# block 1

Block 1, floorplan with the power grid:
Scale bar: 20 um. Pins as bars on the die edge. Tap cells in gray.
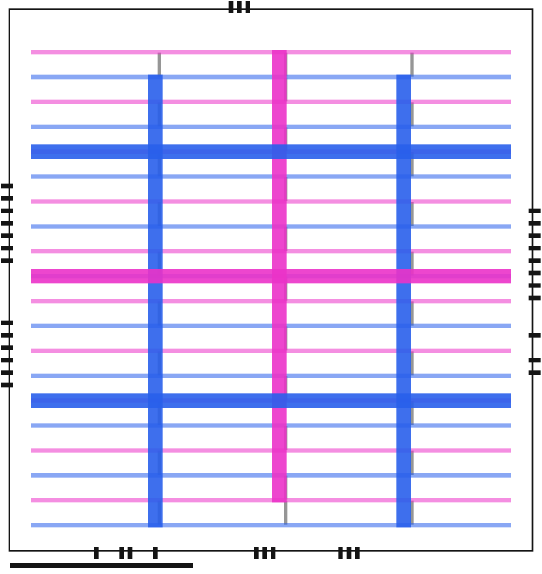
Block 1, I/O nets highlighted:
Scale bar: 20 um.
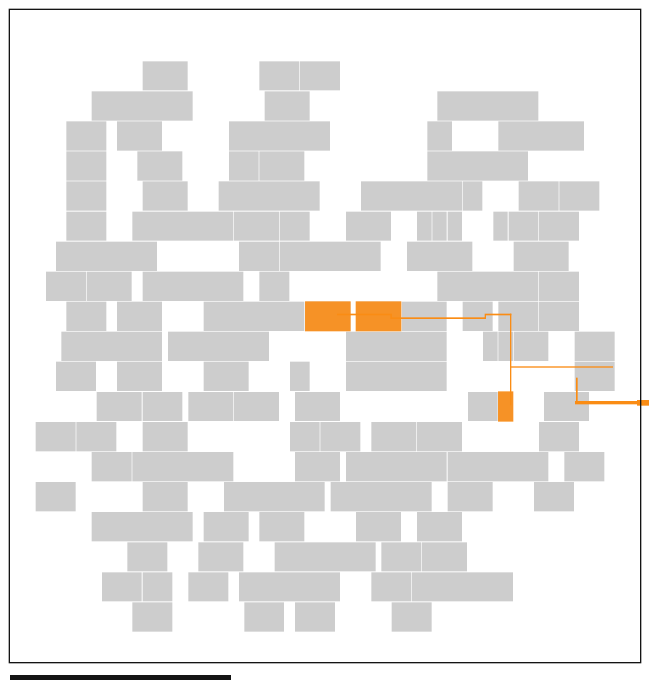
[config.mk]
export PLATFORM = sky130hd
export DESIGN_NAME = sata_dma_stream_demux
export DESIGN_NICKNAME = d
export VERILOG_FILES = /design/src/rtl/sata_dma_stream_pkg.sv /design/src/rtl/sata_dma_stream_skid.sv /design/src/rtl/sata_dma_stream_demux.sv
export SDC_FILE = /design/constraint.sdc
export NUM_CORES = 1
export LEC_CHECK = 0
export CORE_AREA = 2 2 55 57
export DETAILED_ROUTE_END_ITERATION = 8
export DIE_AREA = 0 0 57 59
export PLACE_DENSITY = 0.75
export REMOVE_ABC_BUFFERS = 1
export SLEW_MARGIN = 20
export SYNTH_ARGS = -nofsm -noshare
export SYNTH_HDL_FRONTEND = slang
export SYNTH_SLANG_ARGS = --single-unit
[constraint.sdc]
create_clock -name clk -period 2.3 [get_ports clk]
set_clock_uncertainty 0.2 [all_clocks]
set_input_delay 0.23 -clock clk [delete_from_list [all_inputs] [get_ports clk]]
set_output_delay 0.23 -clock clk [all_outputs]
set_load 0.005 [all_outputs]
[src/rtl/sata_dma_stream_pkg.sv]
// Shared helpers for the SATA DMA stream blocks.
// Destination-index width used to size select fields and slice payloads.
package sata_dma_stream_pkg;

  // clog2 that never returns 0, so a 1-bit index field always exists.
  function automatic int idx_width(input int n);
    int w;
    w = $clog2(n);
    return (w < 1) ? 1 : w;
  endfunction

endpackage

[src/rtl/sata_dma_stream_skid.sv]
// Generic 2-entry register slice: registered input ready, 1-cycle latency,
// full throughput. Main is the head entry; skid catches the beat in flight on a stall.
module sata_dma_stream_skid #(
  parameter int WIDTH = 8
) (
  input  logic             clk,
  input  logic             rst_n,
  input  logic [WIDTH-1:0] in_dat_i,
  input  logic             in_val_i,
  output logic             in_rdy_o,
  output logic [WIDTH-1:0] out_dat_o,
  output logic             out_val_o,
  input  logic             out_rdy_i
);

  logic [WIDTH-1:0] main_dat_q, main_dat_d;
  logic [WIDTH-1:0] skid_dat_q, skid_dat_d;
  logic             main_val_q, main_val_d;
  logic             skid_val_q, skid_val_d;
  logic             rdy_q, rdy_d;
  logic             acc, fire;

  assign acc  = in_val_i & rdy_q;
  assign fire = main_val_q & out_rdy_i;

  always_comb begin
    main_dat_d = main_dat_q;
    main_val_d = main_val_q;
    skid_dat_d = skid_dat_q;
    skid_val_d = skid_val_q;
    if (!main_val_q || fire) begin
      // Head is free this cycle: refill from skid first to preserve order.
      if (skid_val_q) begin
        main_dat_d = skid_dat_q;
        main_val_d = 1'b1;
        skid_val_d = 1'b0;
      end else if (acc) begin
        main_dat_d = in_dat_i;
        main_val_d = 1'b1;
      end else begin
        main_val_d = 1'b0;
      end
    end else if (acc) begin
      skid_dat_d = in_dat_i;
      skid_val_d = 1'b1;
    end
    rdy_d = !skid_val_d;
  end

  always_ff @(posedge clk or negedge rst_n) begin
    if (!rst_n) begin
      main_dat_q <= '0;
      main_val_q <= 1'b0;
      skid_dat_q <= '0;
      skid_val_q <= 1'b0;
      rdy_q      <= 1'b0;
    end else begin
      main_dat_q <= main_dat_d;
      main_val_q <= main_val_d;
      skid_dat_q <= skid_dat_d;
      skid_val_q <= skid_val_d;
      rdy_q      <= rdy_d;
    end
  end

  assign in_rdy_o  = rdy_q;
  assign out_dat_o = main_dat_q;
  assign out_val_o = main_val_q;

endmodule

[src/rtl/sata_dma_stream_demux.sv]
// Packet-aware 1-to-OUTPUTS stream demultiplexer. The destination is sampled on
// the first beat of a packet and held until eop; a 2-entry slice carries {dst, eop, dat}.
module sata_dma_stream_demux
  import sata_dma_stream_pkg::*;
#(
  parameter int OUTPUTS = 2,
  parameter int WIDTH   = 8
) (
  input  logic                                  clk,
  input  logic                                  reset_n,
  input  logic [idx_width(OUTPUTS)-1:0]         select,
  input  logic [WIDTH-1:0]                      i_dat,
  input  logic                                  i_val,
  input  logic                                  i_eop,
  output logic                                  i_rdy,
  output logic [OUTPUTS-1:0][WIDTH-1:0]         o_dat,
  output logic [OUTPUTS-1:0]                    o_val,
  output logic [OUTPUTS-1:0]                    o_eop,
  input  logic [OUTPUTS-1:0]                    o_rdy,
  output logic                                  busy
);

  localparam int SEL_W = idx_width(OUTPUTS);
  localparam int ENT_W = WIDTH + 1 + SEL_W;

  logic [SEL_W-1:0] sel_safe;
  logic [SEL_W-1:0] dst;
  logic [SEL_W-1:0] lock_sel_q;
  logic             locked_q;
  logic             acc;

  logic [ENT_W-1:0] main_ent;
  logic             main_val;
  logic [SEL_W-1:0] main_dst;
  logic             main_eop;
  logic [WIDTH-1:0] main_dat;

  // Out-of-range indices fall back to output 0; impossible when OUTPUTS is a power of 2.
  generate
    if (OUTPUTS == (1 << SEL_W)) begin : g_sel_pow2
      assign sel_safe = select;
    end else begin : g_sel_clamp
      assign sel_safe = (select < SEL_W'(OUTPUTS)) ? select : '0;
    end
  endgenerate

  assign dst = locked_q ? lock_sel_q : sel_safe;
  assign acc = i_val & i_rdy;

  always_ff @(posedge clk or negedge reset_n) begin
    if (!reset_n) begin
      locked_q   <= 1'b0;
      lock_sel_q <= '0;
    end else if (acc) begin
      if (i_eop) begin
        locked_q <= 1'b0;
      end else begin
        locked_q   <= 1'b1;
        lock_sel_q <= dst;
      end
    end
  end

  sata_dma_stream_skid #(
    .WIDTH(ENT_W)
  ) u_slice (
    .clk      (clk),
    .rst_n    (reset_n),
    .in_dat_i ({dst, i_eop, i_dat}),
    .in_val_i (i_val),
    .in_rdy_o (i_rdy),
    .out_dat_o(main_ent),
    .out_val_o(main_val),
    .out_rdy_i(o_rdy[main_dst])
  );

  assign {main_dst, main_eop, main_dat} = main_ent;

  genvar gi;
  generate
    for (gi = 0; gi < OUTPUTS; gi++) begin : g_lane
      assign o_val[gi] = main_val & (main_dst == SEL_W'(gi));
      assign o_eop[gi] = o_val[gi] & main_eop;
      assign o_dat[gi] = main_dat;
    end
  endgenerate

  assign busy = locked_q;

endmodule

==> run notes <==
Physical implementation.

- After legalization and detailed placement, the total HPWL measured 1610 um.
- The clock network power reported by the tool is about 0.00019 W.
- Among the non-sequential cells, multiplexers take the most area.
- The routed layout has 730 vias.
- The family with the most delay on the worst path is flip-flops.
- The type of the tightest min-delay check is in2async.
- The number of standard cells in the layout, taps in and fillers out is 146.
- The met1 layer usage reported by global route is 16.1%.
- CTS built an H-tree with a depth of 1.
- The flow reports that sequential cells draw a little over two fifths of the design power.
- The tree is rooted in a sky130_fd_sc_hd__clkbuf_4.
- The number of antenna diodes is 0.
- The flow ran to the end, and the final reports show no timing, DRC or antenna violations.
- The CTS tree is built.
- The group with the largest share of power is combinational logic.
- The detailed route wirelength on metal2 is 1120 um.
- The transition time of the tightest slew-check pin is 0.391 ns.
- The number of synthesized register bits is 25.
- Per the TritonCTS log, the buffer count is 3.
- The combinational power share is 48.2%.
- The highest routing layer actually used is met3.
- The final hold slack is around 0.054 ns.
- The area fraction in and, or, nand and nor cells after synthesis is 6.28%.
- The fraction of synthesized cell area taken by the top area cell type is between 50% and 60%.
- The via count of the first global-routing pass came to 888.
- The largest stage delay on the critical path is ~0.53 ns.
- The met2 track utilization from global routing is about 28%.
- The area of placed instances is 1520 um2.
- The kind of end point of the critical path is an output pin.
- The number of instances resized during post-cts repair is 0.
- Ranked by total cell area, the synthesized netlist is headed by sky130_fd_sc_hd__dfrtp_1 51%, sky130_fd_sc_hd__mux2_2 29%, sky130_fd_sc_hd__buf_4 9.7%.
- The first TritonRoute pass finished after 2 iterations.
- The core area is approximately 2700 um2.
- 37 I/O pins were placed.
Notes on 'floorplan with the power grid' of block 1 above:
[VSS] blue
[VDD] magenta
signal pins: 37
met1 rails: 20
met5 straps: 3
met4 straps: 3
rows: 19

Notes on 'I/O nets highlighted' of block 1 above:
[i_eop] orange | bits: 1 | direction: input | end cells: 3 | buffers: 1 | wire: 41.2 um

[worst paths after layout]
check / from / endpoint / slack, ns / depth (start not counted)
setup / recovery: u_slice.out_val_o$_DFFE_PN0P_ / o_eop[1] / 0.31 / 2
hold / removal: reset_n / u_slice.out_dat_o[6]$_DFFE_PN0P_ / 0.05 / 2
setup reg to reg: u_slice.out_dat_o[9]$_DFFE_PN0P_ / u_slice.skid_dat_q[5]$_DFFE_PN0P_ / 0.50 / 3
hold reg to reg: u_slice.skid_dat_q[1]$_DFFE_PN0P_ / u_slice.skid_dat_q[1]$_DFFE_PN0P_ / 0.32 / 1
max in group asynchronous: reset_n / u_slice.out_dat_o[9]$_DFFE_PN0P_ / 1.59 / 2
min in group clk: u_slice.skid_dat_q[1]$_DFFE_PN0P_ / u_slice.skid_dat_q[1]$_DFFE_PN0P_ / 0.32 / 1
[layout make-up]
type	instances	area [um2]	share of cell area [%]
sequential	25	626	40.4
timing repair buffer	38	375	24.3
clock buffer	3	22.5	1.46
tap	31	38.8	2.51
clock inverter	1	5.00	0.323
multi-input combinational	48	480	31.0
[kinds of logic after synthesis]
group                  Yosys count
muxes                           33
buffers and inverters           18
AOI/OAI and AO/OA                3
DFF                             25
and+or+nand+nor                 12

# block 2

Block 2, I/O nets highlighted:
Scale bar: 50 um.
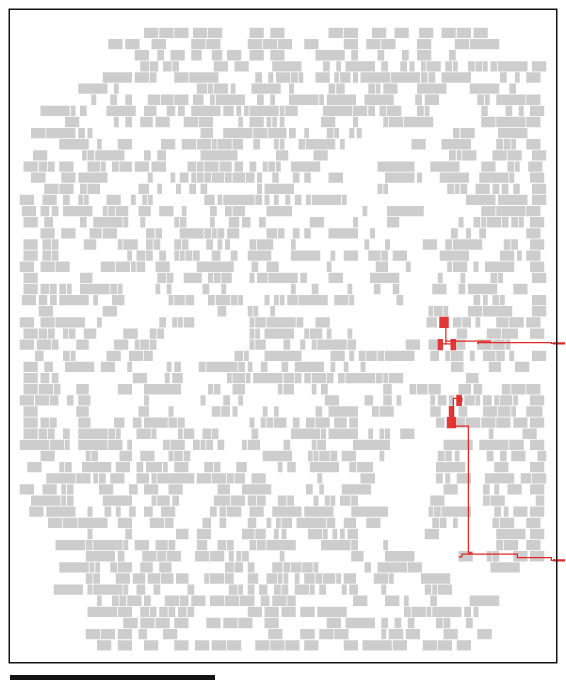
Block 2, placed cells, one color a class:
Fill, decap, tap and diode cells in gray.
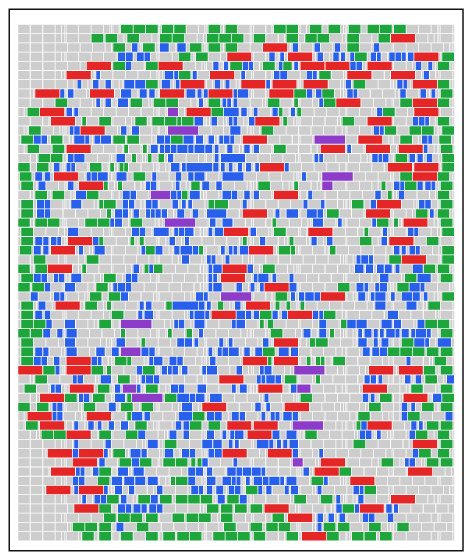
### config.mk
export PLATFORM = sky130hd
export DESIGN_NAME = exception_beta
export DESIGN_NICKNAME = d
export VERILOG_FILES = /design/src/rtl/exception_pkg.sv /design/src/rtl/exc_slot_decode.sv /design/src/rtl/exception_beta.sv
export SDC_FILE = /design/constraint.sdc
export NUM_CORES = 1
export LEC_CHECK = 0
export CAP_MARGIN = 10
export CORE_ASPECT_RATIO = 1.2
export CORE_MARGIN = 2
export CORE_UTILIZATION = 30
export DETAILED_ROUTE_END_ITERATION = 10
export GPL_TIMING_DRIVEN = 0
export HOLD_SLACK_MARGIN = 0.15
export PLACE_DENSITY_LB_ADDON = 0.25
export SLEW_MARGIN = 20
export SYNTH_ARGS = -nofsm -noshare
export SYNTH_HDL_FRONTEND = slang
export SYNTH_HIERARCHICAL = 1
export SYNTH_SLANG_ARGS = --single-unit
### constraint.sdc
create_clock -name clk -period 11.1 [get_ports clk]
set_input_delay 2.22 -clock clk [delete_from_list [all_inputs] [get_ports clk]]
set_output_delay 2.22 -clock clk [all_outputs]
set_load 0.01 [all_outputs]
### src/rtl/exception_pkg.sv
// Shared types for the commit-stage exception unit: exception codes, FSM
// states, the default exception vector and the per-slot decode result.
package exception_pkg;

    localparam logic [31:0] EXC_VECTOR_DEFAULT = 32'hbfc00380;

    typedef enum logic [4:0] {
        EXC_INT  = 5'h00,
        EXC_ADEL = 5'h04,
        EXC_ADES = 5'h05,
        EXC_SYS  = 5'h08,
        EXC_BP   = 5'h09,
        EXC_RI   = 5'h0a,
        EXC_CPU  = 5'h0b,
        EXC_OV   = 5'h0c,
        EXC_TR   = 5'h0d
    } exc_code_t;

    typedef enum logic {
        IDLE,
        REDIRECT
    } state_t;

    typedef struct packed {
        logic      hit;
        logic      is_eret;
        exc_code_t code;
        logic      bad_pc;
        logic      bad_mem;
    } slot_result_t;

endpackage

### src/rtl/exc_slot_decode.sv
// Priority encoder for the events of one commit slot.
// The trap input exists only when EXCEPTION_TRAP_EN is defined.
module exc_slot_decode
    import exception_pkg::*;
(
    input  logic         valid,
    input  logic         int_req,
    input  logic         iaddr_err,
    input  logic         daddr_err,
    input  logic         mem_wen,
    input  logic         ri,
    input  logic         cpu_unusable,
    input  logic         syscall,
    input  logic         break_,
    input  logic         overflow,
`ifdef EXCEPTION_TRAP_EN
    input  logic         trap,
`endif
    input  logic         eret,
    output slot_result_t result
);

    always_comb begin
        // NOTE: default the whole result first so no branch can infer a latch.
        result     = '0;
        result.hit = valid;
        if (valid) begin
            if (int_req)           result.code = EXC_INT;
            else if (iaddr_err) begin
                result.code   = EXC_ADEL;
                result.bad_pc = 1'b1;
            end
            else if (syscall)      result.code = EXC_SYS;
            else if (break_)       result.code = EXC_BP;
            else if (ri)           result.code = EXC_RI;
            else if (cpu_unusable) result.code = EXC_CPU;
            else if (overflow)     result.code = EXC_OV;
`ifdef EXCEPTION_TRAP_EN
            else if (trap)         result.code = EXC_TR;
`endif
            else if (eret)         result.is_eret = 1'b1;
            else if (daddr_err) begin
                result.code    = mem_wen ? EXC_ADES : EXC_ADEL;
                result.bad_mem = 1'b1;
            end
            else                   result.hit = 1'b0;
        end
    end

endmodule

### src/rtl/exception_beta.sv
// Commit-stage exception unit: picks the oldest excepting slot, reports it to
// CP0 and holds a fetch redirect until acknowledged. Option: EXCEPTION_TRAP_EN.
module exception_beta
    import exception_pkg::*;
#(
    parameter int          N_SLOTS    = 2,
    parameter int          N_INT      = 8,
    parameter logic [31:0] EXC_VECTOR = EXC_VECTOR_DEFAULT,
    localparam int         SLOT_W     = (N_SLOTS > 1) ? $clog2(N_SLOTS) : 1
)(
    input  logic               clk,
    input  logic               rst,
    input  logic               stall,
    input  logic [N_SLOTS-1:0] slot_valid,
    input  logic [N_SLOTS-1:0] iaddr_err,
    input  logic [N_SLOTS-1:0] daddr_err,
    input  logic [N_SLOTS-1:0] mem_wen,
    input  logic [N_SLOTS-1:0] ri,
    input  logic [N_SLOTS-1:0] cpu_unusable,
    input  logic [N_SLOTS-1:0] syscall,
    input  logic [N_SLOTS-1:0] break_,
    input  logic [N_SLOTS-1:0] overflow,
`ifdef EXCEPTION_TRAP_EN
    input  logic [N_SLOTS-1:0] trap,
`endif
    input  logic [N_SLOTS-1:0] eret,
    input  logic [N_SLOTS-1:0] is_branch,
    input  logic [31:0]        pc [N_SLOTS],
    input  logic [31:0]        mem_addr [N_SLOTS],
    input  logic [31:0]        epc_in,
    input  logic               allow_int,
    input  logic [N_INT-1:0]   int_flag,
    input  logic               redirect_ready,
    output logic               flush,
    output logic               redirect_valid,
    output logic [31:0]        redirect_pc,
    output logic               cp0_exp_en,
    output logic               cp0_exl_clean,
    output logic [4:0]         cp0_exp_code,
    output logic [31:0]        cp0_exp_epc,
    output logic               cp0_exp_bd,
    output logic [31:0]        cp0_bad_vaddr,
    output logic               cp0_bad_vaddr_wen,
    output logic [SLOT_W-1:0]  exp_slot
);

    state_t             state;
    logic               last_branch;
    logic               int_req;
    slot_result_t       res [N_SLOTS];
    logic [N_SLOTS-1:0] bd;

    logic               found;
    logic [SLOT_W-1:0]  sel;
    slot_result_t       sel_res;
    logic [31:0]        sel_pc;
    logic [31:0]        sel_addr;
    logic               sel_bd;
    logic               next_branch;

    assign int_req = allow_int && (int_flag != '0);

    for (genvar g = 0; g < N_SLOTS; g++) begin : g_slot
        exc_slot_decode u_dec (
            .valid        (slot_valid[g]),
            .int_req      ((g == 0) ? int_req : 1'b0),
            .iaddr_err    (iaddr_err[g]),
            .daddr_err    (daddr_err[g]),
            .mem_wen      (mem_wen[g]),
            .ri           (ri[g]),
            .cpu_unusable (cpu_unusable[g]),
            .syscall      (syscall[g]),
            .break_       (break_[g]),
            .overflow     (overflow[g]),
`ifdef EXCEPTION_TRAP_EN
            .trap         (trap[g]),
`endif
            .eret         (eret[g]),
            .result       (res[g])
        );
    end

    // Slot 0's branch predecessor committed in an earlier cycle.
    always_comb begin
        bd    = '0;
        bd[0] = last_branch;
        for (int i = 1; i < N_SLOTS; i++) bd[i] = slot_valid[i-1] & is_branch[i-1];
    end

    always_comb begin
        found       = 1'b0;
        sel         = '0;
        sel_res     = '0;
        sel_pc      = '0;
        sel_addr    = '0;
        sel_bd      = 1'b0;
        next_branch = last_branch;
        for (int i = 0; i < N_SLOTS; i++) begin
            if (slot_valid[i]) next_branch = is_branch[i];
            if (!found && res[i].hit) begin
                found    = 1'b1;
                sel      = SLOT_W'(i);
                sel_res  = res[i];
                sel_pc   = pc[i];
                sel_addr = mem_addr[i];
                sel_bd   = bd[i];
            end
        end
    end

    always_ff @(posedge clk) begin
        if (rst) begin
            state             <= IDLE;
            last_branch       <= 1'b0;
            flush             <= 1'b0;
            redirect_valid    <= 1'b0;
            redirect_pc       <= EXC_VECTOR;
            cp0_exp_en        <= 1'b0;
            cp0_exl_clean     <= 1'b0;
            cp0_exp_code      <= '0;
            cp0_exp_epc       <= '0;
            cp0_exp_bd        <= 1'b0;
            cp0_bad_vaddr     <= '0;
            cp0_bad_vaddr_wen <= 1'b0;
            exp_slot          <= '0;
        end else begin
            // NOTE: CP0 strobes default low every cycle so a capture yields a one-cycle pulse.
            cp0_exp_en        <= 1'b0;
            cp0_exl_clean     <= 1'b0;
            cp0_bad_vaddr_wen <= 1'b0;
            case (state)
                IDLE: begin
                    if (!stall) begin
                        if (found) begin
                            state             <= REDIRECT;
                            flush             <= 1'b1;
                            redirect_valid    <= 1'b1;
                            redirect_pc       <= sel_res.is_eret ? epc_in : EXC_VECTOR;
                            cp0_exp_en        <= !sel_res.is_eret;
                            cp0_exl_clean     <= sel_res.is_eret;
                            cp0_exp_code      <= sel_res.code;
                            cp0_exp_epc       <= sel_bd ? (sel_pc - 32'd4) : sel_pc;
                            cp0_exp_bd        <= sel_bd;
                            cp0_bad_vaddr     <= sel_res.bad_pc  ? sel_pc :
                                                 sel_res.bad_mem ? sel_addr : '0;
                            cp0_bad_vaddr_wen <= sel_res.bad_pc | sel_res.bad_mem;
                            exp_slot          <= sel;
                            last_branch       <= 1'b0;
                        end else begin
                            last_branch <= next_branch;
                        end
                    end
                end
                REDIRECT: begin
                    if (redirect_ready) begin
                        state          <= IDLE;
                        flush          <= 1'b0;
                        redirect_valid <= 1'b0;
                    end
                end
                default: state <= IDLE;
            endcase
        end
    end

endmodule
==> run notes <==
Physical implementation.

- The flow ran to the end, and the final reports show no timing, DRC or antenna violations.
- CTS placed an instance of sky130_fd_sc_hd__clkbuf_16 at the clock tree root.
- The number of signal-net buffers in the layout is 370.
- In this run the mean area of a mapped cell was 7.33 um2.
- The first-pass GRT wire length is between 40000 and 50000 um.
- The critical path goes through clkdlybuf4s50_1, nor4_1, a21boi_0, nor4_1, a21boi_1, inv_1, clkbuf_1, clkbuf_1, and3_1, a21oi_1, ha_1, nand3_4, nor4_4, nand4_4, or4_1, a32o_1.
- The combinational power share is a little over a quarter.
- The destination of the critical timing path is cp0_exp_epc[28]$_SDFFE_PP0P_.
- According to the tapcell log, the count of inserted taps is 261.
- Hold analysis shows the worst path with a depth of 2.
- The portion of the layout cell area used by clock cells is under 10%.
- Ranked by total cell area, the synthesized netlist is headed by sky130_fd_sc_hd__dfxtp_1 36%, sky130_fd_sc_hd__o21ai_0 6.7%, sky130_fd_sc_hd__a21oi_1 6.5%.
- The number of instances resized during post-cts repair is 0.
- The number of antenna diodes is 0.
- The power per cell area is 107 nW/um2.
- Leaving out filler cells and counting taps, the final layout contains 1401.
- The final wirelength is 27800 um.
Notes on 'I/O nets highlighted' of block 2 above:
[iaddr_err] red | bits: 2 | direction: input | end cells: 6 | buffers: 2 | wire: 109 um

Notes on 'placed cells, one color a class' of block 2 above:
[remaining buffers and delay cells] green | cells: 370
[sequential cells] red | cells: 109
[clock drivers and dummy loads] purple | cells: 16
[remaining logic cells] blue | cells: 645

[stage by stage]
step | power [W] | util [%] | hold WS (ns)
after floorplan | 0.000538 | - | 0.454
after global routing | 0.00108 | 49.3 | 0.477
after CTS | 0.00104 | 49.3 | 0.457
after detailed placement | 0.000696 | 47.8 | 0.444
after global placement | 0.000695 | 47.8 | 0.438
final | 0.00104 | 49.3 | 0.454
[cells by family (layout without fill, tap and decap cells)]
family | after synthesis | count (layout) | synth area share, %
AND/OR/NAND/NOR | 358 | 358 | 29.6
AND-OR/OR-AND | 262 | 262 | 27.0
flip-flops | 109 | 109 | 36.2
buffers and inverters | 81 | 398 | 5.62
XOR/XNOR | 8 | 8 | 1.16
other | 3 | 4 | 0.187
adder cells (fa/ha/maj) | 1 | 1 | 0.208
[routing by layer]
metal | part of all wire, % | vias up | track usage, %
met4 | 2.3 | 0 | 8.08
met3 | 7.1 | 36 | 5.64
met2 | 48 | 281 | 44.3
met1 | 42 | 3426 | 31.7
li1 | - | 3614 | -
met5 | 0 | - | 0
[state kept, by name, summed over array words and instances (netlist names), 5 cells and up]
signal and cells:
redirect_pc 32, cp0_exp_epc 32, cp0_bad_vaddr 32, cp0_exp_code 5

# block 3

--- src/rtl/cpu_fetch_unit.sv ---
// Instruction fetch stage: reads a two-byte instruction (hi at pc, lo at pc+1)
// from the shared byte-wide sync RAM and hands it to execute via valid/ready.
module cpu_fetch_unit #(
  parameter int                    ADDR_WIDTH = 8,
  parameter int                    DATA_WIDTH = 8,
  parameter logic [ADDR_WIDTH-1:0] RESET_PC   = '0
) (
  input  logic                    clk,
  input  logic                    rst_n,
  input  logic                    mem_grant,
  output logic [ADDR_WIDTH-1:0]   mem_addr,
  output logic                    mem_cs,
  output logic                    mem_we,
  output logic                    mem_oe,
  input  logic [DATA_WIDTH-1:0]   mem_rdata,
  output logic [2*DATA_WIDTH-1:0] ir,
  output logic [ADDR_WIDTH-1:0]   ir_pc,
  output logic                    ir_valid,
  input  logic                    ir_ready,
  input  logic                    redirect_valid,
  input  logic [ADDR_WIDTH-1:0]   redirect_pc,
  output logic [ADDR_WIDTH-1:0]   pc
);

  typedef enum logic [2:0] {REQ_HI, CAP_HI, REQ_LO, CAP_LO, HOLD} state_t;

  state_t                state, state_nxt;
  logic [DATA_WIDTH-1:0] hi;

  assign mem_we   = 1'b0;
  assign mem_oe   = mem_cs;
  assign mem_addr = (state == REQ_LO) ? pc + ADDR_WIDTH'(1) : pc;

  // A redirect suppresses the request: the address it would use is stale.
  always_comb begin
    state_nxt = state;
    mem_cs    = 1'b0;
    if (redirect_valid) begin
      state_nxt = REQ_HI;
    end else begin
      case (state)
        REQ_HI: begin
          mem_cs = mem_grant;
          if (mem_grant) state_nxt = CAP_HI;
        end
        CAP_HI: state_nxt = REQ_LO;
        REQ_LO: begin
          mem_cs = mem_grant;
          if (mem_grant) state_nxt = CAP_LO;
        end
        CAP_LO: state_nxt = HOLD;
        HOLD:   if (ir_valid && ir_ready) state_nxt = REQ_HI;
        default: state_nxt = REQ_HI;
      endcase
    end
  end

  always_ff @(posedge clk) begin
    if (!rst_n) begin
      state    <= REQ_HI;
      pc       <= RESET_PC;
      hi       <= '0;
      ir       <= '0;
      ir_pc    <= '0;
      ir_valid <= 1'b0;
    end else begin
      state <= state_nxt;
      if (redirect_valid) begin
        pc       <= redirect_pc;
        hi       <= '0;
        ir_valid <= 1'b0;
      end else begin
        case (state)
          CAP_HI: hi <= mem_rdata;
          CAP_LO: begin
            ir       <= {hi, mem_rdata};
            ir_pc    <= pc;
            pc       <= pc + ADDR_WIDTH'(2);
            ir_valid <= 1'b1;
          end
          HOLD:   if (ir_valid && ir_ready) ir_valid <= 1'b0;
          default: ;
        endcase
      end
    end
  end

endmodule

--- config.mk ---
export PLATFORM = sky130hd
export DESIGN_NAME = cpu_fetch_unit
export DESIGN_NICKNAME = d
export VERILOG_FILES = /design/src/rtl/cpu_fetch_unit.sv
export SDC_FILE = /design/constraint.sdc
export NUM_CORES = 1
export LEC_CHECK = 0
export CORE_ASPECT_RATIO = 0.9
export CORE_UTILIZATION = 49
export CTS_CLUSTER_SIZE = 10
export DETAILED_ROUTE_END_ITERATION = 8
export PLACE_DENSITY = 0.84
export SETUP_SLACK_MARGIN = 0.02
export SLEW_MARGIN = 20
export SYNTH_ARGS = -nofsm -noshare
export SYNTH_HDL_FRONTEND = slang
export SYNTH_SLANG_ARGS = --single-unit
--- constraint.sdc ---
create_clock -name clk -period 2 [get_ports clk]
set_input_delay 0.2 -clock clk [delete_from_list [all_inputs] [get_ports clk]]
set_output_delay 0.2 -clock clk [all_outputs]
set_load 0.005 [all_outputs]
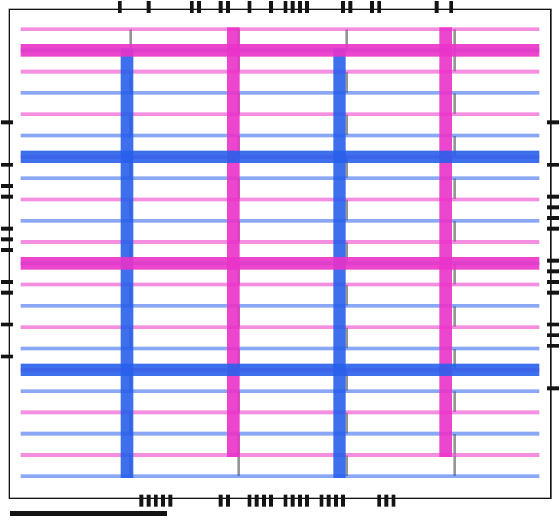
Block 3: floorplan with the power grid
Scale bar: 20 um. Pins as bars on the die edge. Tap cells in gray.
[VDD] magenta
[VSS] blue
met4 straps: 4
met1 rails: 22

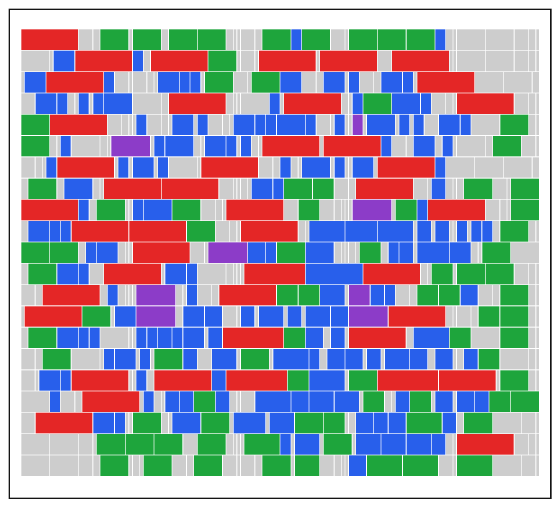
Block 3: placed cells, one color a class
Fill, decap, tap and diode cells in gray.
[clock drivers and dummy loads] purple | cells: 8
[remaining buffers and delay cells] green | cells: 82
[sequential cells] red | cells: 44
[remaining logic cells] blue | cells: 162

==> run notes <==
Physical implementation.

- By startpoint and endpoint, the worst setup path is classified as reg2out.
- The half-perimeter wire length of the detailed placement result is 3330 um.
- The tool warning count for the run is 27.
- The worst setup slack for register-to-register paths is 0.56 ns.
- The clock drives 44 sinks.
- Yosys instantiated no cell more often than sky130_fd_sc_hd__nand2_1.
- The final layout contains between 300 and 400 nets.
- The data arrival time at the worst-slack endpoint is 1.72 ns.
- The post-cts hold-fix buffer tally is 0.
- The commonest non-fill, non-tap cell in the layout is sky130_fd_sc_hd__clkdlybuf4s50_1.
- The fraction of registers with async set or reset after synthesis is 0%.
- The number of max-cap violations is 0.
- In the post-synthesis netlist, the biggest area contributors are sky130_fd_sc_hd__dfxtp_1 45%, sky130_fd_sc_hd__nand2_1 9.9%, sky130_fd_sc_hd__a21boi_0 7.2%.
- More flip-flops sit in one register than any other, and that register is ir.
- The detailed-router iteration count before antenna repair is 4.
- In this run the most critical hold path is launched from ir[8]$_SDFFE_PN0P_.
- The part of the power in the clock network is around 34%.
- The number of fillers in the final layout is 301.
- Per the detail_route report, vias per standard cell equal 5.23.
- CTS added clock buffers totalling 5.
- The flow ran to the end, and the final reports show no timing, DRC or antenna violations.
- The power per cell area is 600 nW/um2.
- After its last routability iteration, the placer logged a weighted congestion of 0.844.
- The number of distinct library cell variants in the gate-level netlist after synthesis is 38.
- The flip-flop count of the largest register, all copies and words added is 16.
- Timing would allow up to 0.521 GHz.
- Per the CTS log, the buffer count on the longest clock path is 2.
- The initial antenna violation count was 0.
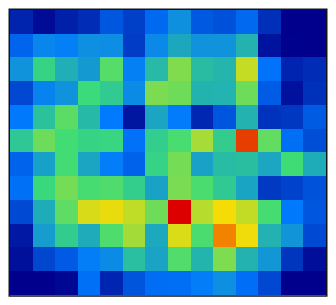
Block 3: wire density map
The die is cut into 14 by 12 equal tiles; dark blue is low, red is high, scaled to the fullest tile. Values are wire area over tile area, all layers added.
mean over tiles: 0.18
nearly empty tiles: 5.4%
tiles over half the peak: 23%
fullest tile: 0.53
densest ninth of the die: south

## through the flow
step	instance area [um2]	std cells	setup WS (ns)
finish	2810	342	0.0814
global route	2810	342	0.0207
CTS	2780	340	0.0388
detailed placement	2680	331	0.253
global placement	2680	331	0.306
floorplan	1980	226	0.592
## layer usage
metal	share of wire (%)	GRT usage [%]
met1	45	33.8
met2	47	35.9
met3	6.8	6.43
met4	0.61	7.14
met5	0	0
## repair_timing
item,4_1_cts,5_1_grt
endpoints found under the setup margin,2,6
resized,4,6
pin swaps,1,1
buffers inserted,1,2
## area by class of cell
cell class | count | area [um2] | share of cell area (%)
multi-input combinational | 160 | 981 | 34.9
sequential | 44 | 886 | 31.5
timing repair buffer | 82 | 785 | 27.9
clock buffer | 7 | 86.3 | 3.07
tap | 46 | 57.6 | 2.05
clock inverter | 1 | 7.51 | 0.267
inverter | 2 | 7.51 | 0.267
## critical path, stage by stage, from the launching register on
cell and delay, ns:
sky130_fd_sc_hd__dfxtp_2 0.34, sky130_fd_sc_hd__ha_1 0.18, sky130_fd_sc_hd__and3_1 0.19, sky130_fd_sc_hd__nand2_1 0.08, sky130_fd_sc_hd__xnor2_1 0.12, sky130_fd_sc_hd__clkdlybuf4s50_1 0.52

# block 4

===== config.mk =====
export PLATFORM = sky130hd
export DESIGN_NAME = mdu_iter
export DESIGN_NICKNAME = d
export VERILOG_FILES = /design/src/rtl/mdu_pkg.sv /design/src/rtl/mdu_div_core.sv /design/src/rtl/mdu_iter.sv
export SDC_FILE = /design/constraint.sdc
export NUM_CORES = 1
export LEC_CHECK = 0
export ABC_CLOCK_PERIOD_IN_PS = 7350
export CAP_MARGIN = 20
export CORE_UTILIZATION = 40
export CTS_CLUSTER_SIZE = 24
export DETAILED_ROUTE_END_ITERATION = 7
export PLACE_DENSITY_LB_ADDON = 0.25
export SLEW_MARGIN = 25
export SYNTH_ARGS = -nofsm -noshare
export SYNTH_HDL_FRONTEND = slang
export SYNTH_SLANG_ARGS = --single-unit

===== constraint.sdc =====
create_clock -name clk -period 7.35 [get_ports clk]
set_clock_uncertainty 0.2 [all_clocks]
set_input_delay 0.735 -clock clk [delete_from_list [all_inputs] [get_ports clk]]
set_output_delay 0.735 -clock clk [all_outputs]
set_load 0.1 [all_outputs]

===== src/rtl/mdu_pkg.sv =====
// Shared constants for the iterative RV32M multiply/divide unit: funct3 opcodes,
// FSM state encoding, iteration count and sign-fixup helpers.
package mdu_pkg;

  localparam logic [2:0] F3_MUL    = 3'd0;
  localparam logic [2:0] F3_MULH   = 3'd1;
  localparam logic [2:0] F3_MULHSU = 3'd2;
  localparam logic [2:0] F3_MULHU  = 3'd3;
  localparam logic [2:0] F3_DIV    = 3'd4;
  localparam logic [2:0] F3_DIVU   = 3'd5;
  localparam logic [2:0] F3_REM    = 3'd6;
  localparam logic [2:0] F3_REMU   = 3'd7;

  localparam int STEPS = 32;

  typedef enum logic [1:0] {
    ST_IDLE = 2'd0,
    ST_RUN  = 2'd1,
    ST_DONE = 2'd2
  } state_t;

  function automatic logic [31:0] cond_neg32(input logic [31:0] v, input logic neg);
    return neg ? (~v + 32'd1) : v;
  endfunction

  function automatic logic [63:0] cond_neg64(input logic [63:0] v, input logic neg);
    return neg ? (~v + 64'd1) : v;
  endfunction

endpackage


===== src/rtl/mdu_div_core.sv =====
// Restoring unsigned divider: one quotient bit per step on magnitudes.
// Exposes next-state values so the caller can register the final result on the last step.
module mdu_div_core
  import mdu_pkg::*;
(
  input  logic        clk,
  input  logic        load,
  input  logic        step,
  input  logic [31:0] dividend,
  input  logic [31:0] divisor,
  output logic [31:0] quo_nxt,
  output logic [31:0] rem_nxt
);

  logic [31:0] quo_q, quo_d;
  logic [31:0] rem_q, rem_d;
  logic [31:0] dvs_q, dvs_d;
  logic [33:0] trial;

  always_comb begin
    // Extra guard bit keeps the borrow distinct from the partial remainder's MSB.
    trial   = {1'b0, rem_q, quo_q[31]} - {2'b00, dvs_q};
    quo_nxt = {quo_q[30:0], ~trial[33]};
    rem_nxt = trial[33] ? {rem_q[30:0], quo_q[31]} : trial[31:0];

    quo_d = quo_q;
    rem_d = rem_q;
    dvs_d = dvs_q;
    if (load) begin
      quo_d = dividend;
      rem_d = '0;
      dvs_d = divisor;
    end else if (step) begin
      quo_d = quo_nxt;
      rem_d = rem_nxt;
    end
  end

  always_ff @(posedge clk) begin
    quo_q <= quo_d;
    rem_q <= rem_d;
    dvs_q <= dvs_d;
  end

endmodule


===== src/rtl/mdu_iter.sv =====
// Iterative RV32M multiply/divide unit (32 steps per op, done one cycle after the last step).
// Define MDU_FAST_MUL_EN to complete multiplies in a single cycle with a 64-bit multiplier.
module mdu_iter
  import mdu_pkg::*;
#(
  parameter int XLEN = 32
) (
  input  logic            clk,
  input  logic            rst,
  input  logic            start,
  input  logic [2:0]      funct3,
  input  logic [XLEN-1:0] rs1_val,
  input  logic [XLEN-1:0] rs2_val,
  input  logic [4:0]      rd_num,
  output logic            busy,
  output logic            done,
  output logic [XLEN-1:0] result,
  output logic [4:0]      result_rd,
  output logic            result_we
);

  state_t          state_q, state_d;
  logic [5:0]      cnt_q, cnt_d;
  logic [2:0]      op_q, op_d;
  logic [4:0]      rd_q, rd_d;
  logic            neg_q, neg_d;
  logic [63:0]     mcand_q, mcand_d;
  logic [XLEN-1:0] mplier_q, mplier_d;
  logic [63:0]     prod_q, prod_d;
  logic [XLEN-1:0] result_q, result_d;
  logic [4:0]      result_rd_q, result_rd_d;

  logic            a_sgn, b_sgn, sa, sb, neg_in;
  logic [XLEN-1:0] mag_a, mag_b;
  logic [63:0]     prod_step, prod_fix;
  logic [XLEN-1:0] mul_res, div_sel, div_res, run_res;
  logic [XLEN-1:0] quo_nxt, rem_nxt;
  logic            div_load, run_step;

  // Operand decode: magnitudes and final sign are fixed at acceptance.
  always_comb begin
    a_sgn = (funct3 == F3_MULH) || (funct3 == F3_MULHSU) || (funct3 == F3_DIV) || (funct3 == F3_REM);
    b_sgn = (funct3 == F3_MULH) || (funct3 == F3_DIV) || (funct3 == F3_REM);
    sa    = a_sgn & rs1_val[XLEN-1];
    sb    = b_sgn & rs2_val[XLEN-1];
    mag_a = cond_neg32(rs1_val, sa);
    mag_b = cond_neg32(rs2_val, sb);
    if ((funct3 == F3_REM) || (funct3 == F3_REMU)) begin
      neg_in = sa;
    end else if (funct3[2]) begin
      // Divide by zero returns all-ones unsigned, so the quotient sign is never applied.
      neg_in = (sa ^ sb) && (rs2_val != '0);
    end else begin
      neg_in = sa ^ sb;
    end
  end

  always_comb begin
    prod_step = prod_q + (mplier_q[0] ? mcand_q : 64'd0);
    prod_fix  = cond_neg64(prod_step, neg_q);
    mul_res   = (op_q == F3_MUL) ? prod_fix[31:0] : prod_fix[63:32];
    div_sel   = ((op_q == F3_REM) || (op_q == F3_REMU)) ? rem_nxt : quo_nxt;
    div_res   = cond_neg32(div_sel, neg_q);
    run_res   = op_q[2] ? div_res : mul_res;
  end

`ifdef MDU_FAST_MUL_EN
  logic [63:0]     fast_prod;
  logic [XLEN-1:0] fast_res;
  always_comb begin
    fast_prod = cond_neg64(64'(mag_a) * 64'(mag_b), neg_in);
    fast_res  = (funct3 == F3_MUL) ? fast_prod[31:0] : fast_prod[63:32];
  end
`endif

  always_comb begin
    state_d     = state_q;
    cnt_d       = cnt_q;
    op_d        = op_q;
    rd_d        = rd_q;
    neg_d       = neg_q;
    mcand_d     = mcand_q;
    mplier_d    = mplier_q;
    prod_d      = prod_q;
    result_d    = result_q;
    result_rd_d = result_rd_q;
    div_load    = 1'b0;
    run_step    = 1'b0;

    unique case (state_q)
      ST_IDLE: begin
        if (start) begin
          op_d     = funct3;
          rd_d     = rd_num;
          neg_d    = neg_in;
          mcand_d  = {32'd0, mag_a};
          mplier_d = mag_b;
          prod_d   = '0;
          div_load = 1'b1;
          cnt_d    = '0;
          state_d  = ST_RUN;
`ifdef MDU_FAST_MUL_EN
          if (!funct3[2]) begin
            result_d    = fast_res;
            result_rd_d = rd_num;
            state_d     = ST_DONE;
          end
`endif
        end
      end
      ST_RUN: begin
        run_step = 1'b1;
        prod_d   = prod_step;
        mcand_d  = {mcand_q[62:0], 1'b0};
        mplier_d = {1'b0, mplier_q[XLEN-1:1]};
        cnt_d    = cnt_q + 6'd1;
        if (cnt_q == 6'(STEPS - 1)) begin
          cnt_d       = '0;
          result_d    = run_res;
          result_rd_d = rd_q;
          state_d     = ST_DONE;
        end
      end
      ST_DONE: state_d = ST_IDLE;
      default: state_d = ST_IDLE;
    endcase
  end

  mdu_div_core u_div (
    .clk      (clk),
    .load     (div_load),
    .step     (run_step),
    .dividend (mag_a),
    .divisor  (mag_b),
    .quo_nxt  (quo_nxt),
    .rem_nxt  (rem_nxt)
  );

  // Datapath registers are don't-care until loaded at acceptance.
  always_ff @(posedge clk) begin
    op_q     <= op_d;
    rd_q     <= rd_d;
    neg_q    <= neg_d;
    mcand_q  <= mcand_d;
    mplier_q <= mplier_d;
    prod_q   <= prod_d;
  end

  always_ff @(posedge clk) begin
    if (rst) begin
      state_q     <= ST_IDLE;
      cnt_q       <= '0;
      result_q    <= '0;
      result_rd_q <= '0;
    end else begin
      state_q     <= state_d;
      cnt_q       <= cnt_d;
      result_q    <= result_d;
      result_rd_q <= result_rd_d;
    end
  end

  assign busy      = (state_q != ST_IDLE);
  assign done      = (state_q == ST_DONE);
  assign result    = result_q;
  assign result_rd = result_rd_q;
  assign result_we = done && (result_rd_q != 5'd0);

endmodule

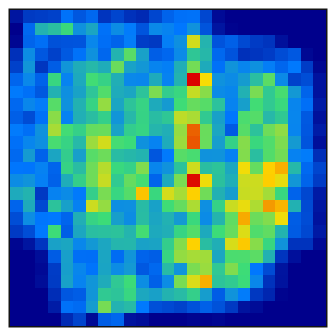
Block 4: wire density map
The die is cut into 25 by 25 equal tiles; dark blue is low, red is high, scaled to the fullest tile. Values are wire area over tile area, all layers added.
densest ninth of the die: center
nearly empty tiles: 12%
mean over tiles: 0.24
fullest tile: 0.75

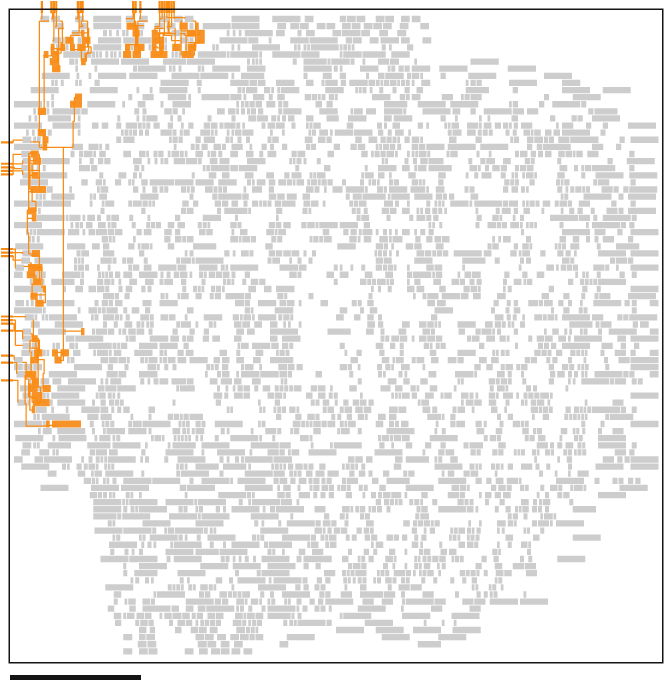
Block 4: I/O nets highlighted
Scale bar: 50 um.
[rs2_val] orange | bits: 32 | direction: input | end cells: 75 | buffers: 32 | wire: 1110 um

## per-stage QoR
stage	setup WS, ns	instances	hold slack, ns	total power (W)	area, um2
2_1_floorplan	1.18	2985	0.243	0.00464	24500
3_3_place_gp	1.32	3744	0.252	0.00568	26300
3_5_place_dp	1.15	3744	0.253	0.00571	26300
4_1_cts	1.13	3813	0.264	0.00771	27600
5_1_grt	0.547	3813	0.306	0.00812	27600
6_report	1.02	3813	0.265	0.00776	27600
## layout by cell type (no fill, tap or decap), types with 68 or more instances in the layout
cell,n
sky130_fd_sc_hd__inv_1,77
sky130_fd_sc_hd__dfxtp_1,77
sky130_fd_sc_hd__o21ai_0,205
sky130_fd_sc_hd__edfxtp_1,233
sky130_fd_sc_hd__xor2_1,81
sky130_fd_sc_hd__nand2_1,303
sky130_fd_sc_hd__ha_1,100
sky130_fd_sc_hd__xnor2_1,89
sky130_fd_sc_hd__and2_1,123
sky130_fd_sc_hd__nor3_1,68
sky130_fd_sc_hd__a21oi_1,242
sky130_fd_sc_hd__nor2_1,375
sky130_fd_sc_hd__clkdlybuf4s50_1,114
==> run notes <==
Physical implementation.

- The via count of the first global-routing pass is roughly 23000.
- STA reports the tightest min-delay check as being of type reg2reg.
- The routed length on met1 is 38300 um.
- Per the final timing report, the hold violations number 0.
- For this sky-water flow run, the detailed-routed wirelength per cell is reported as 23.8 um.
- The tally of buffers added on design ports is 114.
- In this run the biggest area consumer among cell types represents between 20% and 30% of the synthesized area.
- TritonCTS built the clock tree.
- Summing the sequential cell areas from Yosys gives 34.8% of the chip area.
- Among the non-sequential cells, simple AND/OR/NAND/NOR gates take the most area.
- The startpoint identified for the worst register-to-register timing path is mplier_q[0]$_DFFE_PP_.
- The non-clock inverter count in the final layout is 81.
- VDD sags by at most 0.161 mV.
- Before placement the cells fill slightly above 40% of the core.
- The clock distribution power is 0.00199 W.
- CTS placed an instance of sky130_fd_sc_hd__clkbuf_16 at the clock tree root.
- STA classifies the critical path endpoint as a flop.
- The final antenna diode tally reported by the flow is 0.
- The tree built by TritonCTS fans out to approximately 310 sinks.
- The number of vias in the routed layout is 23800.
- The detailed-router iteration count before antenna repair is 8.
- The floorplan report lists the tap cell count as 782.
- In the global route stage, met1 resource usage came out at 36.6%.
- In this run, distinct cell masters in the synthesized netlist total 97.
- The run finished with clean final reports.
- Based on the critical path, the design can be clocked at up to 0.158 GHz.

# block 5

Block 5, I/O nets highlighted:
Scale bar: 20 um.
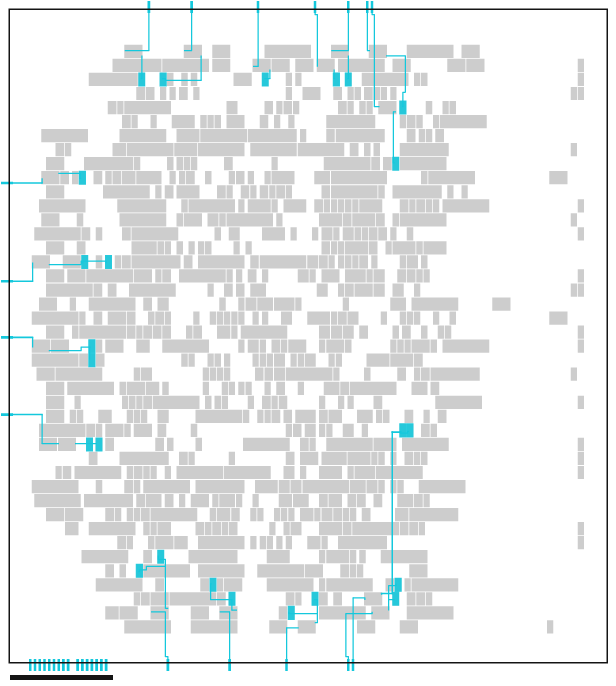
Block 5, placed cells, one color a class:
Fill, decap, tap and diode cells in gray.
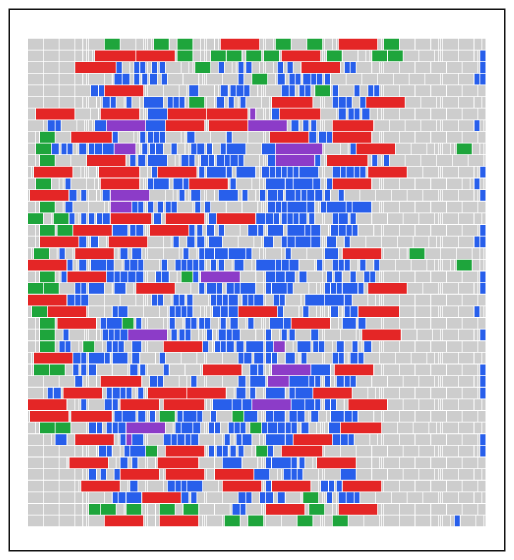
### src/rtl/carbon_irq_sched.sv
// Priority interrupt scheduler: latches/masks sources, presents one vector with valid/ack, tracks in-service until EOI.
// Optional macro CARBON_IRQ_SCHED_NEST_EN enables priority nesting; undefined means one interrupt in service at a time.
module carbon_irq_sched #(
    parameter int         N_SRC    = 8,
    parameter logic [7:0] VEC_BASE = 8'h20
) (
    input  logic              i_clk,
    input  logic              i_rst_n,
    input  logic [N_SRC-1:0]  i_src_irq,
    input  logic              i_reg_valid,
    output logic              o_reg_ready,
    input  logic              i_reg_write,
    input  logic [4:0]        i_reg_addr,
    input  logic [31:0]       i_reg_wdata,
    output logic [31:0]       o_reg_rdata,
    output logic              o_reg_rvalid,
    output logic              o_irq_valid,
    output logic [7:0]        o_irq_vector,
    input  logic              i_irq_ack,
    output logic              o_irq_busy
);
    typedef enum logic {ST_IDLE, ST_PRESENT} state_t;

    state_t               r_state, w_state_next;
    logic                 r_ctrl_en;
    logic [15:0]          r_mask;
    logic [N_SRC-1:0]     r_edge, r_latch, r_prev, r_inservice;
    logic [2*N_SRC-1:0]   r_prio;
    logic [7:0]           r_vector;
    logic [3:0]           r_idx;
    logic [31:0]          r_rdata;
    logic                 r_rvalid;

    logic [N_SRC-1:0]     w_pending, w_elig;
    logic [N_SRC-1:0]     w_latch_set, w_latch_clr, w_latch_next;
    logic [N_SRC-1:0]     w_ack_vec, w_eoi_vec;
    logic                 w_win_found, w_is_any, w_fire, w_load, w_ack_take;
    logic [3:0]           w_win_idx, w_is_idx;
    logic [1:0]           w_win_prio, w_is_prio;
    logic                 w_wr, w_rd;
    logic [2:0]           w_sel;
    logic [31:0]          w_rdata;
    logic                 w_unused_bits;

    assign w_wr  = i_reg_valid & i_reg_write;
    assign w_rd  = i_reg_valid & ~i_reg_write;
    assign w_sel = i_reg_addr[4:2];
    assign w_unused_bits = ^{i_reg_wdata, i_reg_addr[1:0]};

    assign w_pending = (r_edge & r_latch) | (~r_edge & i_src_irq);
    assign w_elig    = w_pending & ~r_mask[N_SRC-1:0] & {N_SRC{r_ctrl_en}};

    // Strict '>' keeps the lowest index on equal priority.
    always_comb begin
        w_win_found = 1'b0;
        w_win_idx   = '0;
        w_win_prio  = '0;
        w_is_any    = 1'b0;
        w_is_idx    = '0;
        w_is_prio   = '0;
        for (int i = 0; i < N_SRC; i++) begin
            if (w_elig[i] && (!w_win_found || r_prio[2*i +: 2] > w_win_prio)) begin
                w_win_found = 1'b1;
                w_win_idx   = 4'(i);
                w_win_prio  = r_prio[2*i +: 2];
            end
            if (r_inservice[i] && (!w_is_any || r_prio[2*i +: 2] > w_is_prio)) begin
                w_is_any  = 1'b1;
                w_is_idx  = 4'(i);
                w_is_prio = r_prio[2*i +: 2];
            end
        end
    end

`ifdef CARBON_IRQ_SCHED_NEST_EN
    assign w_fire = w_win_found && (!w_is_any || w_win_prio > w_is_prio);
`else
    assign w_fire = w_win_found && !w_is_any;
`endif

    always_comb begin
        w_state_next = r_state;
        w_load       = 1'b0;
        w_ack_take   = 1'b0;
        case (r_state)
            ST_IDLE: begin
                if (w_fire) begin
                    w_state_next = ST_PRESENT;
                    w_load       = 1'b1;
                end
            end
            ST_PRESENT: begin
                if (i_irq_ack) begin
                    w_state_next = ST_IDLE;
                    w_ack_take   = 1'b1;
                end
            end
            default: w_state_next = ST_IDLE;
        endcase
    end

    genvar gi;
    for (gi = 0; gi < N_SRC; gi++) begin : g_src
        assign w_latch_set[gi] = r_edge[gi] & i_src_irq[gi] & ~r_prev[gi];
        assign w_ack_vec[gi]   = w_ack_take & (r_idx == 4'(gi));
        assign w_eoi_vec[gi]   = w_wr & (w_sel == 3'd6) & w_is_any & (w_is_idx == 4'(gi));
        assign w_latch_clr[gi] = (w_wr & (w_sel == 3'd4) & i_reg_wdata[gi]) | w_ack_vec[gi];
    end
    // A new edge in the same cycle as a clear wins.
    assign w_latch_next = w_latch_set | (r_latch & ~w_latch_clr);

    always_comb begin
        w_rdata = '0;
        case (w_sel)
            3'd0:    w_rdata = {31'b0, r_ctrl_en};
            3'd1:    w_rdata = 32'(r_mask);
            3'd2:    w_rdata = 32'(r_edge);
            3'd3:    w_rdata = 32'(r_prio);
            3'd4:    w_rdata = 32'(w_pending);
            3'd5:    w_rdata = 32'(r_inservice);
            default: w_rdata = '0;
        endcase
    end

    always_ff @(posedge i_clk or negedge i_rst_n) begin
        if (!i_rst_n) r_state <= ST_IDLE;
        else          r_state <= w_state_next;
    end

    always_ff @(posedge i_clk or negedge i_rst_n) begin
        if (!i_rst_n) begin
            r_ctrl_en   <= 1'b0;
            r_mask      <= '1;
            r_edge      <= '0;
            r_prio      <= '0;
            r_latch     <= '0;
            r_prev      <= '0;
            r_inservice <= '0;
            r_vector    <= '0;
            r_idx       <= '0;
            r_rdata     <= '0;
            r_rvalid    <= 1'b0;
        end else begin
            r_prev      <= i_src_irq;
            r_latch     <= w_latch_next;
            r_inservice <= (r_inservice & ~w_eoi_vec) | w_ack_vec;
            r_rvalid    <= w_rd;
            if (w_rd) r_rdata <= w_rdata;
            if (w_load) begin
                r_vector <= VEC_BASE + {4'b0, w_win_idx};
                r_idx    <= w_win_idx;
            end
            if (w_wr) begin
                case (w_sel)
                    3'd0:    r_ctrl_en <= i_reg_wdata[0];
                    3'd1:    r_mask    <= i_reg_wdata[15:0];
                    3'd2:    r_edge    <= i_reg_wdata[N_SRC-1:0];
                    3'd3:    r_prio    <= i_reg_wdata[2*N_SRC-1:0];
                    default: ;
                endcase
            end
        end
    end

    assign o_reg_ready  = 1'b1;
    assign o_reg_rdata  = r_rdata;
    assign o_reg_rvalid = r_rvalid;
    assign o_irq_valid  = (r_state == ST_PRESENT);
    assign o_irq_vector = r_vector;
    assign o_irq_busy   = |r_inservice;
endmodule

### config.mk
export PLATFORM = sky130hd
export DESIGN_NAME = carbon_irq_sched
export DESIGN_NICKNAME = d
export VERILOG_FILES = /design/src/rtl/carbon_irq_sched.sv
export SDC_FILE = /design/constraint.sdc
export NUM_CORES = 1
export LEC_CHECK = 0
export ABC_AREA = 1
export CAP_MARGIN = 15
export CORE_ASPECT_RATIO = 1.1
export CORE_MARGIN = 4
export CORE_UTILIZATION = 40
export DETAILED_ROUTE_END_ITERATION = 10
export PLACE_DENSITY = 0.69
export SLEW_MARGIN = 20
export SYNTH_ARGS = -nofsm -noshare
export SYNTH_HDL_FRONTEND = slang
export SYNTH_SLANG_ARGS = --single-unit
### constraint.sdc
create_clock -name i_clk -period 8.67 [get_ports i_clk]
set_input_delay 0.867 -clock i_clk [delete_from_list [all_inputs] [get_ports i_clk]]
set_output_delay 0.867 -clock i_clk [all_outputs]
set_load 0.005 [all_outputs]
==> run notes <==
Physical implementation.

- The fraction of registers with async set or reset after synthesis is 100%.
- The destination of the critical timing path is r_inservice[3]$_DFF_PN0_.
- The run finished with clean final reports.
- Of the cells placed in the final design, the portion with a size suffix greater than 1 is 11.6%.
- The average wire per cell in the routed design is 15.6 um.
- The final critical-path share of the clock period is between 90% and 100%.
- The number of vias in the routed layout is 4605.
- Looking at the max-slew report, the worst-margin pin has a slew of 1.08 ns.
- Across the run, the number of max-cap violations was 0.
- The number of clock sinks seen by CTS is ~87.
- The STA report counts the stages on the worst setup path as about 57.
- Setup total negative slack on the finished layout was measured at 0 ns.
- Summed over all nets, the switching power comes to 0.000749 W.
- The most common logic cells in the final layout are 199 x sky130_fd_sc_hd__nand2_1, 78 x sky130_fd_sc_hd__o21ai_0, 71 x sky130_fd_sc_hd__inv_1.
- For the worst reg-to-reg path, the startpoint reported by OpenROAD is r_inservice[0]$_DFF_PN0_.
- The type of the worst setup path is reg2reg.
Notes on 'I/O nets highlighted' of block 5 above:
[i_reg_wdata] cyan | bits: 32 | direction: input | end cells: 24 | buffers: 16 | wire: 348 um

Notes on 'placed cells, one color a class' of block 5 above:
[sequential cells] red | cells: 87
[remaining logic cells] blue | cells: 566
[remaining buffers and delay cells] green | cells: 61
[clock drivers and dummy loads] purple | cells: 16

-- final cells by class --
| cell class | count | area (um2) |
|---|---|---|
| Clock buffer | 14 | 274 |
| Multi-Input combinational cell | 491 | 2540 |
| Fill cell | 1163 | 6130 |
| Sequential cell | 87 | 2200 |
| Clock inverter | 2 | 37.5 |
| Tap cell | 154 | 193 |
| Inverter | 75 | 282 |
| Timing Repair Buffer | 61 | 591 |
-- kinds of logic (layout without fill, tap and decap cells) --
group | after synthesis | count (layout) | share of synthesized area (%)
and+or+nand+nor | 306 | 306 | 25.6
AOI/OAI and AO/OA | 131 | 131 | 14.0
buffers and inverters | 108 | 152 | 9.51
DFF | 87 | 87 | 43.1
adders and majority gates | 24 | 24 | 5.90
muxes | 9 | 9 | 1.77
other | 2 | 21 | 0.147
-- stage by stage --
step,util [%],std cells,hold WS (ns),setup slack (ns),area (um2)
floorplan,-,686,0.410,1.12,5160
global placement,46.8,865,0.419,0.0993,5730
detailed placement,46.8,865,0.419,-0.0869,5730
CTS,49.3,881,0.413,0.0853,6040
global route,49.9,884,0.425,-0.0173,6110
finish,49.9,884,0.401,0.634,6110

# block 6

File: src/rtl/dmem_arbiter.sv
// Two-port arbiter in front of the single-port data memory: fixed priority to
// the pipeline port C, with a starvation guard that periodically forces port D.
module dmem_arbiter #(
  parameter int ASIZE        = 16,
  parameter int DSIZE        = 16,
  parameter int STARVE_LIMIT = 4
) (
  input  logic             clk,
  input  logic             rst,
  input  logic             c_req,
  input  logic             c_we,
  input  logic [ASIZE-1:0] c_addr,
  input  logic [DSIZE-1:0] c_wdata,
  output logic             c_gnt,
  output logic             c_stall,
  output logic             c_rvalid,
  output logic [DSIZE-1:0] c_rdata,
  input  logic             d_req,
  input  logic             d_we,
  input  logic [ASIZE-1:0] d_addr,
  input  logic [DSIZE-1:0] d_wdata,
  output logic             d_gnt,
  output logic             d_rvalid,
  output logic [DSIZE-1:0] d_rdata,
  output logic             m_memwrite,
  output logic             m_memread,
  output logic [ASIZE-1:0] m_addr,
  output logic [DSIZE-1:0] m_wdata,
  input  logic [DSIZE-1:0] m_rdata,
  output logic [15:0]      conflict_cnt
);

  localparam logic [3:0] LIMIT = 4'(STARVE_LIMIT);

  logic [3:0] starve_cnt;
  logic       rd_pend;
  logic       rd_owner;  // 0 = C, 1 = D
  logic       rd_grant;

  // NOTE: every signal written in always_comb gets a default first, so no
  // path leaves it unassigned and no latch is inferred.
  always_comb begin
    c_gnt = 1'b0;
    d_gnt = 1'b0;
    if (!rst) begin
      if (d_req && starve_cnt == LIMIT) d_gnt = 1'b1;
      else if (c_req)                   c_gnt = 1'b1;
      else if (d_req)                   d_gnt = 1'b1;
    end
  end

  // While rst is held the grant is already low, which also keeps the memory
  // from seeing writes during its own preload.
  assign c_stall    = c_req & ~c_gnt & ~rst;
  assign m_memwrite = (c_gnt & c_we) | (d_gnt & d_we);
  assign m_addr     = c_gnt ? c_addr  : (d_gnt ? d_addr  : '0);
  assign m_wdata    = c_gnt ? c_wdata : (d_gnt ? d_wdata : '0);
  assign rd_grant   = (c_gnt & ~c_we) | (d_gnt & ~d_we);

  // A read granted just before reset would otherwise surface during the first
  // reset cycle; masking with rst drops it.
  assign m_memread = rd_pend & ~rst;
  assign c_rvalid  = m_memread & ~rd_owner;
  assign d_rvalid  = m_memread & rd_owner;
  assign c_rdata   = c_rvalid ? m_rdata : '0;
  assign d_rdata   = d_rvalid ? m_rdata : '0;

  // NOTE: sequential state uses non-blocking assignments so every register
  // samples pre-edge values regardless of statement order.
  always_ff @(posedge clk) begin
    if (rst) begin
      rd_pend      <= 1'b0;
      rd_owner     <= 1'b0;
      starve_cnt   <= '0;
      conflict_cnt <= '0;
    end else begin
      rd_pend <= rd_grant;
      if (rd_grant) rd_owner <= d_gnt;

      if (d_gnt || !d_req)                 starve_cnt <= '0;
      else if (c_gnt && starve_cnt != LIMIT) starve_cnt <= starve_cnt + 4'd1;

      if (c_req && d_req && conflict_cnt != 16'hFFFF)
        conflict_cnt <= conflict_cnt + 16'd1;
    end
  end

endmodule

File: config.mk
export PLATFORM = sky130hd
export DESIGN_NAME = dmem_arbiter
export DESIGN_NICKNAME = d
export VERILOG_FILES = /design/src/rtl/dmem_arbiter.sv
export SDC_FILE = /design/constraint.sdc
export NUM_CORES = 1
export LEC_CHECK = 0
export CAP_MARGIN = 15
export CORE_MARGIN = 3
export CORE_UTILIZATION = 26
export DETAILED_ROUTE_END_ITERATION = 8
export PLACE_DENSITY = 0.77
export SYNTH_ARGS = -nofsm -noshare
export SYNTH_HDL_FRONTEND = slang
export SYNTH_SLANG_ARGS = --single-unit
File: constraint.sdc
create_clock -name clk -period 1.8 [get_ports clk]
set_input_delay 0.36 -clock clk [delete_from_list [all_inputs] [get_ports clk]]
set_output_delay 0.36 -clock clk [all_outputs]
set_load 0.01 [all_outputs]
==> run notes <==
Physical implementation.

- The run finished, with violations left.
- Counting both buffers and inverters, the worst setup path holds a total of 4.
- The die outline height is roughly 86 um.
- The wire length recorded after detailed routing is 8580 um.
- The minimum setup slack in the final design is -0.342 ns.
- The number of H-tree levels is 1.
- From the final report, the count of setup violators was given as 35.
- The number of synthesized register bits is 22.
- The final total negative setup slack is -9.92 ns.
- The number of nets still failing antenna checks after routing is 0.
- The commonest non-fill, non-tap cell in the layout is sky130_fd_sc_hd__clkdlybuf4s50_1.
- The adder and majority gate portion of the synthesized area is between 2 and 2.5%.
- The final reports fail on negative setup slack.
- The layout report lists the non-clock buffer share of cell area as 52.8%.
- Of all nets on the critical path, the largest fanout is 8.
- The multi-input combinational cell area is between 1000 and 1500 um2.
- Once detailed placement completed, the half-perimeter wirelength came to 5980 um.
- The worst pin sits at a relative slew slack of 83.4%.
- The via count of the first global-routing pass is 2493.
- The tool warning count is 29.
- The final-report max-slew violation count is 0.
- In the final layout, the share of cells above drive strength 1 is 29.5%.
- Entering global routing, the biggest net connects 22 pins.
power groups by stage:
stage	Combinational [W]	Clock, W	Sequential, W
final	0.000546	0.000361	0.000496
after global routing	0.000579	0.000383	0.000496
after CTS	0.000551	0.000367	0.000495
after detailed placement	0.000497	0	0.000506
after global placement	0.000491	0	0.000505
after floorplan	0.000136	0	0.000509
per-layer routing:
metal / up-vias / GRT usage [%]
li1: 1201 / -
met1: 1157 / 26.9
met2: 109 / 38.5
met3: 18 / 4.32
met4: 0 / 5.32
met5: - / 0
repair_timing:
item	in CTS	in global routing
endpoints found under the setup margin	75	45
gates cloned	9	2
hold buffers	0	0
buffers inserted	14	5
gates resized	274	20
pin swaps	7	12
sequential cells by signal (all words and copies together), names as in the netlist:
name / cells
starve_cnt: 4
conflict_cnt: 16
rd_owner: 1
rd_pend: 1
tightest hold or removal path, cell delays in order (launching register included):
cell and delay (ns):
sky130_fd_sc_hd__dfxtp_2 0.34, sky130_fd_sc_hd__buf_4 0.11, sky130_fd_sc_hd__nor2_1 0.04
logic make-up after synthesis:
family	Yosys count
xor gates and xnor gates	3
buffers and inverters	20
AOI/OAI and AO/OA	64
DFF	22
adders and majority gates	3
and+or+nand+nor	89
muxes	2
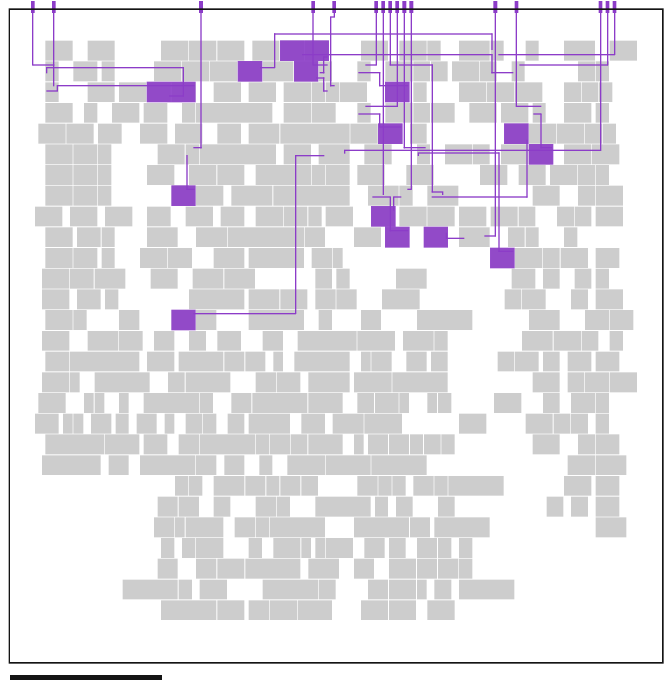
Block 6: I/O nets highlighted
Scale bar: 20 um.
[m_wdata] purple | bits: 16 | direction: output | end cells: 16 | buffers: 16 | wire: 562 um


# block 7

Block 7, wire density map:
The die is cut into 13 by 13 equal tiles; dark blue is low, red is high, scaled to the fullest tile. Values are wire area over tile area, all layers added.
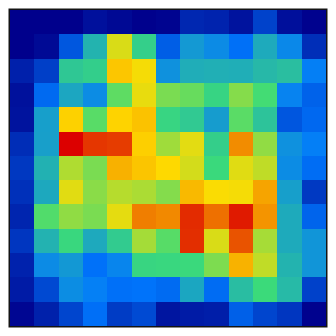
Block 7, cell outlines without signal wires:
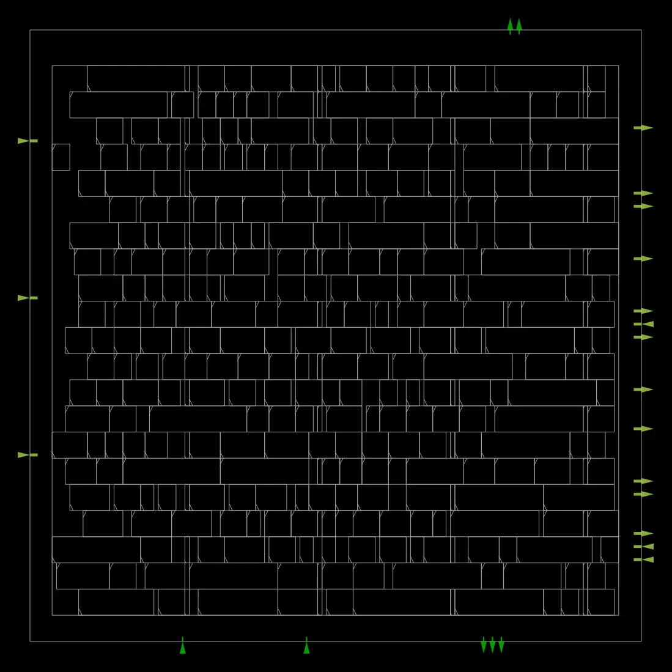
Block 7, placed cells, one color a class:
Fill, decap, tap and diode cells in gray.
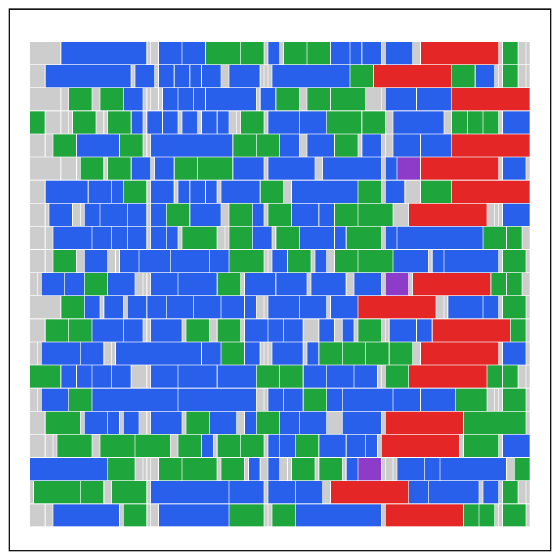
### src/rtl/sine_wave_gen.sv
// Phase-to-amplitude converter: 6-bit phase index -> 16-bit signed sine sample, one register stage.
// Build option SINE_FULL_TABLE_EN selects a direct 64-entry table instead of quarter-wave folding.
module sine_wave_gen (
  input  logic        clk,
  input  logic        rst_n,
  input  logic [5:0]  phase,
  output logic [15:0] out
);

  logic [15:0] sample;

`ifdef SINE_FULL_TABLE_EN
  localparam logic [15:0] FULL_TAB [64] = '{
     16'sd0,      16'sd3212,   16'sd6393,   16'sd9512,   16'sd12539,  16'sd15446,  16'sd18204,  16'sd20787,
     16'sd23170,  16'sd25329,  16'sd27245,  16'sd28898,  16'sd30273,  16'sd31356,  16'sd32137,  16'sd32609,
     16'sd32767,  16'sd32609,  16'sd32137,  16'sd31356,  16'sd30273,  16'sd28898,  16'sd27245,  16'sd25329,
     16'sd23170,  16'sd20787,  16'sd18204,  16'sd15446,  16'sd12539,  16'sd9512,   16'sd6393,   16'sd3212,
     16'sd0,     -16'sd3212,  -16'sd6393,  -16'sd9512,  -16'sd12539, -16'sd15446, -16'sd18204, -16'sd20787,
    -16'sd23170, -16'sd25329, -16'sd27245, -16'sd28898, -16'sd30273, -16'sd31356, -16'sd32137, -16'sd32609,
    -16'sd32767, -16'sd32609, -16'sd32137, -16'sd31356, -16'sd30273, -16'sd28898, -16'sd27245, -16'sd25329,
    -16'sd23170, -16'sd20787, -16'sd18204, -16'sd15446, -16'sd12539, -16'sd9512,  -16'sd6393,  -16'sd3212
  };

  always_comb begin
    sample = FULL_TAB[phase];
  end
`else
  localparam logic [15:0] QTAB [17] = '{
    16'd0,     16'd3212,  16'd6393,  16'd9512,  16'd12539, 16'd15446,
    16'd18204, 16'd20787, 16'd23170, 16'd25329, 16'd27245, 16'd28898,
    16'd30273, 16'd31356, 16'd32137, 16'd32609, 16'd32767
  };

  logic [4:0]  qidx;
  logic [15:0] mag;

  // Odd quadrants read the quarter table backwards; the lower half of the period is negated.
  always_comb begin
    qidx   = phase[4] ? (5'd16 - {1'b0, phase[3:0]}) : {1'b0, phase[3:0]};
    mag    = QTAB[qidx];
    sample = phase[5] ? (~mag + 16'd1) : mag;
  end
`endif

  always_ff @(posedge clk or negedge rst_n) begin
    if (!rst_n) begin
      out <= 16'h0000;
    end else begin
      out <= sample;
    end
  end

endmodule

### config.mk
export PLATFORM = sky130hd
export DESIGN_NAME = sine_wave_gen
export DESIGN_NICKNAME = d
export VERILOG_FILES = /design/src/rtl/sine_wave_gen.sv
export SDC_FILE = /design/constraint.sdc
export NUM_CORES = 1
export LEC_CHECK = 0
export CORE_MARGIN = 2
export CORE_UTILIZATION = 50
export DETAILED_ROUTE_END_ITERATION = 8
export PLACE_DENSITY_LB_ADDON = 0.15
export SLEW_MARGIN = 5
export SYNTH_ARGS = -nofsm -noshare
export SYNTH_HDL_FRONTEND = slang
export SYNTH_SLANG_ARGS = --single-unit
### constraint.sdc
create_clock -name clk -period 0.8 [get_ports clk]
set_input_delay 0.12 -clock clk [delete_from_list [all_inputs] [get_ports clk]]
set_output_delay 0.12 -clock clk [all_outputs]
set_load 0.01 [all_outputs]
==> run notes <==
Physical implementation.

- The flow ran to the end, but the final reports show violations.
- The checks that failed: negative setup slack.
- The critical path in the final layout is reported with a setup slack of -1.69 ns.
- In the final layout, the clock buffer count is 3.
- The tally of buffers added on design ports is 23.
- The average wire per cell in the routed design is 21.0 um.
- The die outline height is 63.5 um.
- The largest net degree at the start of global routing is 17.
- The library cells used most frequently in the layout, excluding fill and tap cells, are 69 x sky130_fd_sc_hd__buf_4, 17 x sky130_fd_sc_hd__buf_6, 16 x sky130_fd_sc_hd__buf_2, 16 x sky130_fd_sc_hd__dfrtp_1, 14 x sky130_fd_sc_hd__nand2_1.
- Yosys reports that the most numerous cell types are 19 x sky130_fd_sc_hd__nand2_1, 16 x sky130_fd_sc_hd__a21oi_1, 16 x sky130_fd_sc_hd__dfrtp_1.
- The critical path contains buffers and inverters numbering 4 combined.
- The number of nets still failing antenna checks after routing is 0.
- The instance count after placement with tap cells included is 333.
- The number of nets in the synthesized netlist is 229.
- The instance tally after logic synthesis is 214.
- Setup repair after global routing could not meet its margin everywhere.
- By area the synthesized netlist is led by sky130_fd_sc_hd__dfrtp_1 23%, sky130_fd_sc_hd__ha_1 4.9%, sky130_fd_sc_hd__a21oi_1 4.5%.
- The final weighted congestion recorded by global placement is between 0.9 and 1.
- The commonest non-fill, non-tap cell in the layout is sky130_fd_sc_hd__buf_4.
- The initial antenna violation count came to 0.
- After layout, the worst path uses 312% of the clock period.
- The floorplan step defined a die boundary enclosing 4040 um2.
- The number of hold violations in the final report is 0.
- The final tally of setup violations is 32.
- The multi-input combinational cell area is 1570 um2.
- The number of synthesized register bits is 16.
Notes on 'wire density map' of block 7 above:
mean over tiles: 0.31
fullest tile: 0.77
nearly empty tiles: 5.9%

Notes on 'cell outlines without signal wires' of block 7 above:
share of the core filled with cells in the final layout: 88.4%
n_taps: 46
fraction of standard cell area that is sequential: 13.5%
row count: 21

Notes on 'placed cells, one color a class' of block 7 above:
[remaining buffers and delay cells] green | cells: 108
[sequential cells] red | cells: 16
[clock-net drivers] purple | cells: 3
[remaining logic cells] blue | cells: 182

## routing by layer
layer  part of all wire [%]  routed length (um)
met1                     36                2690
met2                     50                3760
met3                    6.5                 486
met4                    7.0                 524
met5                      0                   0
## worst max-delay path by stage
stage / startpoint / endpoint / slack (ns) / cells after the start
after floorplan: phase[0] / out[8]$_DFF_PN0_ / -1.76 / 16
after global placement: phase[0] / out[6]$_DFF_PN0_ / -2.27 / 15
after detailed placement: phase[0] / out[13]$_DFF_PN0_ / -2.35 / 13
after CTS: phase[1] / out[14]$_DFF_PN0_ / -1.56 / 15
after global routing: phase[1] / out[10]$_DFF_PN0_ / -1.85 / 15
final: phase[1] / out[10]$_DFF_PN0_ / -1.69 / 15
## cell families (layout without fill, tap and decap cells)
group | Yosys count | count (layout) | synth area share [%]
compound gates | 68 | 68 | 28.6
xor+xnor | 14 | 14 | 9.25
fa+ha+maj | 7 | 7 | 4.94
buf+inv | 26 | 121 | 7.20
flops | 16 | 16 | 22.6
mux | 7 | 7 | 4.02
simple gates | 76 | 76 | 23.4
## what timing repair did
item,CTS,global route
endpoints found under the hold margin,0,0
gates resized,126,28
buffers inserted,11,10
pin swaps,34,25
endpoints found under the setup margin,32,32

# block 8

`src/rtl/types.sv`:
```
// Shared line-state encoding for the low-speed USB receive path.
// Low speed: J = D- high, K = D+ high.
package types;

  typedef logic [1:0] d_port_t;

  localparam d_port_t LS_SE0 = 2'b00;
  localparam d_port_t LS_J   = 2'b01;
  localparam d_port_t LS_K   = 2'b10;
  localparam d_port_t LS_SE1 = 2'b11;

endpackage

```
`src/rtl/usb_rx_phy.sv`:
```
// Low-speed USB receive front end: sync, DPLL, NRZI decode, SYNC detect, destuff, byte assembly.
// Latency: pads to line_state 2 clk (4 clk with glitch filter); byte out ~9 clk after its last bit edge.
// Backpressure: none; rx_valid is a one-clk pulse the consumer must take when it appears.
//
// Ports:
//   clk, reset      24 MHz clock, asynchronous active-low reset
//   dp, dn          raw asynchronous D+/D- pads
//   rx_enable       0 forces IDLE (used while our own transmitter drives the bus)
//   line_state      synchronized {D+,D-}
//   rx_data/rx_valid  received byte and its one-clk strobe
//   rx_active       high from end of SYNC until the J following EOP
//   rx_error        one-clk pulse on stuff error, SE1, or partial byte at EOP
// Optional build macro USB_RX_GLITCH_FILTER_EN: line_state only follows 3 identical
// synchronized samples, suppressing pulses of 2 clk or less.
module usb_rx_phy #(
  parameter int CLKS_PER_BIT = 16,
  parameter int SAMPLE_PHASE = 8
) (
  input  logic            clk,
  input  logic            reset,
  input  logic            dp,
  input  logic            dn,
  input  logic            rx_enable,
  output types::d_port_t  line_state,
  output logic [7:0]      rx_data,
  output logic            rx_valid,
  output logic            rx_active,
  output logic            rx_error
);
  import types::*;

  localparam int PW = $clog2(CLKS_PER_BIT);

  localparam logic [2:0] ST_IDLE     = 3'd0;
  localparam logic [2:0] ST_SYNC     = 3'd1;
  localparam logic [2:0] ST_DATA     = 3'd2;
  localparam logic [2:0] ST_ERR_WAIT = 3'd3;
  localparam logic [2:0] ST_EOP      = 3'd4;

  // Two-flop synchronizer; both pads move together so they share stages.
  d_port_t sync1, sync2;

  always_ff @(posedge clk or negedge reset) begin
    if (!reset) begin
      sync1 <= LS_J;
      sync2 <= LS_J;
    end else begin
      sync1 <= {dp, dn};
      sync2 <= sync1;
    end
  end

`ifdef USB_RX_GLITCH_FILTER_EN
  // Output follows the pads only once three consecutive synchronized samples
  // agree; otherwise the last accepted state is held.
  d_port_t hist1, hist2, held;
  logic    stable;

  assign stable     = (sync2 == hist1) && (hist1 == hist2);
  assign line_state = stable ? hist2 : held;

  always_ff @(posedge clk or negedge reset) begin
    if (!reset) begin
      hist1 <= LS_J;
      hist2 <= LS_J;
      held  <= LS_J;
    end else begin
      hist1 <= sync2;
      hist2 <= hist1;
      held  <= line_state;
    end
  end
`else
  assign line_state = sync2;
`endif

  // DPLL: phase restarts on every J<->K edge so sampling lands mid-bit even
  // when the transmitter's bit period is off by one clock.
  d_port_t       ls_q;
  logic [PW-1:0] phase;
  logic          ls_is_jk, lsq_is_jk, jk_edge, sample;

  assign ls_is_jk  = (line_state == LS_J) || (line_state == LS_K);
  assign lsq_is_jk = (ls_q == LS_J) || (ls_q == LS_K);
  assign jk_edge   = ls_is_jk && lsq_is_jk && (line_state != ls_q);
  assign sample    = (phase == PW'(SAMPLE_PHASE));

  always_ff @(posedge clk or negedge reset) begin
    if (!reset) begin
      ls_q  <= LS_J;
      phase <= '0;
    end else begin
      ls_q <= line_state;
      if (jk_edge || phase == PW'(CLKS_PER_BIT - 1))
        phase <= '0;
      else
        phase <= phase + 1'b1;
    end
  end

  // Receive FSM.
  logic [2:0] state;
  d_port_t    prev_ls;
  logic [2:0] sync_cnt;
  logic [2:0] bit_cnt;
  logic [2:0] ones_cnt;
  logic [6:0] shreg;
  logic       nrzi_bit;

  // NRZI: no change between samples is a 1.
  assign nrzi_bit = (line_state == prev_ls);

  always_ff @(posedge clk or negedge reset) begin
    if (!reset) begin
      state     <= ST_IDLE;
      prev_ls   <= LS_J;
      sync_cnt  <= '0;
      bit_cnt   <= '0;
      ones_cnt  <= '0;
      shreg     <= '0;
      rx_data   <= '0;
      rx_valid  <= 1'b0;
      rx_active <= 1'b0;
      rx_error  <= 1'b0;
    end else begin
      rx_valid <= 1'b0;
      rx_error <= 1'b0;
      if (!rx_enable) begin
        state     <= ST_IDLE;
        rx_active <= 1'b0;
      end else if (state == ST_IDLE) begin
        if (ls_q == LS_J && line_state == LS_K) begin
          state    <= ST_SYNC;
          prev_ls  <= LS_J;
          sync_cnt <= '0;
        end
      end else if (sample) begin
        if (line_state == LS_SE1) begin
          rx_error <= 1'b1;
          state    <= ST_ERR_WAIT;
        end else begin
          case (state)
            ST_SYNC: begin
              if (line_state == LS_SE0) begin
                state <= ST_IDLE;
              end else begin
                prev_ls <= line_state;
                if (!nrzi_bit) begin
                  if (sync_cnt == 3'd7) state <= ST_IDLE;
                  else                  sync_cnt <= sync_cnt + 3'd1;
                end else if (sync_cnt == 3'd7) begin
                  state     <= ST_DATA;
                  rx_active <= 1'b1;
                  bit_cnt   <= '0;
                  ones_cnt  <= '0;
                end else begin
                  state <= ST_IDLE;
                end
              end
            end
            ST_DATA: begin
              if (line_state == LS_SE0) begin
                state <= ST_EOP;
                if (bit_cnt != 3'd0) rx_error <= 1'b1;
              end else begin
                prev_ls <= line_state;
                if (ones_cnt == 3'd6) begin
                  // Bit after six 1s is a stuffed 0 and is dropped.
                  if (nrzi_bit) begin
                    rx_error <= 1'b1;
                    state    <= ST_ERR_WAIT;
                  end else begin
                    ones_cnt <= '0;
                  end
                end else begin
                  ones_cnt <= nrzi_bit ? ones_cnt + 3'd1 : 3'd0;
                  shreg    <= {nrzi_bit, shreg[6:1]};
                  bit_cnt  <= bit_cnt + 3'd1;
                  if (bit_cnt == 3'd7) begin
                    rx_data  <= {nrzi_bit, shreg};
                    rx_valid <= 1'b1;
                  end
                end
              end
            end
            ST_ERR_WAIT: begin
              if (line_state == LS_SE0) state <= ST_EOP;
            end
            ST_EOP: begin
              if (line_state == LS_J) begin
                rx_active <= 1'b0;
                state     <= ST_IDLE;
              end
            end
            default: state <= ST_IDLE;
          endcase
        end
      end
    end
  end

endmodule
```
`config.mk`:
```
export PLATFORM = sky130hd
export DESIGN_NAME = usb_rx_phy
export DESIGN_NICKNAME = d
export VERILOG_FILES = /design/src/rtl/types.sv /design/src/rtl/usb_rx_phy.sv
export SDC_FILE = /design/constraint.sdc
export NUM_CORES = 1
export LEC_CHECK = 0
export CAP_MARGIN = 20
export CORE_AREA = 3 3 67 69
export DETAILED_ROUTE_END_ITERATION = 8
export DIE_AREA = 0 0 70 72
export PLACE_DENSITY_LB_ADDON = 0.08
export REMOVE_ABC_BUFFERS = 1
export SYNTH_ARGS = -nofsm -noshare
export SYNTH_HDL_FRONTEND = slang
export SYNTH_SLANG_ARGS = --single-unit
```
`constraint.sdc`:
```
create_clock -name clk -period 2.7 [get_ports clk]
set_clock_uncertainty 0.2 [all_clocks]
set_input_delay 0.405 -clock clk [delete_from_list [all_inputs] [get_ports clk]]
set_output_delay 0.405 -clock clk [all_outputs]
set_load 0.005 [all_outputs]
```
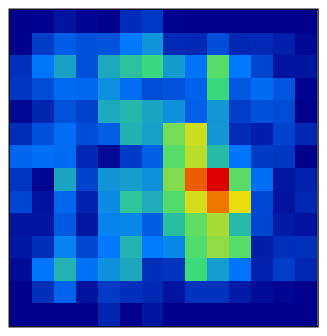
Block 8: wire density map
The die is cut into 14 by 14 equal tiles; dark blue is low, red is high, scaled to the fullest tile. Values are wire area over tile area, all layers added.
nearly empty tiles: 17%
fullest tile: 0.67
tiles over half the peak: 9.2%
mean over tiles: 0.13
densest ninth of the die: center

==> run notes <==
Physical implementation.

- The commonest non-fill, non-tap cell in the layout is sky130_fd_sc_hd__dfrtp_1.
- STA classifies the critical path endpoint as a flop.
- Of all nets on the critical path, the largest fanout is 8.
- The clock distribution power is 0.000507 W.
- The multi-input combinational cell area is 987 um2.
- The initial antenna violation count is 0.
- The synthesized netlist devotes 8.24% of its cell area to adder and majority cells.
- For this run, the detailed router reports a per-instance via density of 5.61.
- The final wirelength is 4230 um.
- The detailed route wirelength on metal2 is approximately 2000 um.
- The upper clock frequency limit is 0.396 GHz.
- Per the summary, power density relative to cell area is around 620 nW/um2.
- During placement, the flow inserted port buffers numbering 17.
- The instance tally after logic synthesis is 191.
- The overall die area is 5040 um2.
- According to the timing report, the critical path is launched from line_state[0]$_DFF_PN1_.
- The number of H-tree levels is 2.
- Per report_power, the top consumer among the power groups is sequential cells.
- The half-perimeter wire length of the detailed placement result is ~3200 um.
- The number of synthesized flops with an enable pin is 0.
- The total internal power is 0.00113 W.
- Before placement the cells fill 53.5% of the core.
- The highest routing layer actually used is met4.
- The fraction of synthesized cell area taken by the top area cell type is between 40% and 50%.
- The flow ran to the end, and the final reports show no timing, DRC or antenna violations.
-- final cells by class --
type | count | area share, %
flip-flops and latches | 42 | 41.7
multi-input cells | 129 | 39.0
repair buffers | 29 | 10.1
clock buffers | 7 | 3.41
well taps | 50 | 2.47
inverters | 15 | 2.22
clock inverters | 1 | 1.19
-- through the flow --
stage                     util [%]  instances
final                         63.8        273
after global routing          63.8        273
after CTS                     63.8        273
after detailed placement      60.9        265
after global placement        60.9        265
after floorplan                  -        186
-- path summary, 6_finish.rpt --
| check | endpoint | slack, ns | cells after the start |
|---|---|---|---|
| max | ones_cnt[0]$_DFFE_PN0P_ | 0.17 | 6 |
| min in group clk | line_state[1]$_DFF_PN0_ | 0.15 | 0 |
| min reg2reg | line_state[1]$_DFF_PN0_ | 0.15 | 0 |
| min | state[2]$_DFFE_PN0P_ | 0.02 | 1 |
| max in group asynchronous | bit_cnt[0]$_DFFE_PN0P_ | 1.70 | 1 |
| max reg2reg | ones_cnt[0]$_DFFE_PN0P_ | 0.17 | 6 |

# block 9

Block 9, wire density map:
The die is cut into 20 by 20 equal tiles; dark blue is low, red is high, scaled to the fullest tile. Values are wire area over tile area, all layers added.
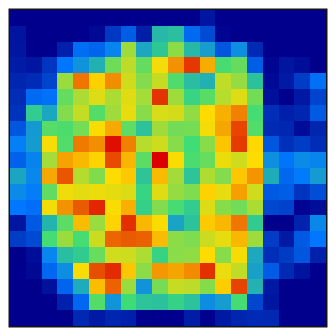
Block 9, cell outlines without signal wires:
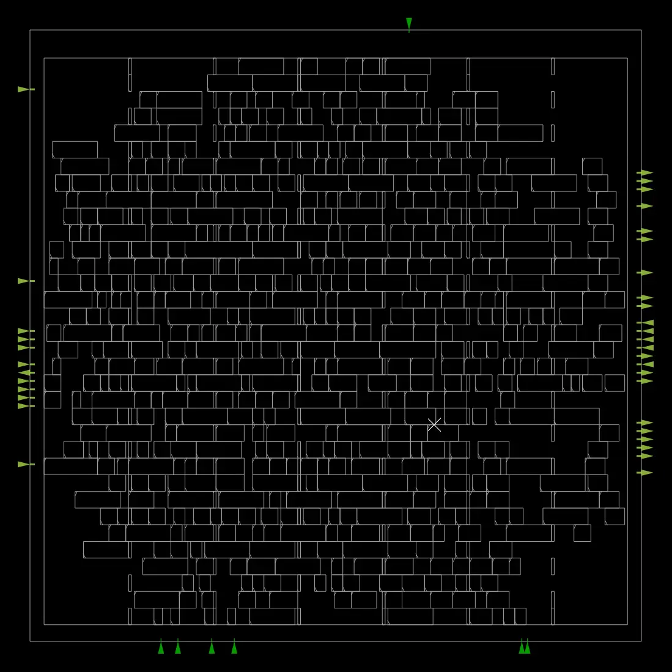
<file path="src/rtl/data_reg_pkg.sv">
// Shared types and sizing helpers for the data register bank.
package data_reg_pkg;

  typedef enum logic {IDLE = 1'b0, CLEAR = 1'b1} state_t;

  localparam int DEF_WIDTH  = 8;
  localparam int DEF_DEPTH  = 8;
  localparam int DEF_NUM_RD = 2;

  // Index width for a bank of 'depth' registers, never narrower than one bit.
  function automatic int addr_w(input int depth);
    return (depth > 2) ? $clog2(depth) : 1;
  endfunction

endpackage

</file>
<file path="src/rtl/data_reg_rd_port.sv">
// One registered read port: range check, optional write-through, zero when idle.
// DATA_REG_BANK_BYPASS_EN forwards same-cycle write data to a colliding read.
module data_reg_rd_port
  import data_reg_pkg::*;
#(
  parameter int WIDTH  = DEF_WIDTH,
  parameter int DEPTH  = DEF_DEPTH,
  parameter int ADDR_W = addr_w(DEF_DEPTH)
) (
  input  logic                        clk,
  input  logic                        rst_n,
  input  logic                        rd_en,
  input  logic [ADDR_W-1:0]           rd_addr,
  input  logic [DEPTH-1:0][WIDTH-1:0] regs,
`ifdef DATA_REG_BANK_BYPASS_EN
  input  logic                        wr_fire,
  input  logic [ADDR_W-1:0]           wr_addr,
  input  logic [WIDTH-1:0]            wr_data,
`endif
  output logic [WIDTH-1:0]            rd_data,
  output logic                        rd_valid
);

  logic             in_range;
  logic [WIDTH-1:0] rd_word;

  assign in_range = int'(rd_addr) < DEPTH;

  always_comb begin
    rd_word = '0;
    if (in_range) rd_word = regs[rd_addr];
`ifdef DATA_REG_BANK_BYPASS_EN
    // wr_fire already excludes writes issued while a clear is running
    if (in_range && wr_fire && (wr_addr == rd_addr)) rd_word = wr_data;
`endif
  end

  always_ff @(posedge clk) begin
    if (!rst_n) begin
      rd_valid <= 1'b0;
      rd_data  <= '0;
    end else begin
      rd_valid <= rd_en;
      rd_data  <= rd_en ? rd_word : '0;
    end
  end

endmodule

</file>
<file path="src/rtl/data_reg_bank.sv">
// Multi-read-port register bank with a sequential one-register-per-cycle bulk clear.
// DATA_REG_BANK_BYPASS_EN enables write-through forwarding on read/write collisions.
module data_reg_bank
  import data_reg_pkg::*;
#(
  parameter int WIDTH  = DEF_WIDTH,
  parameter int DEPTH  = DEF_DEPTH,
  parameter int NUM_RD = DEF_NUM_RD,
  localparam int ADDR_W = addr_w(DEPTH)
) (
  input  logic                     clk,
  input  logic                     rst_n,
  input  logic                     wr_en,
  input  logic [ADDR_W-1:0]        wr_addr,
  input  logic [WIDTH-1:0]         wr_data,
  input  logic [NUM_RD-1:0]        rd_en,
  input  logic [NUM_RD*ADDR_W-1:0] rd_addr,
  output logic [NUM_RD*WIDTH-1:0]  rd_data,
  output logic [NUM_RD-1:0]        rd_valid,
  input  logic                     clr_req,
  output logic                     busy
);

  logic [DEPTH-1:0][WIDTH-1:0] regs;
  state_t                      state;
  logic [ADDR_W-1:0]           cnt;
  logic                        wr_fire;

  assign wr_fire = wr_en && !busy && (int'(wr_addr) < DEPTH);

  // A write coinciding with clr_req lands first; the clear then wipes it.
  always_ff @(posedge clk) begin
    if (!rst_n) begin
      regs  <= '0;
      state <= IDLE;
      cnt   <= '0;
      busy  <= 1'b0;
    end else begin
      case (state)
        IDLE: begin
          if (wr_fire) regs[wr_addr] <= wr_data;
          if (clr_req) begin
            state <= CLEAR;
            cnt   <= '0;
            busy  <= 1'b1;
          end
        end
        CLEAR: begin
          regs[cnt] <= '0;
          if (cnt == ADDR_W'(DEPTH - 1)) begin
            state <= IDLE;
            cnt   <= '0;
            busy  <= 1'b0;
          end else begin
            cnt <= cnt + ADDR_W'(1);
          end
        end
        default: state <= IDLE;
      endcase
    end
  end

  for (genvar p = 0; p < NUM_RD; p++) begin : g_rd
    data_reg_rd_port #(
      .WIDTH  (WIDTH),
      .DEPTH  (DEPTH),
      .ADDR_W (ADDR_W)
    ) u_rd (
      .clk      (clk),
      .rst_n    (rst_n),
      .rd_en    (rd_en[p]),
      .rd_addr  (rd_addr[p*ADDR_W +: ADDR_W]),
      .regs     (regs),
`ifdef DATA_REG_BANK_BYPASS_EN
      .wr_fire  (wr_fire),
      .wr_addr  (wr_addr),
      .wr_data  (wr_data),
`endif
      .rd_data  (rd_data[p*WIDTH +: WIDTH]),
      .rd_valid (rd_valid[p])
    );
  end

endmodule

</file>
<file path="config.mk">
export PLATFORM = sky130hd
export DESIGN_NAME = data_reg_bank
export DESIGN_NICKNAME = d
export VERILOG_FILES = /design/src/rtl/data_reg_pkg.sv /design/src/rtl/data_reg_rd_port.sv /design/src/rtl/data_reg_bank.sv
export SDC_FILE = /design/constraint.sdc
export NUM_CORES = 1
export LEC_CHECK = 0
export CORE_MARGIN = 2
export CORE_UTILIZATION = 53
export DETAILED_ROUTE_END_ITERATION = 7
export GPL_TIMING_DRIVEN = 0
export HOLD_SLACK_MARGIN = 0.03
export PLACE_DENSITY = 0.83
export RECOVER_POWER = 50
export SLEW_MARGIN = 40
export SYNTH_ARGS = -nofsm -noshare
export SYNTH_HDL_FRONTEND = slang
export SYNTH_SLANG_ARGS = --single-unit
</file>
<file path="constraint.sdc">
create_clock -name clk -period 1.5 [get_ports clk]
set_input_delay 0.375 -clock clk [delete_from_list [all_inputs] [get_ports clk]]
set_output_delay 0.375 -clock clk [all_outputs]
set_load 0.005 [all_outputs]
</file>
==> run notes <==
Physical implementation.

- The run finished, with violations left.
- The final reports fail on design-rule violations, negative setup slack.
- In this run the tools logged warnings totalling 29.
- The minimum setup slack in the final design is -0.0391 ns.
- The DRC violation count after routing is 2.
- The routed design shows a wire length per standard cell of between 20 and 25 um.
- After floorplanning, the core was divided into 34 placement rows.
- For the pin with the worst max-slew slack, the measured transition is 0.565 ns.
- STA classifies the critical path endpoint as a flop.
- The first-pass GRT wire length is 22300 um.
- A synthesized cell averages 9.52 um2.
- In this run, distinct cell masters in the synthesized netlist total 35.
- STA on the placed design reports a worst setup slack of -0.554 ns.
- The largest stage delay on the critical path is 0.50 ns.
- The final timing report counts setup violations totalling 12.
- Of the cells placed in the final design, the portion with a size suffix greater than 1 is 19.6%.
About 'wire density map' of block 9:
tiles over half the peak: 45%
nearly empty tiles: 17%
fullest tile: 0.62
densest ninth of the die: center

About 'cell outlines without signal wires' of block 9:
core area: 8810 um2
n_taps: 108

repair_timing:
item | 4_1_cts | 5_1_grt
setup buffers | 3 | 6
pin swaps | 7 | 18
gates resized | 43 | 23
gates cloned | 0 | 3
endpoints found under the setup margin | 80 | 71
state kept, by name (all words and copies together) (netlist names):
name                cells
regs                   64
g_rd.u_rd.rd_data      16
cnt                     3
g_rd.u_rd.rd_valid      2
busy                    1
state                   1
power breakdown:
part           total (W)  switching (W)  internal (W)
sequential       0.00241      0.0000493       0.00236
clock            0.00170       0.000884      0.000814
combinational   0.000782       0.000449      0.000332
logic make-up (layout without fill, tap and decap cells):
| family | count (synthesis) | after routing | share of synthesized area [%] |
|---|---|---|---|
| compound gates | 165 | 165 | 27.2 |
| simple gates | 121 | 121 | 15.0 |
| flops | 87 | 87 | 35.8 |
| buf+inv | 71 | 122 | 8.03 |
| mux | 64 | 64 | 13.2 |
| fa+ha+maj | 3 | 3 | 0.772 |
layout make-up:
type                       count  share of cell area, %
inverter                       2                  0.132
buffer                        63                   7.28
tap                          108                   2.38
multi-input combinational    353                   49.1
sequential                    87                   30.9
clock inverter                 5                   1.02
clock buffer                  11                   2.49
timing repair buffer          41                   6.71

# block 10

`src/rtl/display_bcd_driver.sv`:
```
`default_nettype none
// ============================================================================
// Module   : display_bcd_driver
// Purpose  : Serial double-dabble binary-to-BCD converter driving DIGITS
//            active-low 7-segment digits with blanking and overflow dashes.
// Revision : 1.0 - initial release
// ============================================================================
module display_bcd_driver #(
    parameter int WIDTH  = 8,
    parameter int DIGITS = 2,
    parameter int LZB    = 1
) (
    input  logic                  clk,
    input  logic                  reset,
    input  logic [WIDTH-1:0]      data,
    input  logic                  load,
    input  logic                  enable,
    output logic                  busy,
    output logic                  done,
    output logic                  ovf,
    output logic [7*DIGITS-1:0]   segs
);

    localparam int NIB  = (WIDTH + 2) / 3 + 1;
    localparam int BCDW = 4 * NIB;
    localparam int CW   = $clog2(WIDTH + 1);

    localparam logic [1:0] S_IDLE   = 2'd0;
    localparam logic [1:0] S_SHIFT  = 2'd1;
    localparam logic [1:0] S_UPDATE = 2'd2;

    localparam logic [CW-1:0] c_last = CW'(WIDTH - 1);
    localparam logic [6:0]    c_dash = 7'b1111110;
    localparam logic [6:0]    c_off  = 7'b1111111;

    logic [1:0]          r_state;
    logic [1:0]          w_state_next;
    logic [WIDTH-1:0]    r_value;
    logic [BCDW-1:0]     r_bcd;
    logic [BCDW-1:0]     w_adj;
    logic [BCDW-1:0]     w_bcd_next;
    logic [CW-1:0]       r_cnt;
    logic [4*DIGITS-1:0] r_disp;
    logic [4*DIGITS-1:0] w_digits;
    logic                r_ovf;
    logic                w_ovf;
    logic                r_done;

    function automatic logic [6:0] seg_decode(input logic [3:0] v);
        case (v)
            4'd0:    seg_decode = 7'b0000001;
            4'd1:    seg_decode = 7'b1001111;
            4'd2:    seg_decode = 7'b0010010;
            4'd3:    seg_decode = 7'b0000110;
            4'd4:    seg_decode = 7'b1001100;
            4'd5:    seg_decode = 7'b0100100;
            4'd6:    seg_decode = 7'b0100000;
            4'd7:    seg_decode = 7'b0001111;
            4'd8:    seg_decode = 7'b0000000;
            4'd9:    seg_decode = 7'b0000100;
            default: seg_decode = 7'b1111111;
        endcase
    endfunction

    always_ff @(posedge clk) begin
        if (reset) r_state <= S_IDLE;
        else       r_state <= w_state_next;
    end

    always_comb begin
        w_state_next = r_state;
        case (r_state)
            S_IDLE:   if (load) w_state_next = S_SHIFT;
            S_SHIFT:  if (r_cnt == c_last) w_state_next = S_UPDATE;
            S_UPDATE: w_state_next = S_IDLE;
            default:  w_state_next = S_IDLE;
        endcase
    end

    always_comb begin
        busy = (r_state != S_IDLE);
        done = r_done;
    end

    // One double-dabble step: correct nibbles >= 5, then shift in the next MSB
    always_comb begin
        w_adj = r_bcd;
        for (int i = 0; i < NIB; i++) begin
            if (r_bcd[4*i +: 4] >= 4'd5) w_adj[4*i +: 4] = r_bcd[4*i +: 4] + 4'd3;
        end
        w_bcd_next = {w_adj[BCDW-2:0], r_value[WIDTH-1]};
    end

    generate
        if (NIB >= DIGITS) begin : g_fit
            assign w_digits = r_bcd[4*DIGITS-1:0];
        end else begin : g_pad
            assign w_digits = {{(4*(DIGITS-NIB)){1'b0}}, r_bcd};
        end
        if (NIB > DIGITS) begin : g_ovf
            assign w_ovf = |r_bcd[BCDW-1:4*DIGITS];
        end else begin : g_no_ovf
            assign w_ovf = 1'b0;
        end
    endgenerate

    always_ff @(posedge clk) begin
        if (reset) begin
            r_value <= '0;
            r_bcd   <= '0;
            r_cnt   <= '0;
            r_disp  <= '0;
            r_ovf   <= 1'b0;
            r_done  <= 1'b0;
        end else begin
            r_done <= 1'b0;
            case (r_state)
                S_IDLE: begin
                    if (load) begin
                        r_value <= data;
                        r_bcd   <= '0;
                        r_cnt   <= '0;
                    end
                end
                S_SHIFT: begin
                    r_bcd   <= w_bcd_next;
                    r_value <= r_value << 1;
                    r_cnt   <= r_cnt + CW'(1);
                end
                S_UPDATE: begin
                    r_disp <= w_digits;
                    r_ovf  <= w_ovf;
                    r_done <= 1'b1;
                end
                default: ;
            endcase
        end
    end

    assign ovf = r_ovf;

    // A digit is shown if blanking is off, it is digit 0, or it or any higher digit is nonzero
    generate
        for (genvar k = 0; k < DIGITS; k++) begin : g_digit
            logic [3:0] w_nib;
            logic       w_show;
            assign w_nib  = r_disp[4*k +: 4];
            assign w_show = (LZB == 0) || (k == 0) || (|r_disp[4*DIGITS-1:4*k]);
            assign segs[7*k +: 7] = enable  ? c_off  :
                                    r_ovf   ? c_dash :
                                    !w_show ? c_off  : seg_decode(w_nib);
        end
    endgenerate

endmodule
`default_nettype wire

```
`config.mk`:
```
export PLATFORM = sky130hd
export DESIGN_NAME = display_bcd_driver
export DESIGN_NICKNAME = d
export VERILOG_FILES = /design/src/rtl/display_bcd_driver.sv
export SDC_FILE = /design/constraint.sdc
export NUM_CORES = 1
export LEC_CHECK = 0
export ABC_AREA = 1
export CORE_ASPECT_RATIO = 0.75
export CORE_MARGIN = 5
export CORE_UTILIZATION = 40
export DETAILED_ROUTE_END_ITERATION = 8
export GPL_TIMING_DRIVEN = 0
export PLACE_DENSITY_LB_ADDON = 0.2
export REMOVE_ABC_BUFFERS = 1
export SYNTH_ARGS = -nofsm -noshare
export SYNTH_HDL_FRONTEND = slang
export SYNTH_SLANG_ARGS = --single-unit
```
`constraint.sdc`:
```
create_clock -name clk -period 1.8 [get_ports clk]
set_input_delay 0.18 -clock clk [delete_from_list [all_inputs] [get_ports clk]]
set_output_delay 0.18 -clock clk [all_outputs]
set_load 0.01 [all_outputs]
```
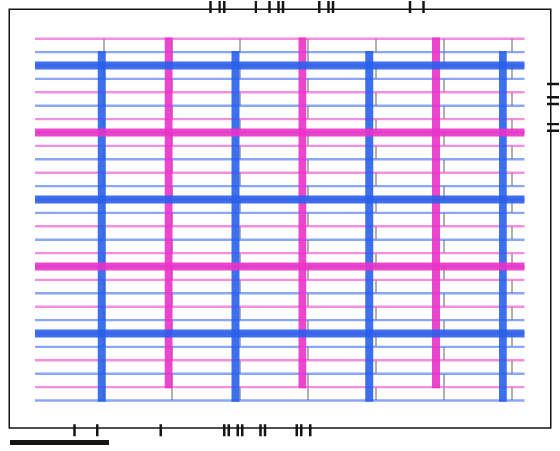
Block 10: floorplan with the power grid
Scale bar: 20 um. Pins as bars on the die edge. Tap cells in gray.
[VDD] magenta
[VSS] blue
rows: 27
met4 straps: 7

==> run notes <==
Physical implementation.

- The initial antenna violation count is 0.
- The multiplexer area fraction after synthesis is 0%.
- The worst setup path is captured at an output pin.
- The most area-hungry cell type in the Yosys netlist is sky130_fd_sc_hd__dfxtp_1.
- The run finished with clean final reports.
- In this run the clock root is driven by a sky130_fd_sc_hd__clkbuf_8.
- Global routing consumed, over all layers together, 13.4% of the routing resources.
- The minimum setup slack in the final design is 0.126 ns.
- STA classifies the critical path startpoint as a flop.
- The clock distribution power is 0.000649 W.
- Entering global routing, the biggest net connects 26 pins.
- The tool warning count is 39.
- Yosys reports that the most numerous cell types are 108 x sky130_fd_sc_hd__nand2_1, 62 x sky130_fd_sc_hd__inv_1, 54 x sky130_fd_sc_hd__dfxtp_1.
- In this run the cell area of the synthesized design comes to 2980 um2.
- The number of vias in the routed layout is 2541.
- The clock tree has to reach 54 sinks.
- According to the hold report, the worst path is of the in2reg type.
cell type report:
cell class	instances	share of cell area, %
Sequential cell	54	31.5
Clock buffer	6	2.10
Inverter	72	8.29
Multi-Input combinational cell	281	45.4
Clock inverter	1	0.217
Tap cell	101	3.66
Timing Repair Buffer	32	8.80
repair_timing:
action	in CTS	in global routing
resized	17	19
buffers inserted	1	3
hold buffers	0	0
pin swaps	0	2
cloned	0	0
setup endpoints to repair	38	17
layer usage:
metal | vias to the layer above | track usage (%) | part of all wire (%)
li1 | 1379 | - | -
met1 | 1125 | 18.4 | 51
met2 | 31 | 20.6 | 44
met3 | 6 | 2.92 | 2.9
met4 | 0 | 4.64 | 1.5
met5 | - | 0 | 0
worst max-delay path by stage:
stage                            start  endpoint  slack (ns)  depth (start not counted)
6_report        r_disp[7]$_SDFFE_PP0N_   segs[9]        0.13                          7
4_1_cts                          reset      flop       0.006                          9
3_5_place_dp                     reset      flop       -1.26                          9
3_3_place_gp                     reset      flop       -1.25                          9
2_1_floorplan  r_state[1]$_SDFFE_PP0P_      flop        0.06                         10
5_1_grt        r_state[1]$_SDFFE_PP0P_      flop      -0.001                         10

# block 11

Block 11, placed cells, one color a class:
Fill, decap, tap and diode cells in gray.
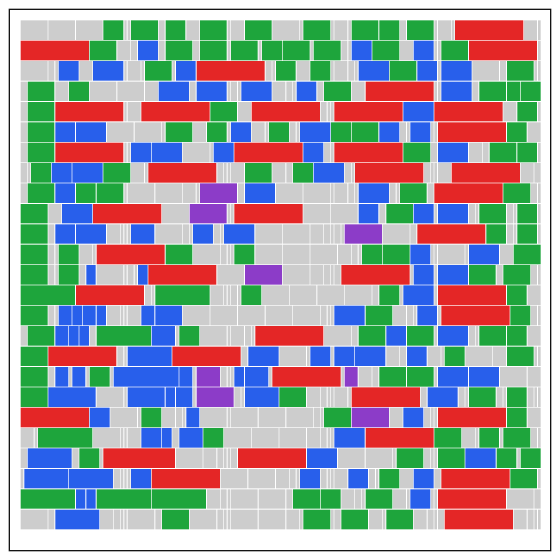
Block 11, floorplan with the power grid:
Scale bar: 20 um. Pins as bars on the die edge. Tap cells in gray.
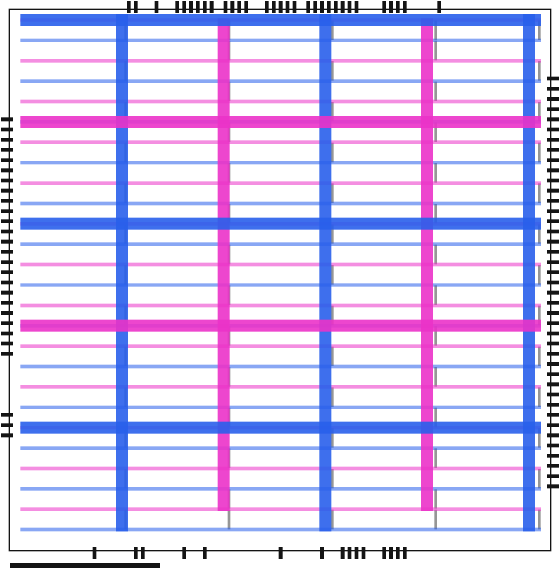
[config.mk]
export PLATFORM = sky130hd
export DESIGN_NAME = tlb_miss_walk_arbiter
export DESIGN_NICKNAME = d
export VERILOG_FILES = /design/src/rtl/tlb_miss_walk_arbiter_pkg.sv /design/src/rtl/tlb_miss_walk_arbiter_prio_sel.sv /design/src/rtl/tlb_miss_walk_arbiter.sv
export SDC_FILE = /design/constraint.sdc
export NUM_CORES = 1
export LEC_CHECK = 0
export ABC_CLOCK_PERIOD_IN_PS = 2100
export CORE_UTILIZATION = 41
export DETAILED_ROUTE_END_ITERATION = 8
export PLACE_DENSITY = 0.84
export SLEW_MARGIN = 20
export SYNTH_ARGS = -nofsm -noshare
export SYNTH_HDL_FRONTEND = slang
export SYNTH_SLANG_ARGS = --single-unit
[constraint.sdc]
create_clock -name clk_i -period 2.1 [get_ports clk_i]
set_input_delay 0.315 -clock clk_i [delete_from_list [all_inputs] [get_ports clk_i]]
set_output_delay 0.315 -clock clk_i [all_outputs]
set_load 0.1 [all_outputs]
[src/rtl/tlb_miss_walk_arbiter_pkg.sv]
// Shared types and defaults for the ITLB/DTLB walker arbiter.
package tlb_miss_walk_arbiter_pkg;

   localparam int unsigned DEFAULT_VLEN         = 32;
   localparam int unsigned DEFAULT_STARVE_LIMIT = 4;
   localparam int unsigned DEFAULT_CNT_W        = 4;

   typedef enum logic {
      OWNER_DTLB = 1'b0,
      OWNER_ITLB = 1'b1
   } walk_owner_e;

   typedef enum logic [1:0] {
      IDLE  = 2'd0,
      ISSUE = 2'd1,
      WAIT  = 2'd2
   } arb_state_e;

endpackage

[src/rtl/tlb_miss_walk_arbiter_prio_sel.sv]
// Winner select between ITLB and DTLB misses with a bounded-wait counter
// that forces an ITLB win after too many consecutive DTLB wins.
module tlb_walk_prio_sel
   import tlb_miss_walk_arbiter_pkg::*;
#(
   parameter int unsigned STARVE_LIMIT = DEFAULT_STARVE_LIMIT,
   parameter int unsigned CNT_W        = DEFAULT_CNT_W
) (
   input  logic clk_i,
   input  logic rst_ni,
   input  logic arb_en_i,
   input  logic itlb_req_i,
   input  logic dtlb_req_i,
   output logic itlb_win_o,
   output logic dtlb_win_o
);

   logic [CNT_W-1:0] starve_cnt_q, starve_cnt_d;
   logic             starved;

   assign starved = (starve_cnt_q >= CNT_W'(STARVE_LIMIT));

   // DTLB wins by default; ITLB wins alone or once it has waited long enough
   always_comb begin
      itlb_win_o = 1'b0;
      dtlb_win_o = 1'b0;
      if (arb_en_i) begin
         if (itlb_req_i && (!dtlb_req_i || starved)) begin
            itlb_win_o = 1'b1;
         end else if (dtlb_req_i) begin
            dtlb_win_o = 1'b1;
         end
      end
   end

   // Count DTLB wins that bypassed a waiting ITLB; saturate, clear on ITLB win
   always_comb begin
      starve_cnt_d = starve_cnt_q;
      if (itlb_win_o) begin
         starve_cnt_d = '0;
      end else if (dtlb_win_o && itlb_req_i && (starve_cnt_q != '1)) begin
         starve_cnt_d = starve_cnt_q + CNT_W'(1);
      end
   end

   // Counter register
   always_ff @(posedge clk_i or negedge rst_ni) begin
      if (!rst_ni) begin
         starve_cnt_q <= '0;
      end else begin
         starve_cnt_q <= starve_cnt_d;
      end
   end

endmodule

[src/rtl/tlb_miss_walk_arbiter.sv]
// Shares one Sv32 page-table walker between the ITLB and DTLB miss paths:
// grants one miss at a time, drives the walker handshake, routes the
// completion back to the owner and swallows walks killed by a flush.
module tlb_miss_walk_arbiter
   import tlb_miss_walk_arbiter_pkg::*;
#(
   parameter int unsigned VLEN         = DEFAULT_VLEN,
   parameter int unsigned STARVE_LIMIT = DEFAULT_STARVE_LIMIT,
   parameter int unsigned CNT_W        = DEFAULT_CNT_W
) (
   input  logic            clk_i,
   input  logic            rst_ni,
   input  logic            flush_i,
   input  logic            itlb_req_i,
   input  logic [VLEN-1:0] itlb_vaddr_i,
   output logic            itlb_gnt_o,
   output logic            itlb_done_o,
   output logic            itlb_err_o,
   input  logic            dtlb_req_i,
   input  logic [VLEN-1:0] dtlb_vaddr_i,
   input  logic            dtlb_is_store_i,
   output logic            dtlb_gnt_o,
   output logic            dtlb_done_o,
   output logic            dtlb_err_o,
   output logic            ptw_req_o,
   output logic [VLEN-1:0] ptw_vaddr_o,
   output logic            ptw_is_instr_o,
   output logic            ptw_is_store_o,
   input  logic            ptw_ready_i,
   input  logic            ptw_done_i,
   input  logic            ptw_err_i
);

   arb_state_e      state_q, state_d;
   walk_owner_e     owner_q, owner_d;
   logic [VLEN-1:0] vaddr_q, vaddr_d;
   logic            store_q, store_d;
   logic            drop_q,  drop_d;
   logic            arb_en;
   logic            itlb_win, dtlb_win;

   assign arb_en = (state_q == IDLE) && !flush_i;

   tlb_walk_prio_sel #(
      .STARVE_LIMIT (STARVE_LIMIT),
      .CNT_W        (CNT_W)
   ) u_prio_sel (
      .clk_i      (clk_i),
      .rst_ni     (rst_ni),
      .arb_en_i   (arb_en),
      .itlb_req_i (itlb_req_i),
      .dtlb_req_i (dtlb_req_i),
      .itlb_win_o (itlb_win),
      .dtlb_win_o (dtlb_win)
   );

   assign ptw_vaddr_o    = vaddr_q;
   assign ptw_is_instr_o = (owner_q == OWNER_ITLB);
   assign ptw_is_store_o = store_q;

   // Next-state, grant, walker request and completion routing
   always_comb begin
      state_d     = state_q;
      owner_d     = owner_q;
      vaddr_d     = vaddr_q;
      store_d     = store_q;
      drop_d      = drop_q;
      itlb_gnt_o  = 1'b0;
      dtlb_gnt_o  = 1'b0;
      itlb_done_o = 1'b0;
      itlb_err_o  = 1'b0;
      dtlb_done_o = 1'b0;
      dtlb_err_o  = 1'b0;
      ptw_req_o   = 1'b0;
      case (state_q)
         IDLE: begin
            if (itlb_win) begin
               itlb_gnt_o = 1'b1;
               owner_d    = OWNER_ITLB;
               vaddr_d    = itlb_vaddr_i;
               store_d    = 1'b0;
               state_d    = ISSUE;
            end else if (dtlb_win) begin
               dtlb_gnt_o = 1'b1;
               owner_d    = OWNER_DTLB;
               vaddr_d    = dtlb_vaddr_i;
               store_d    = dtlb_is_store_i;
               state_d    = ISSUE;
            end
         end
         ISSUE: begin
            // A flush withdraws the request even if the walker accepts it now
            if (flush_i) begin
               state_d = IDLE;
            end else begin
               ptw_req_o = 1'b1;
               if (ptw_ready_i) begin
                  state_d = WAIT;
               end
            end
         end
         WAIT: begin
            if (ptw_done_i) begin
               state_d = IDLE;
               drop_d  = 1'b0;
               if (!drop_q && !flush_i) begin
                  if (owner_q == OWNER_ITLB) begin
                     itlb_done_o = !ptw_err_i;
                     itlb_err_o  = ptw_err_i;
                  end else begin
                     dtlb_done_o = !ptw_err_i;
                     dtlb_err_o  = ptw_err_i;
                  end
               end
            end else if (flush_i) begin
               drop_d = 1'b1;
            end
         end
         default: begin
            state_d = IDLE;
         end
      endcase
   end

   // State and latched request registers
   always_ff @(posedge clk_i or negedge rst_ni) begin
      if (!rst_ni) begin
         state_q <= IDLE;
         owner_q <= OWNER_DTLB;
         vaddr_q <= '0;
         store_q <= 1'b0;
         drop_q  <= 1'b0;
      end else begin
         state_q <= state_d;
         owner_q <= owner_d;
         vaddr_q <= vaddr_d;
         store_q <= store_d;
         drop_q  <= drop_d;
      end
   end

endmodule

==> run notes <==
Physical implementation.

- Setup repair after global routing left no endpoint under its margin.
- Synthesis produced a netlist whose cell count is 156.
- The buffer depth of the longest clock path is 2.
- The final design area excluding fillers is between 3000 and 4000 um2.
- The final critical path takes up 95.8% of the cycle.
- The area added between synthesis and finish is 63.7%.
- The TritonCTS buffer count is 5.
- The tree is rooted in a sky130_fd_sc_hd__clkbuf_8.
- The kind of end point of the critical path is an output pin.
- The multi-input combinational cell area is 897 um2.
- The non-clock inverter count in the final layout is 5.
- The first global-routing pass estimated 8390 um of wire.
- The flow ran to the end, and the final reports show no timing, DRC or antenna violations.
- The synthesized netlist has a Yosys-reported chip area of 2010 um2.
- The global-route usage over all layers is between 20% and 30%.
- The biggest cell category by area in the final layout is non-clock buffers.
- Looking at the max-slew report, the worst-margin pin has a slew of 0.804 ns.
- The CTS tree is built.
- The part of the total power dissipated in sequential elements is 28.8%.
- After detailed routing, the average wire length per cell comes to 15.5 um.
- The clock network power reported by the tool is 0.000538 W.
- The most area-hungry cell type in the Yosys netlist is sky130_fd_sc_hd__dfrtp_1.
- For the worst-skew pair, the clock arrives at the later sink with an insertion delay of 0.29 ns.
- The highest net fanout along the worst path is 6.
- The smallest clock period supported by the final layout is computed as 2.01 ns.
- In the final design database the tool counted about 350 nets.
- The headroom to the max-slew limit is 46.4%.
- The synthesis log from Yosys contains 0 warnings.
- The detailed router reports a met3 wire length of 363 um.
- The end of the worst register-to-register path is ptw_vaddr_o[25]$_DFFE_PN0P_.
Notes on 'placed cells, one color a class' of block 11 above:
[clock drivers and dummy loads] purple | cells: 8
[remaining buffers and delay cells] green | cells: 121
[sequential cells] red | cells: 41
[remaining logic cells] blue | cells: 102

Notes on 'floorplan with the power grid' of block 11 above:
[VSS] blue
[VDD] magenta
met4 straps: 5
met1 rails: 26
met5 straps: 5
signal pins: 114
tap cells: 67

[logic make-up (layout without fill, tap and decap cells)]
group           after synthesis  after routing  synth area share [%]
simple gates                 52             52                  19.2
fa+ha+maj                     1              1                 0.622
flops                        41             41                  51.0
compound gates               43             43                  21.3
buf+inv                      18            134                  7.28
mux                           1              1                 0.560
[timing repair]
item,CTS,global route
resized,0,1
hold buffers,0,0
setup endpoints to repair,0,4
[how the worst max path moves through the flow]
| stage | to | slack [ns] | cells after the start | startpoint |
|---|---|---|---|---|
| after CTS | dtlb_done_o | 0.01 | 4 | state_q[0]$_DFFE_PN0P_ |
| after detailed placement | ptw_vaddr_o[25]$_DFFE_PN0P_ | 0.01 | 5 | flush_i |
| final | dtlb_done_o | 0.09 | 4 | state_q[0]$_DFFE_PN0P_ |
| after floorplan | itlb_done_o | 0.01 | 2 | ptw_is_instr_o$_DFFE_PN0P_ |
| after global placement | ptw_vaddr_o[22]$_DFFE_PN0P_ | 0.07 | 5 | flush_i |
| after global routing | itlb_err_o | 0.02 | 4 | state_q[0]$_DFFE_PN0P_ |


==> gallery <==
Wire density map.
panel A
The die is cut into 11 by 12 equal tiles; dark blue is low, red is high, scaled to the fullest tile. Values are wire area over tile area, all layers added.
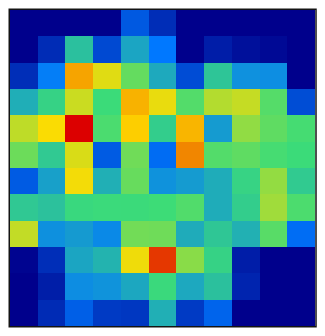
panel B
The die is cut into 22 by 17 equal tiles; dark blue is low, red is high, scaled to the fullest tile. Values are wire area over tile area, all layers added.
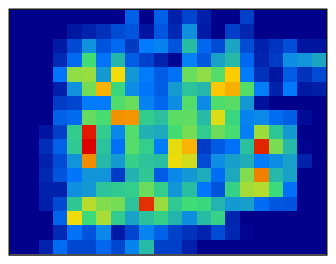
panel C
The die is cut into 17 by 17 equal tiles; dark blue is low, red is high, scaled to the fullest tile. Values are wire area over tile area, all layers added.
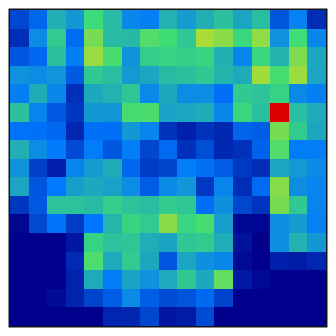
panel D
The die is cut into 23 by 25 equal tiles; dark blue is low, red is high, scaled to the fullest tile. Values are wire area over tile area, all layers added.
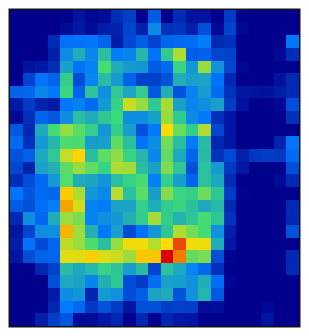
panel E
The die is cut into 14 by 14 equal tiles; dark blue is low, red is high, scaled to the fullest tile. Values are wire area over tile area, all layers added.
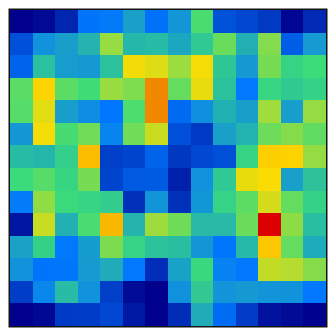
panel F
The die is cut into 27 by 32 equal tiles; dark blue is low, red is high, scaled to the fullest tile. Values are wire area over tile area, all layers added.
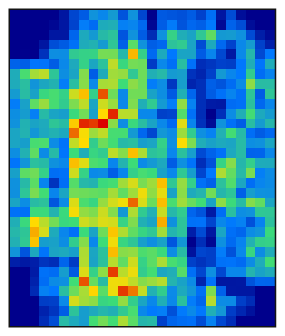
panel C: block 6
panel E: block 11
panel F: block 2
panel B: block 10
panel D: block 5
panel A: block 1


==> gallery <==
Cell outlines without signal wires.
Plate I
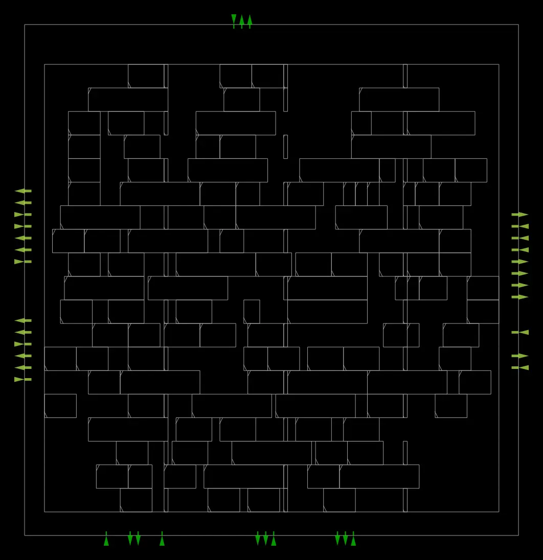
Plate II
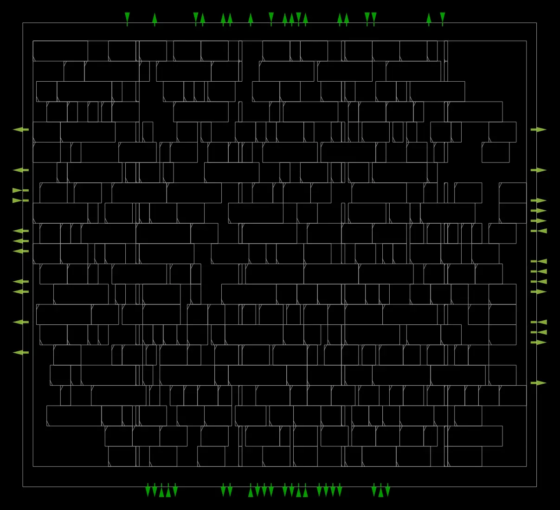
Plate III
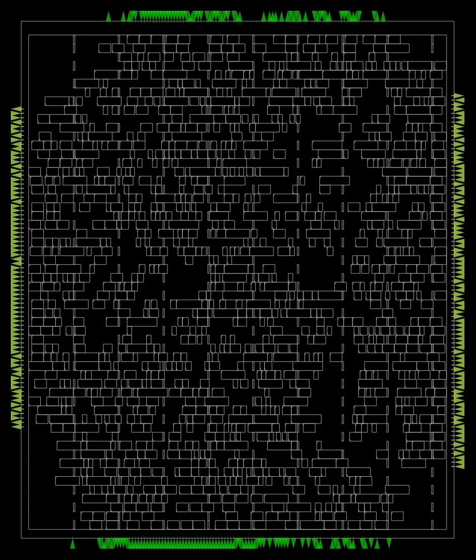
Plate IV
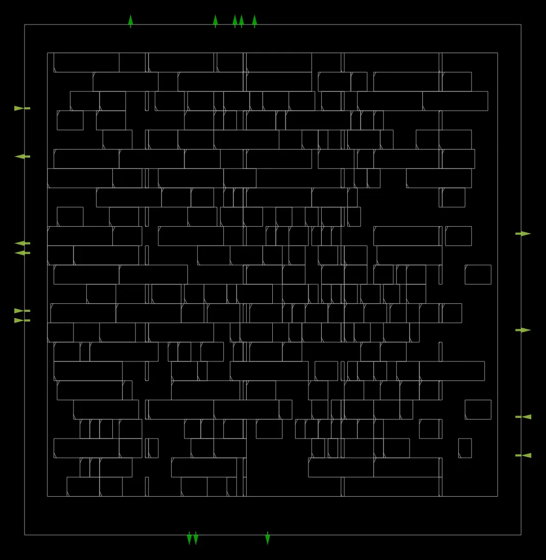
Plate V
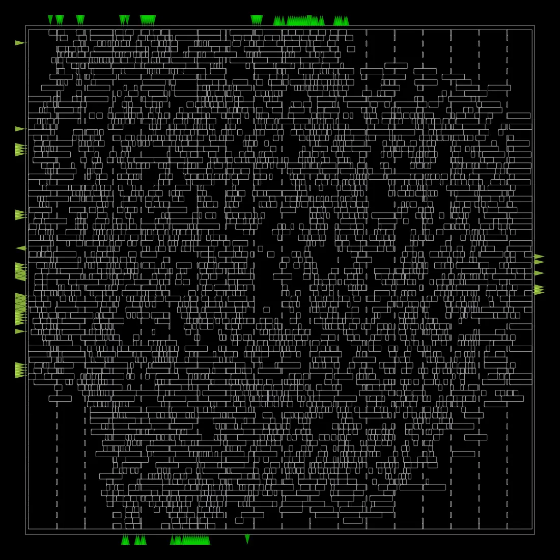
Plate VI
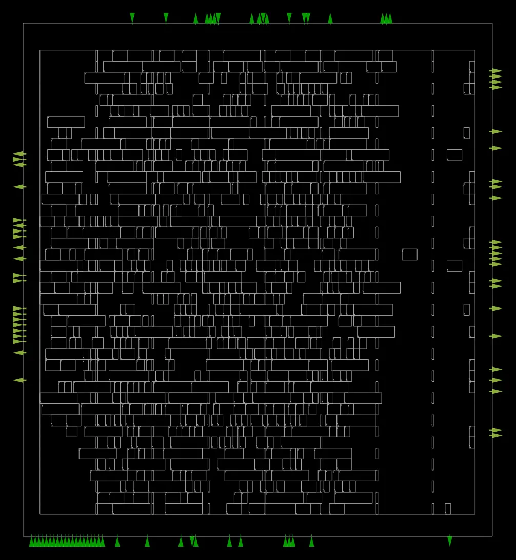
- block 4 = Plate V
- block 8 = Plate IV
- block 3 = Plate II
- block 1 = Plate I
- block 5 = Plate VI
- block 2 = Plate III

Power is estimated from default activity; no workload was simulated.
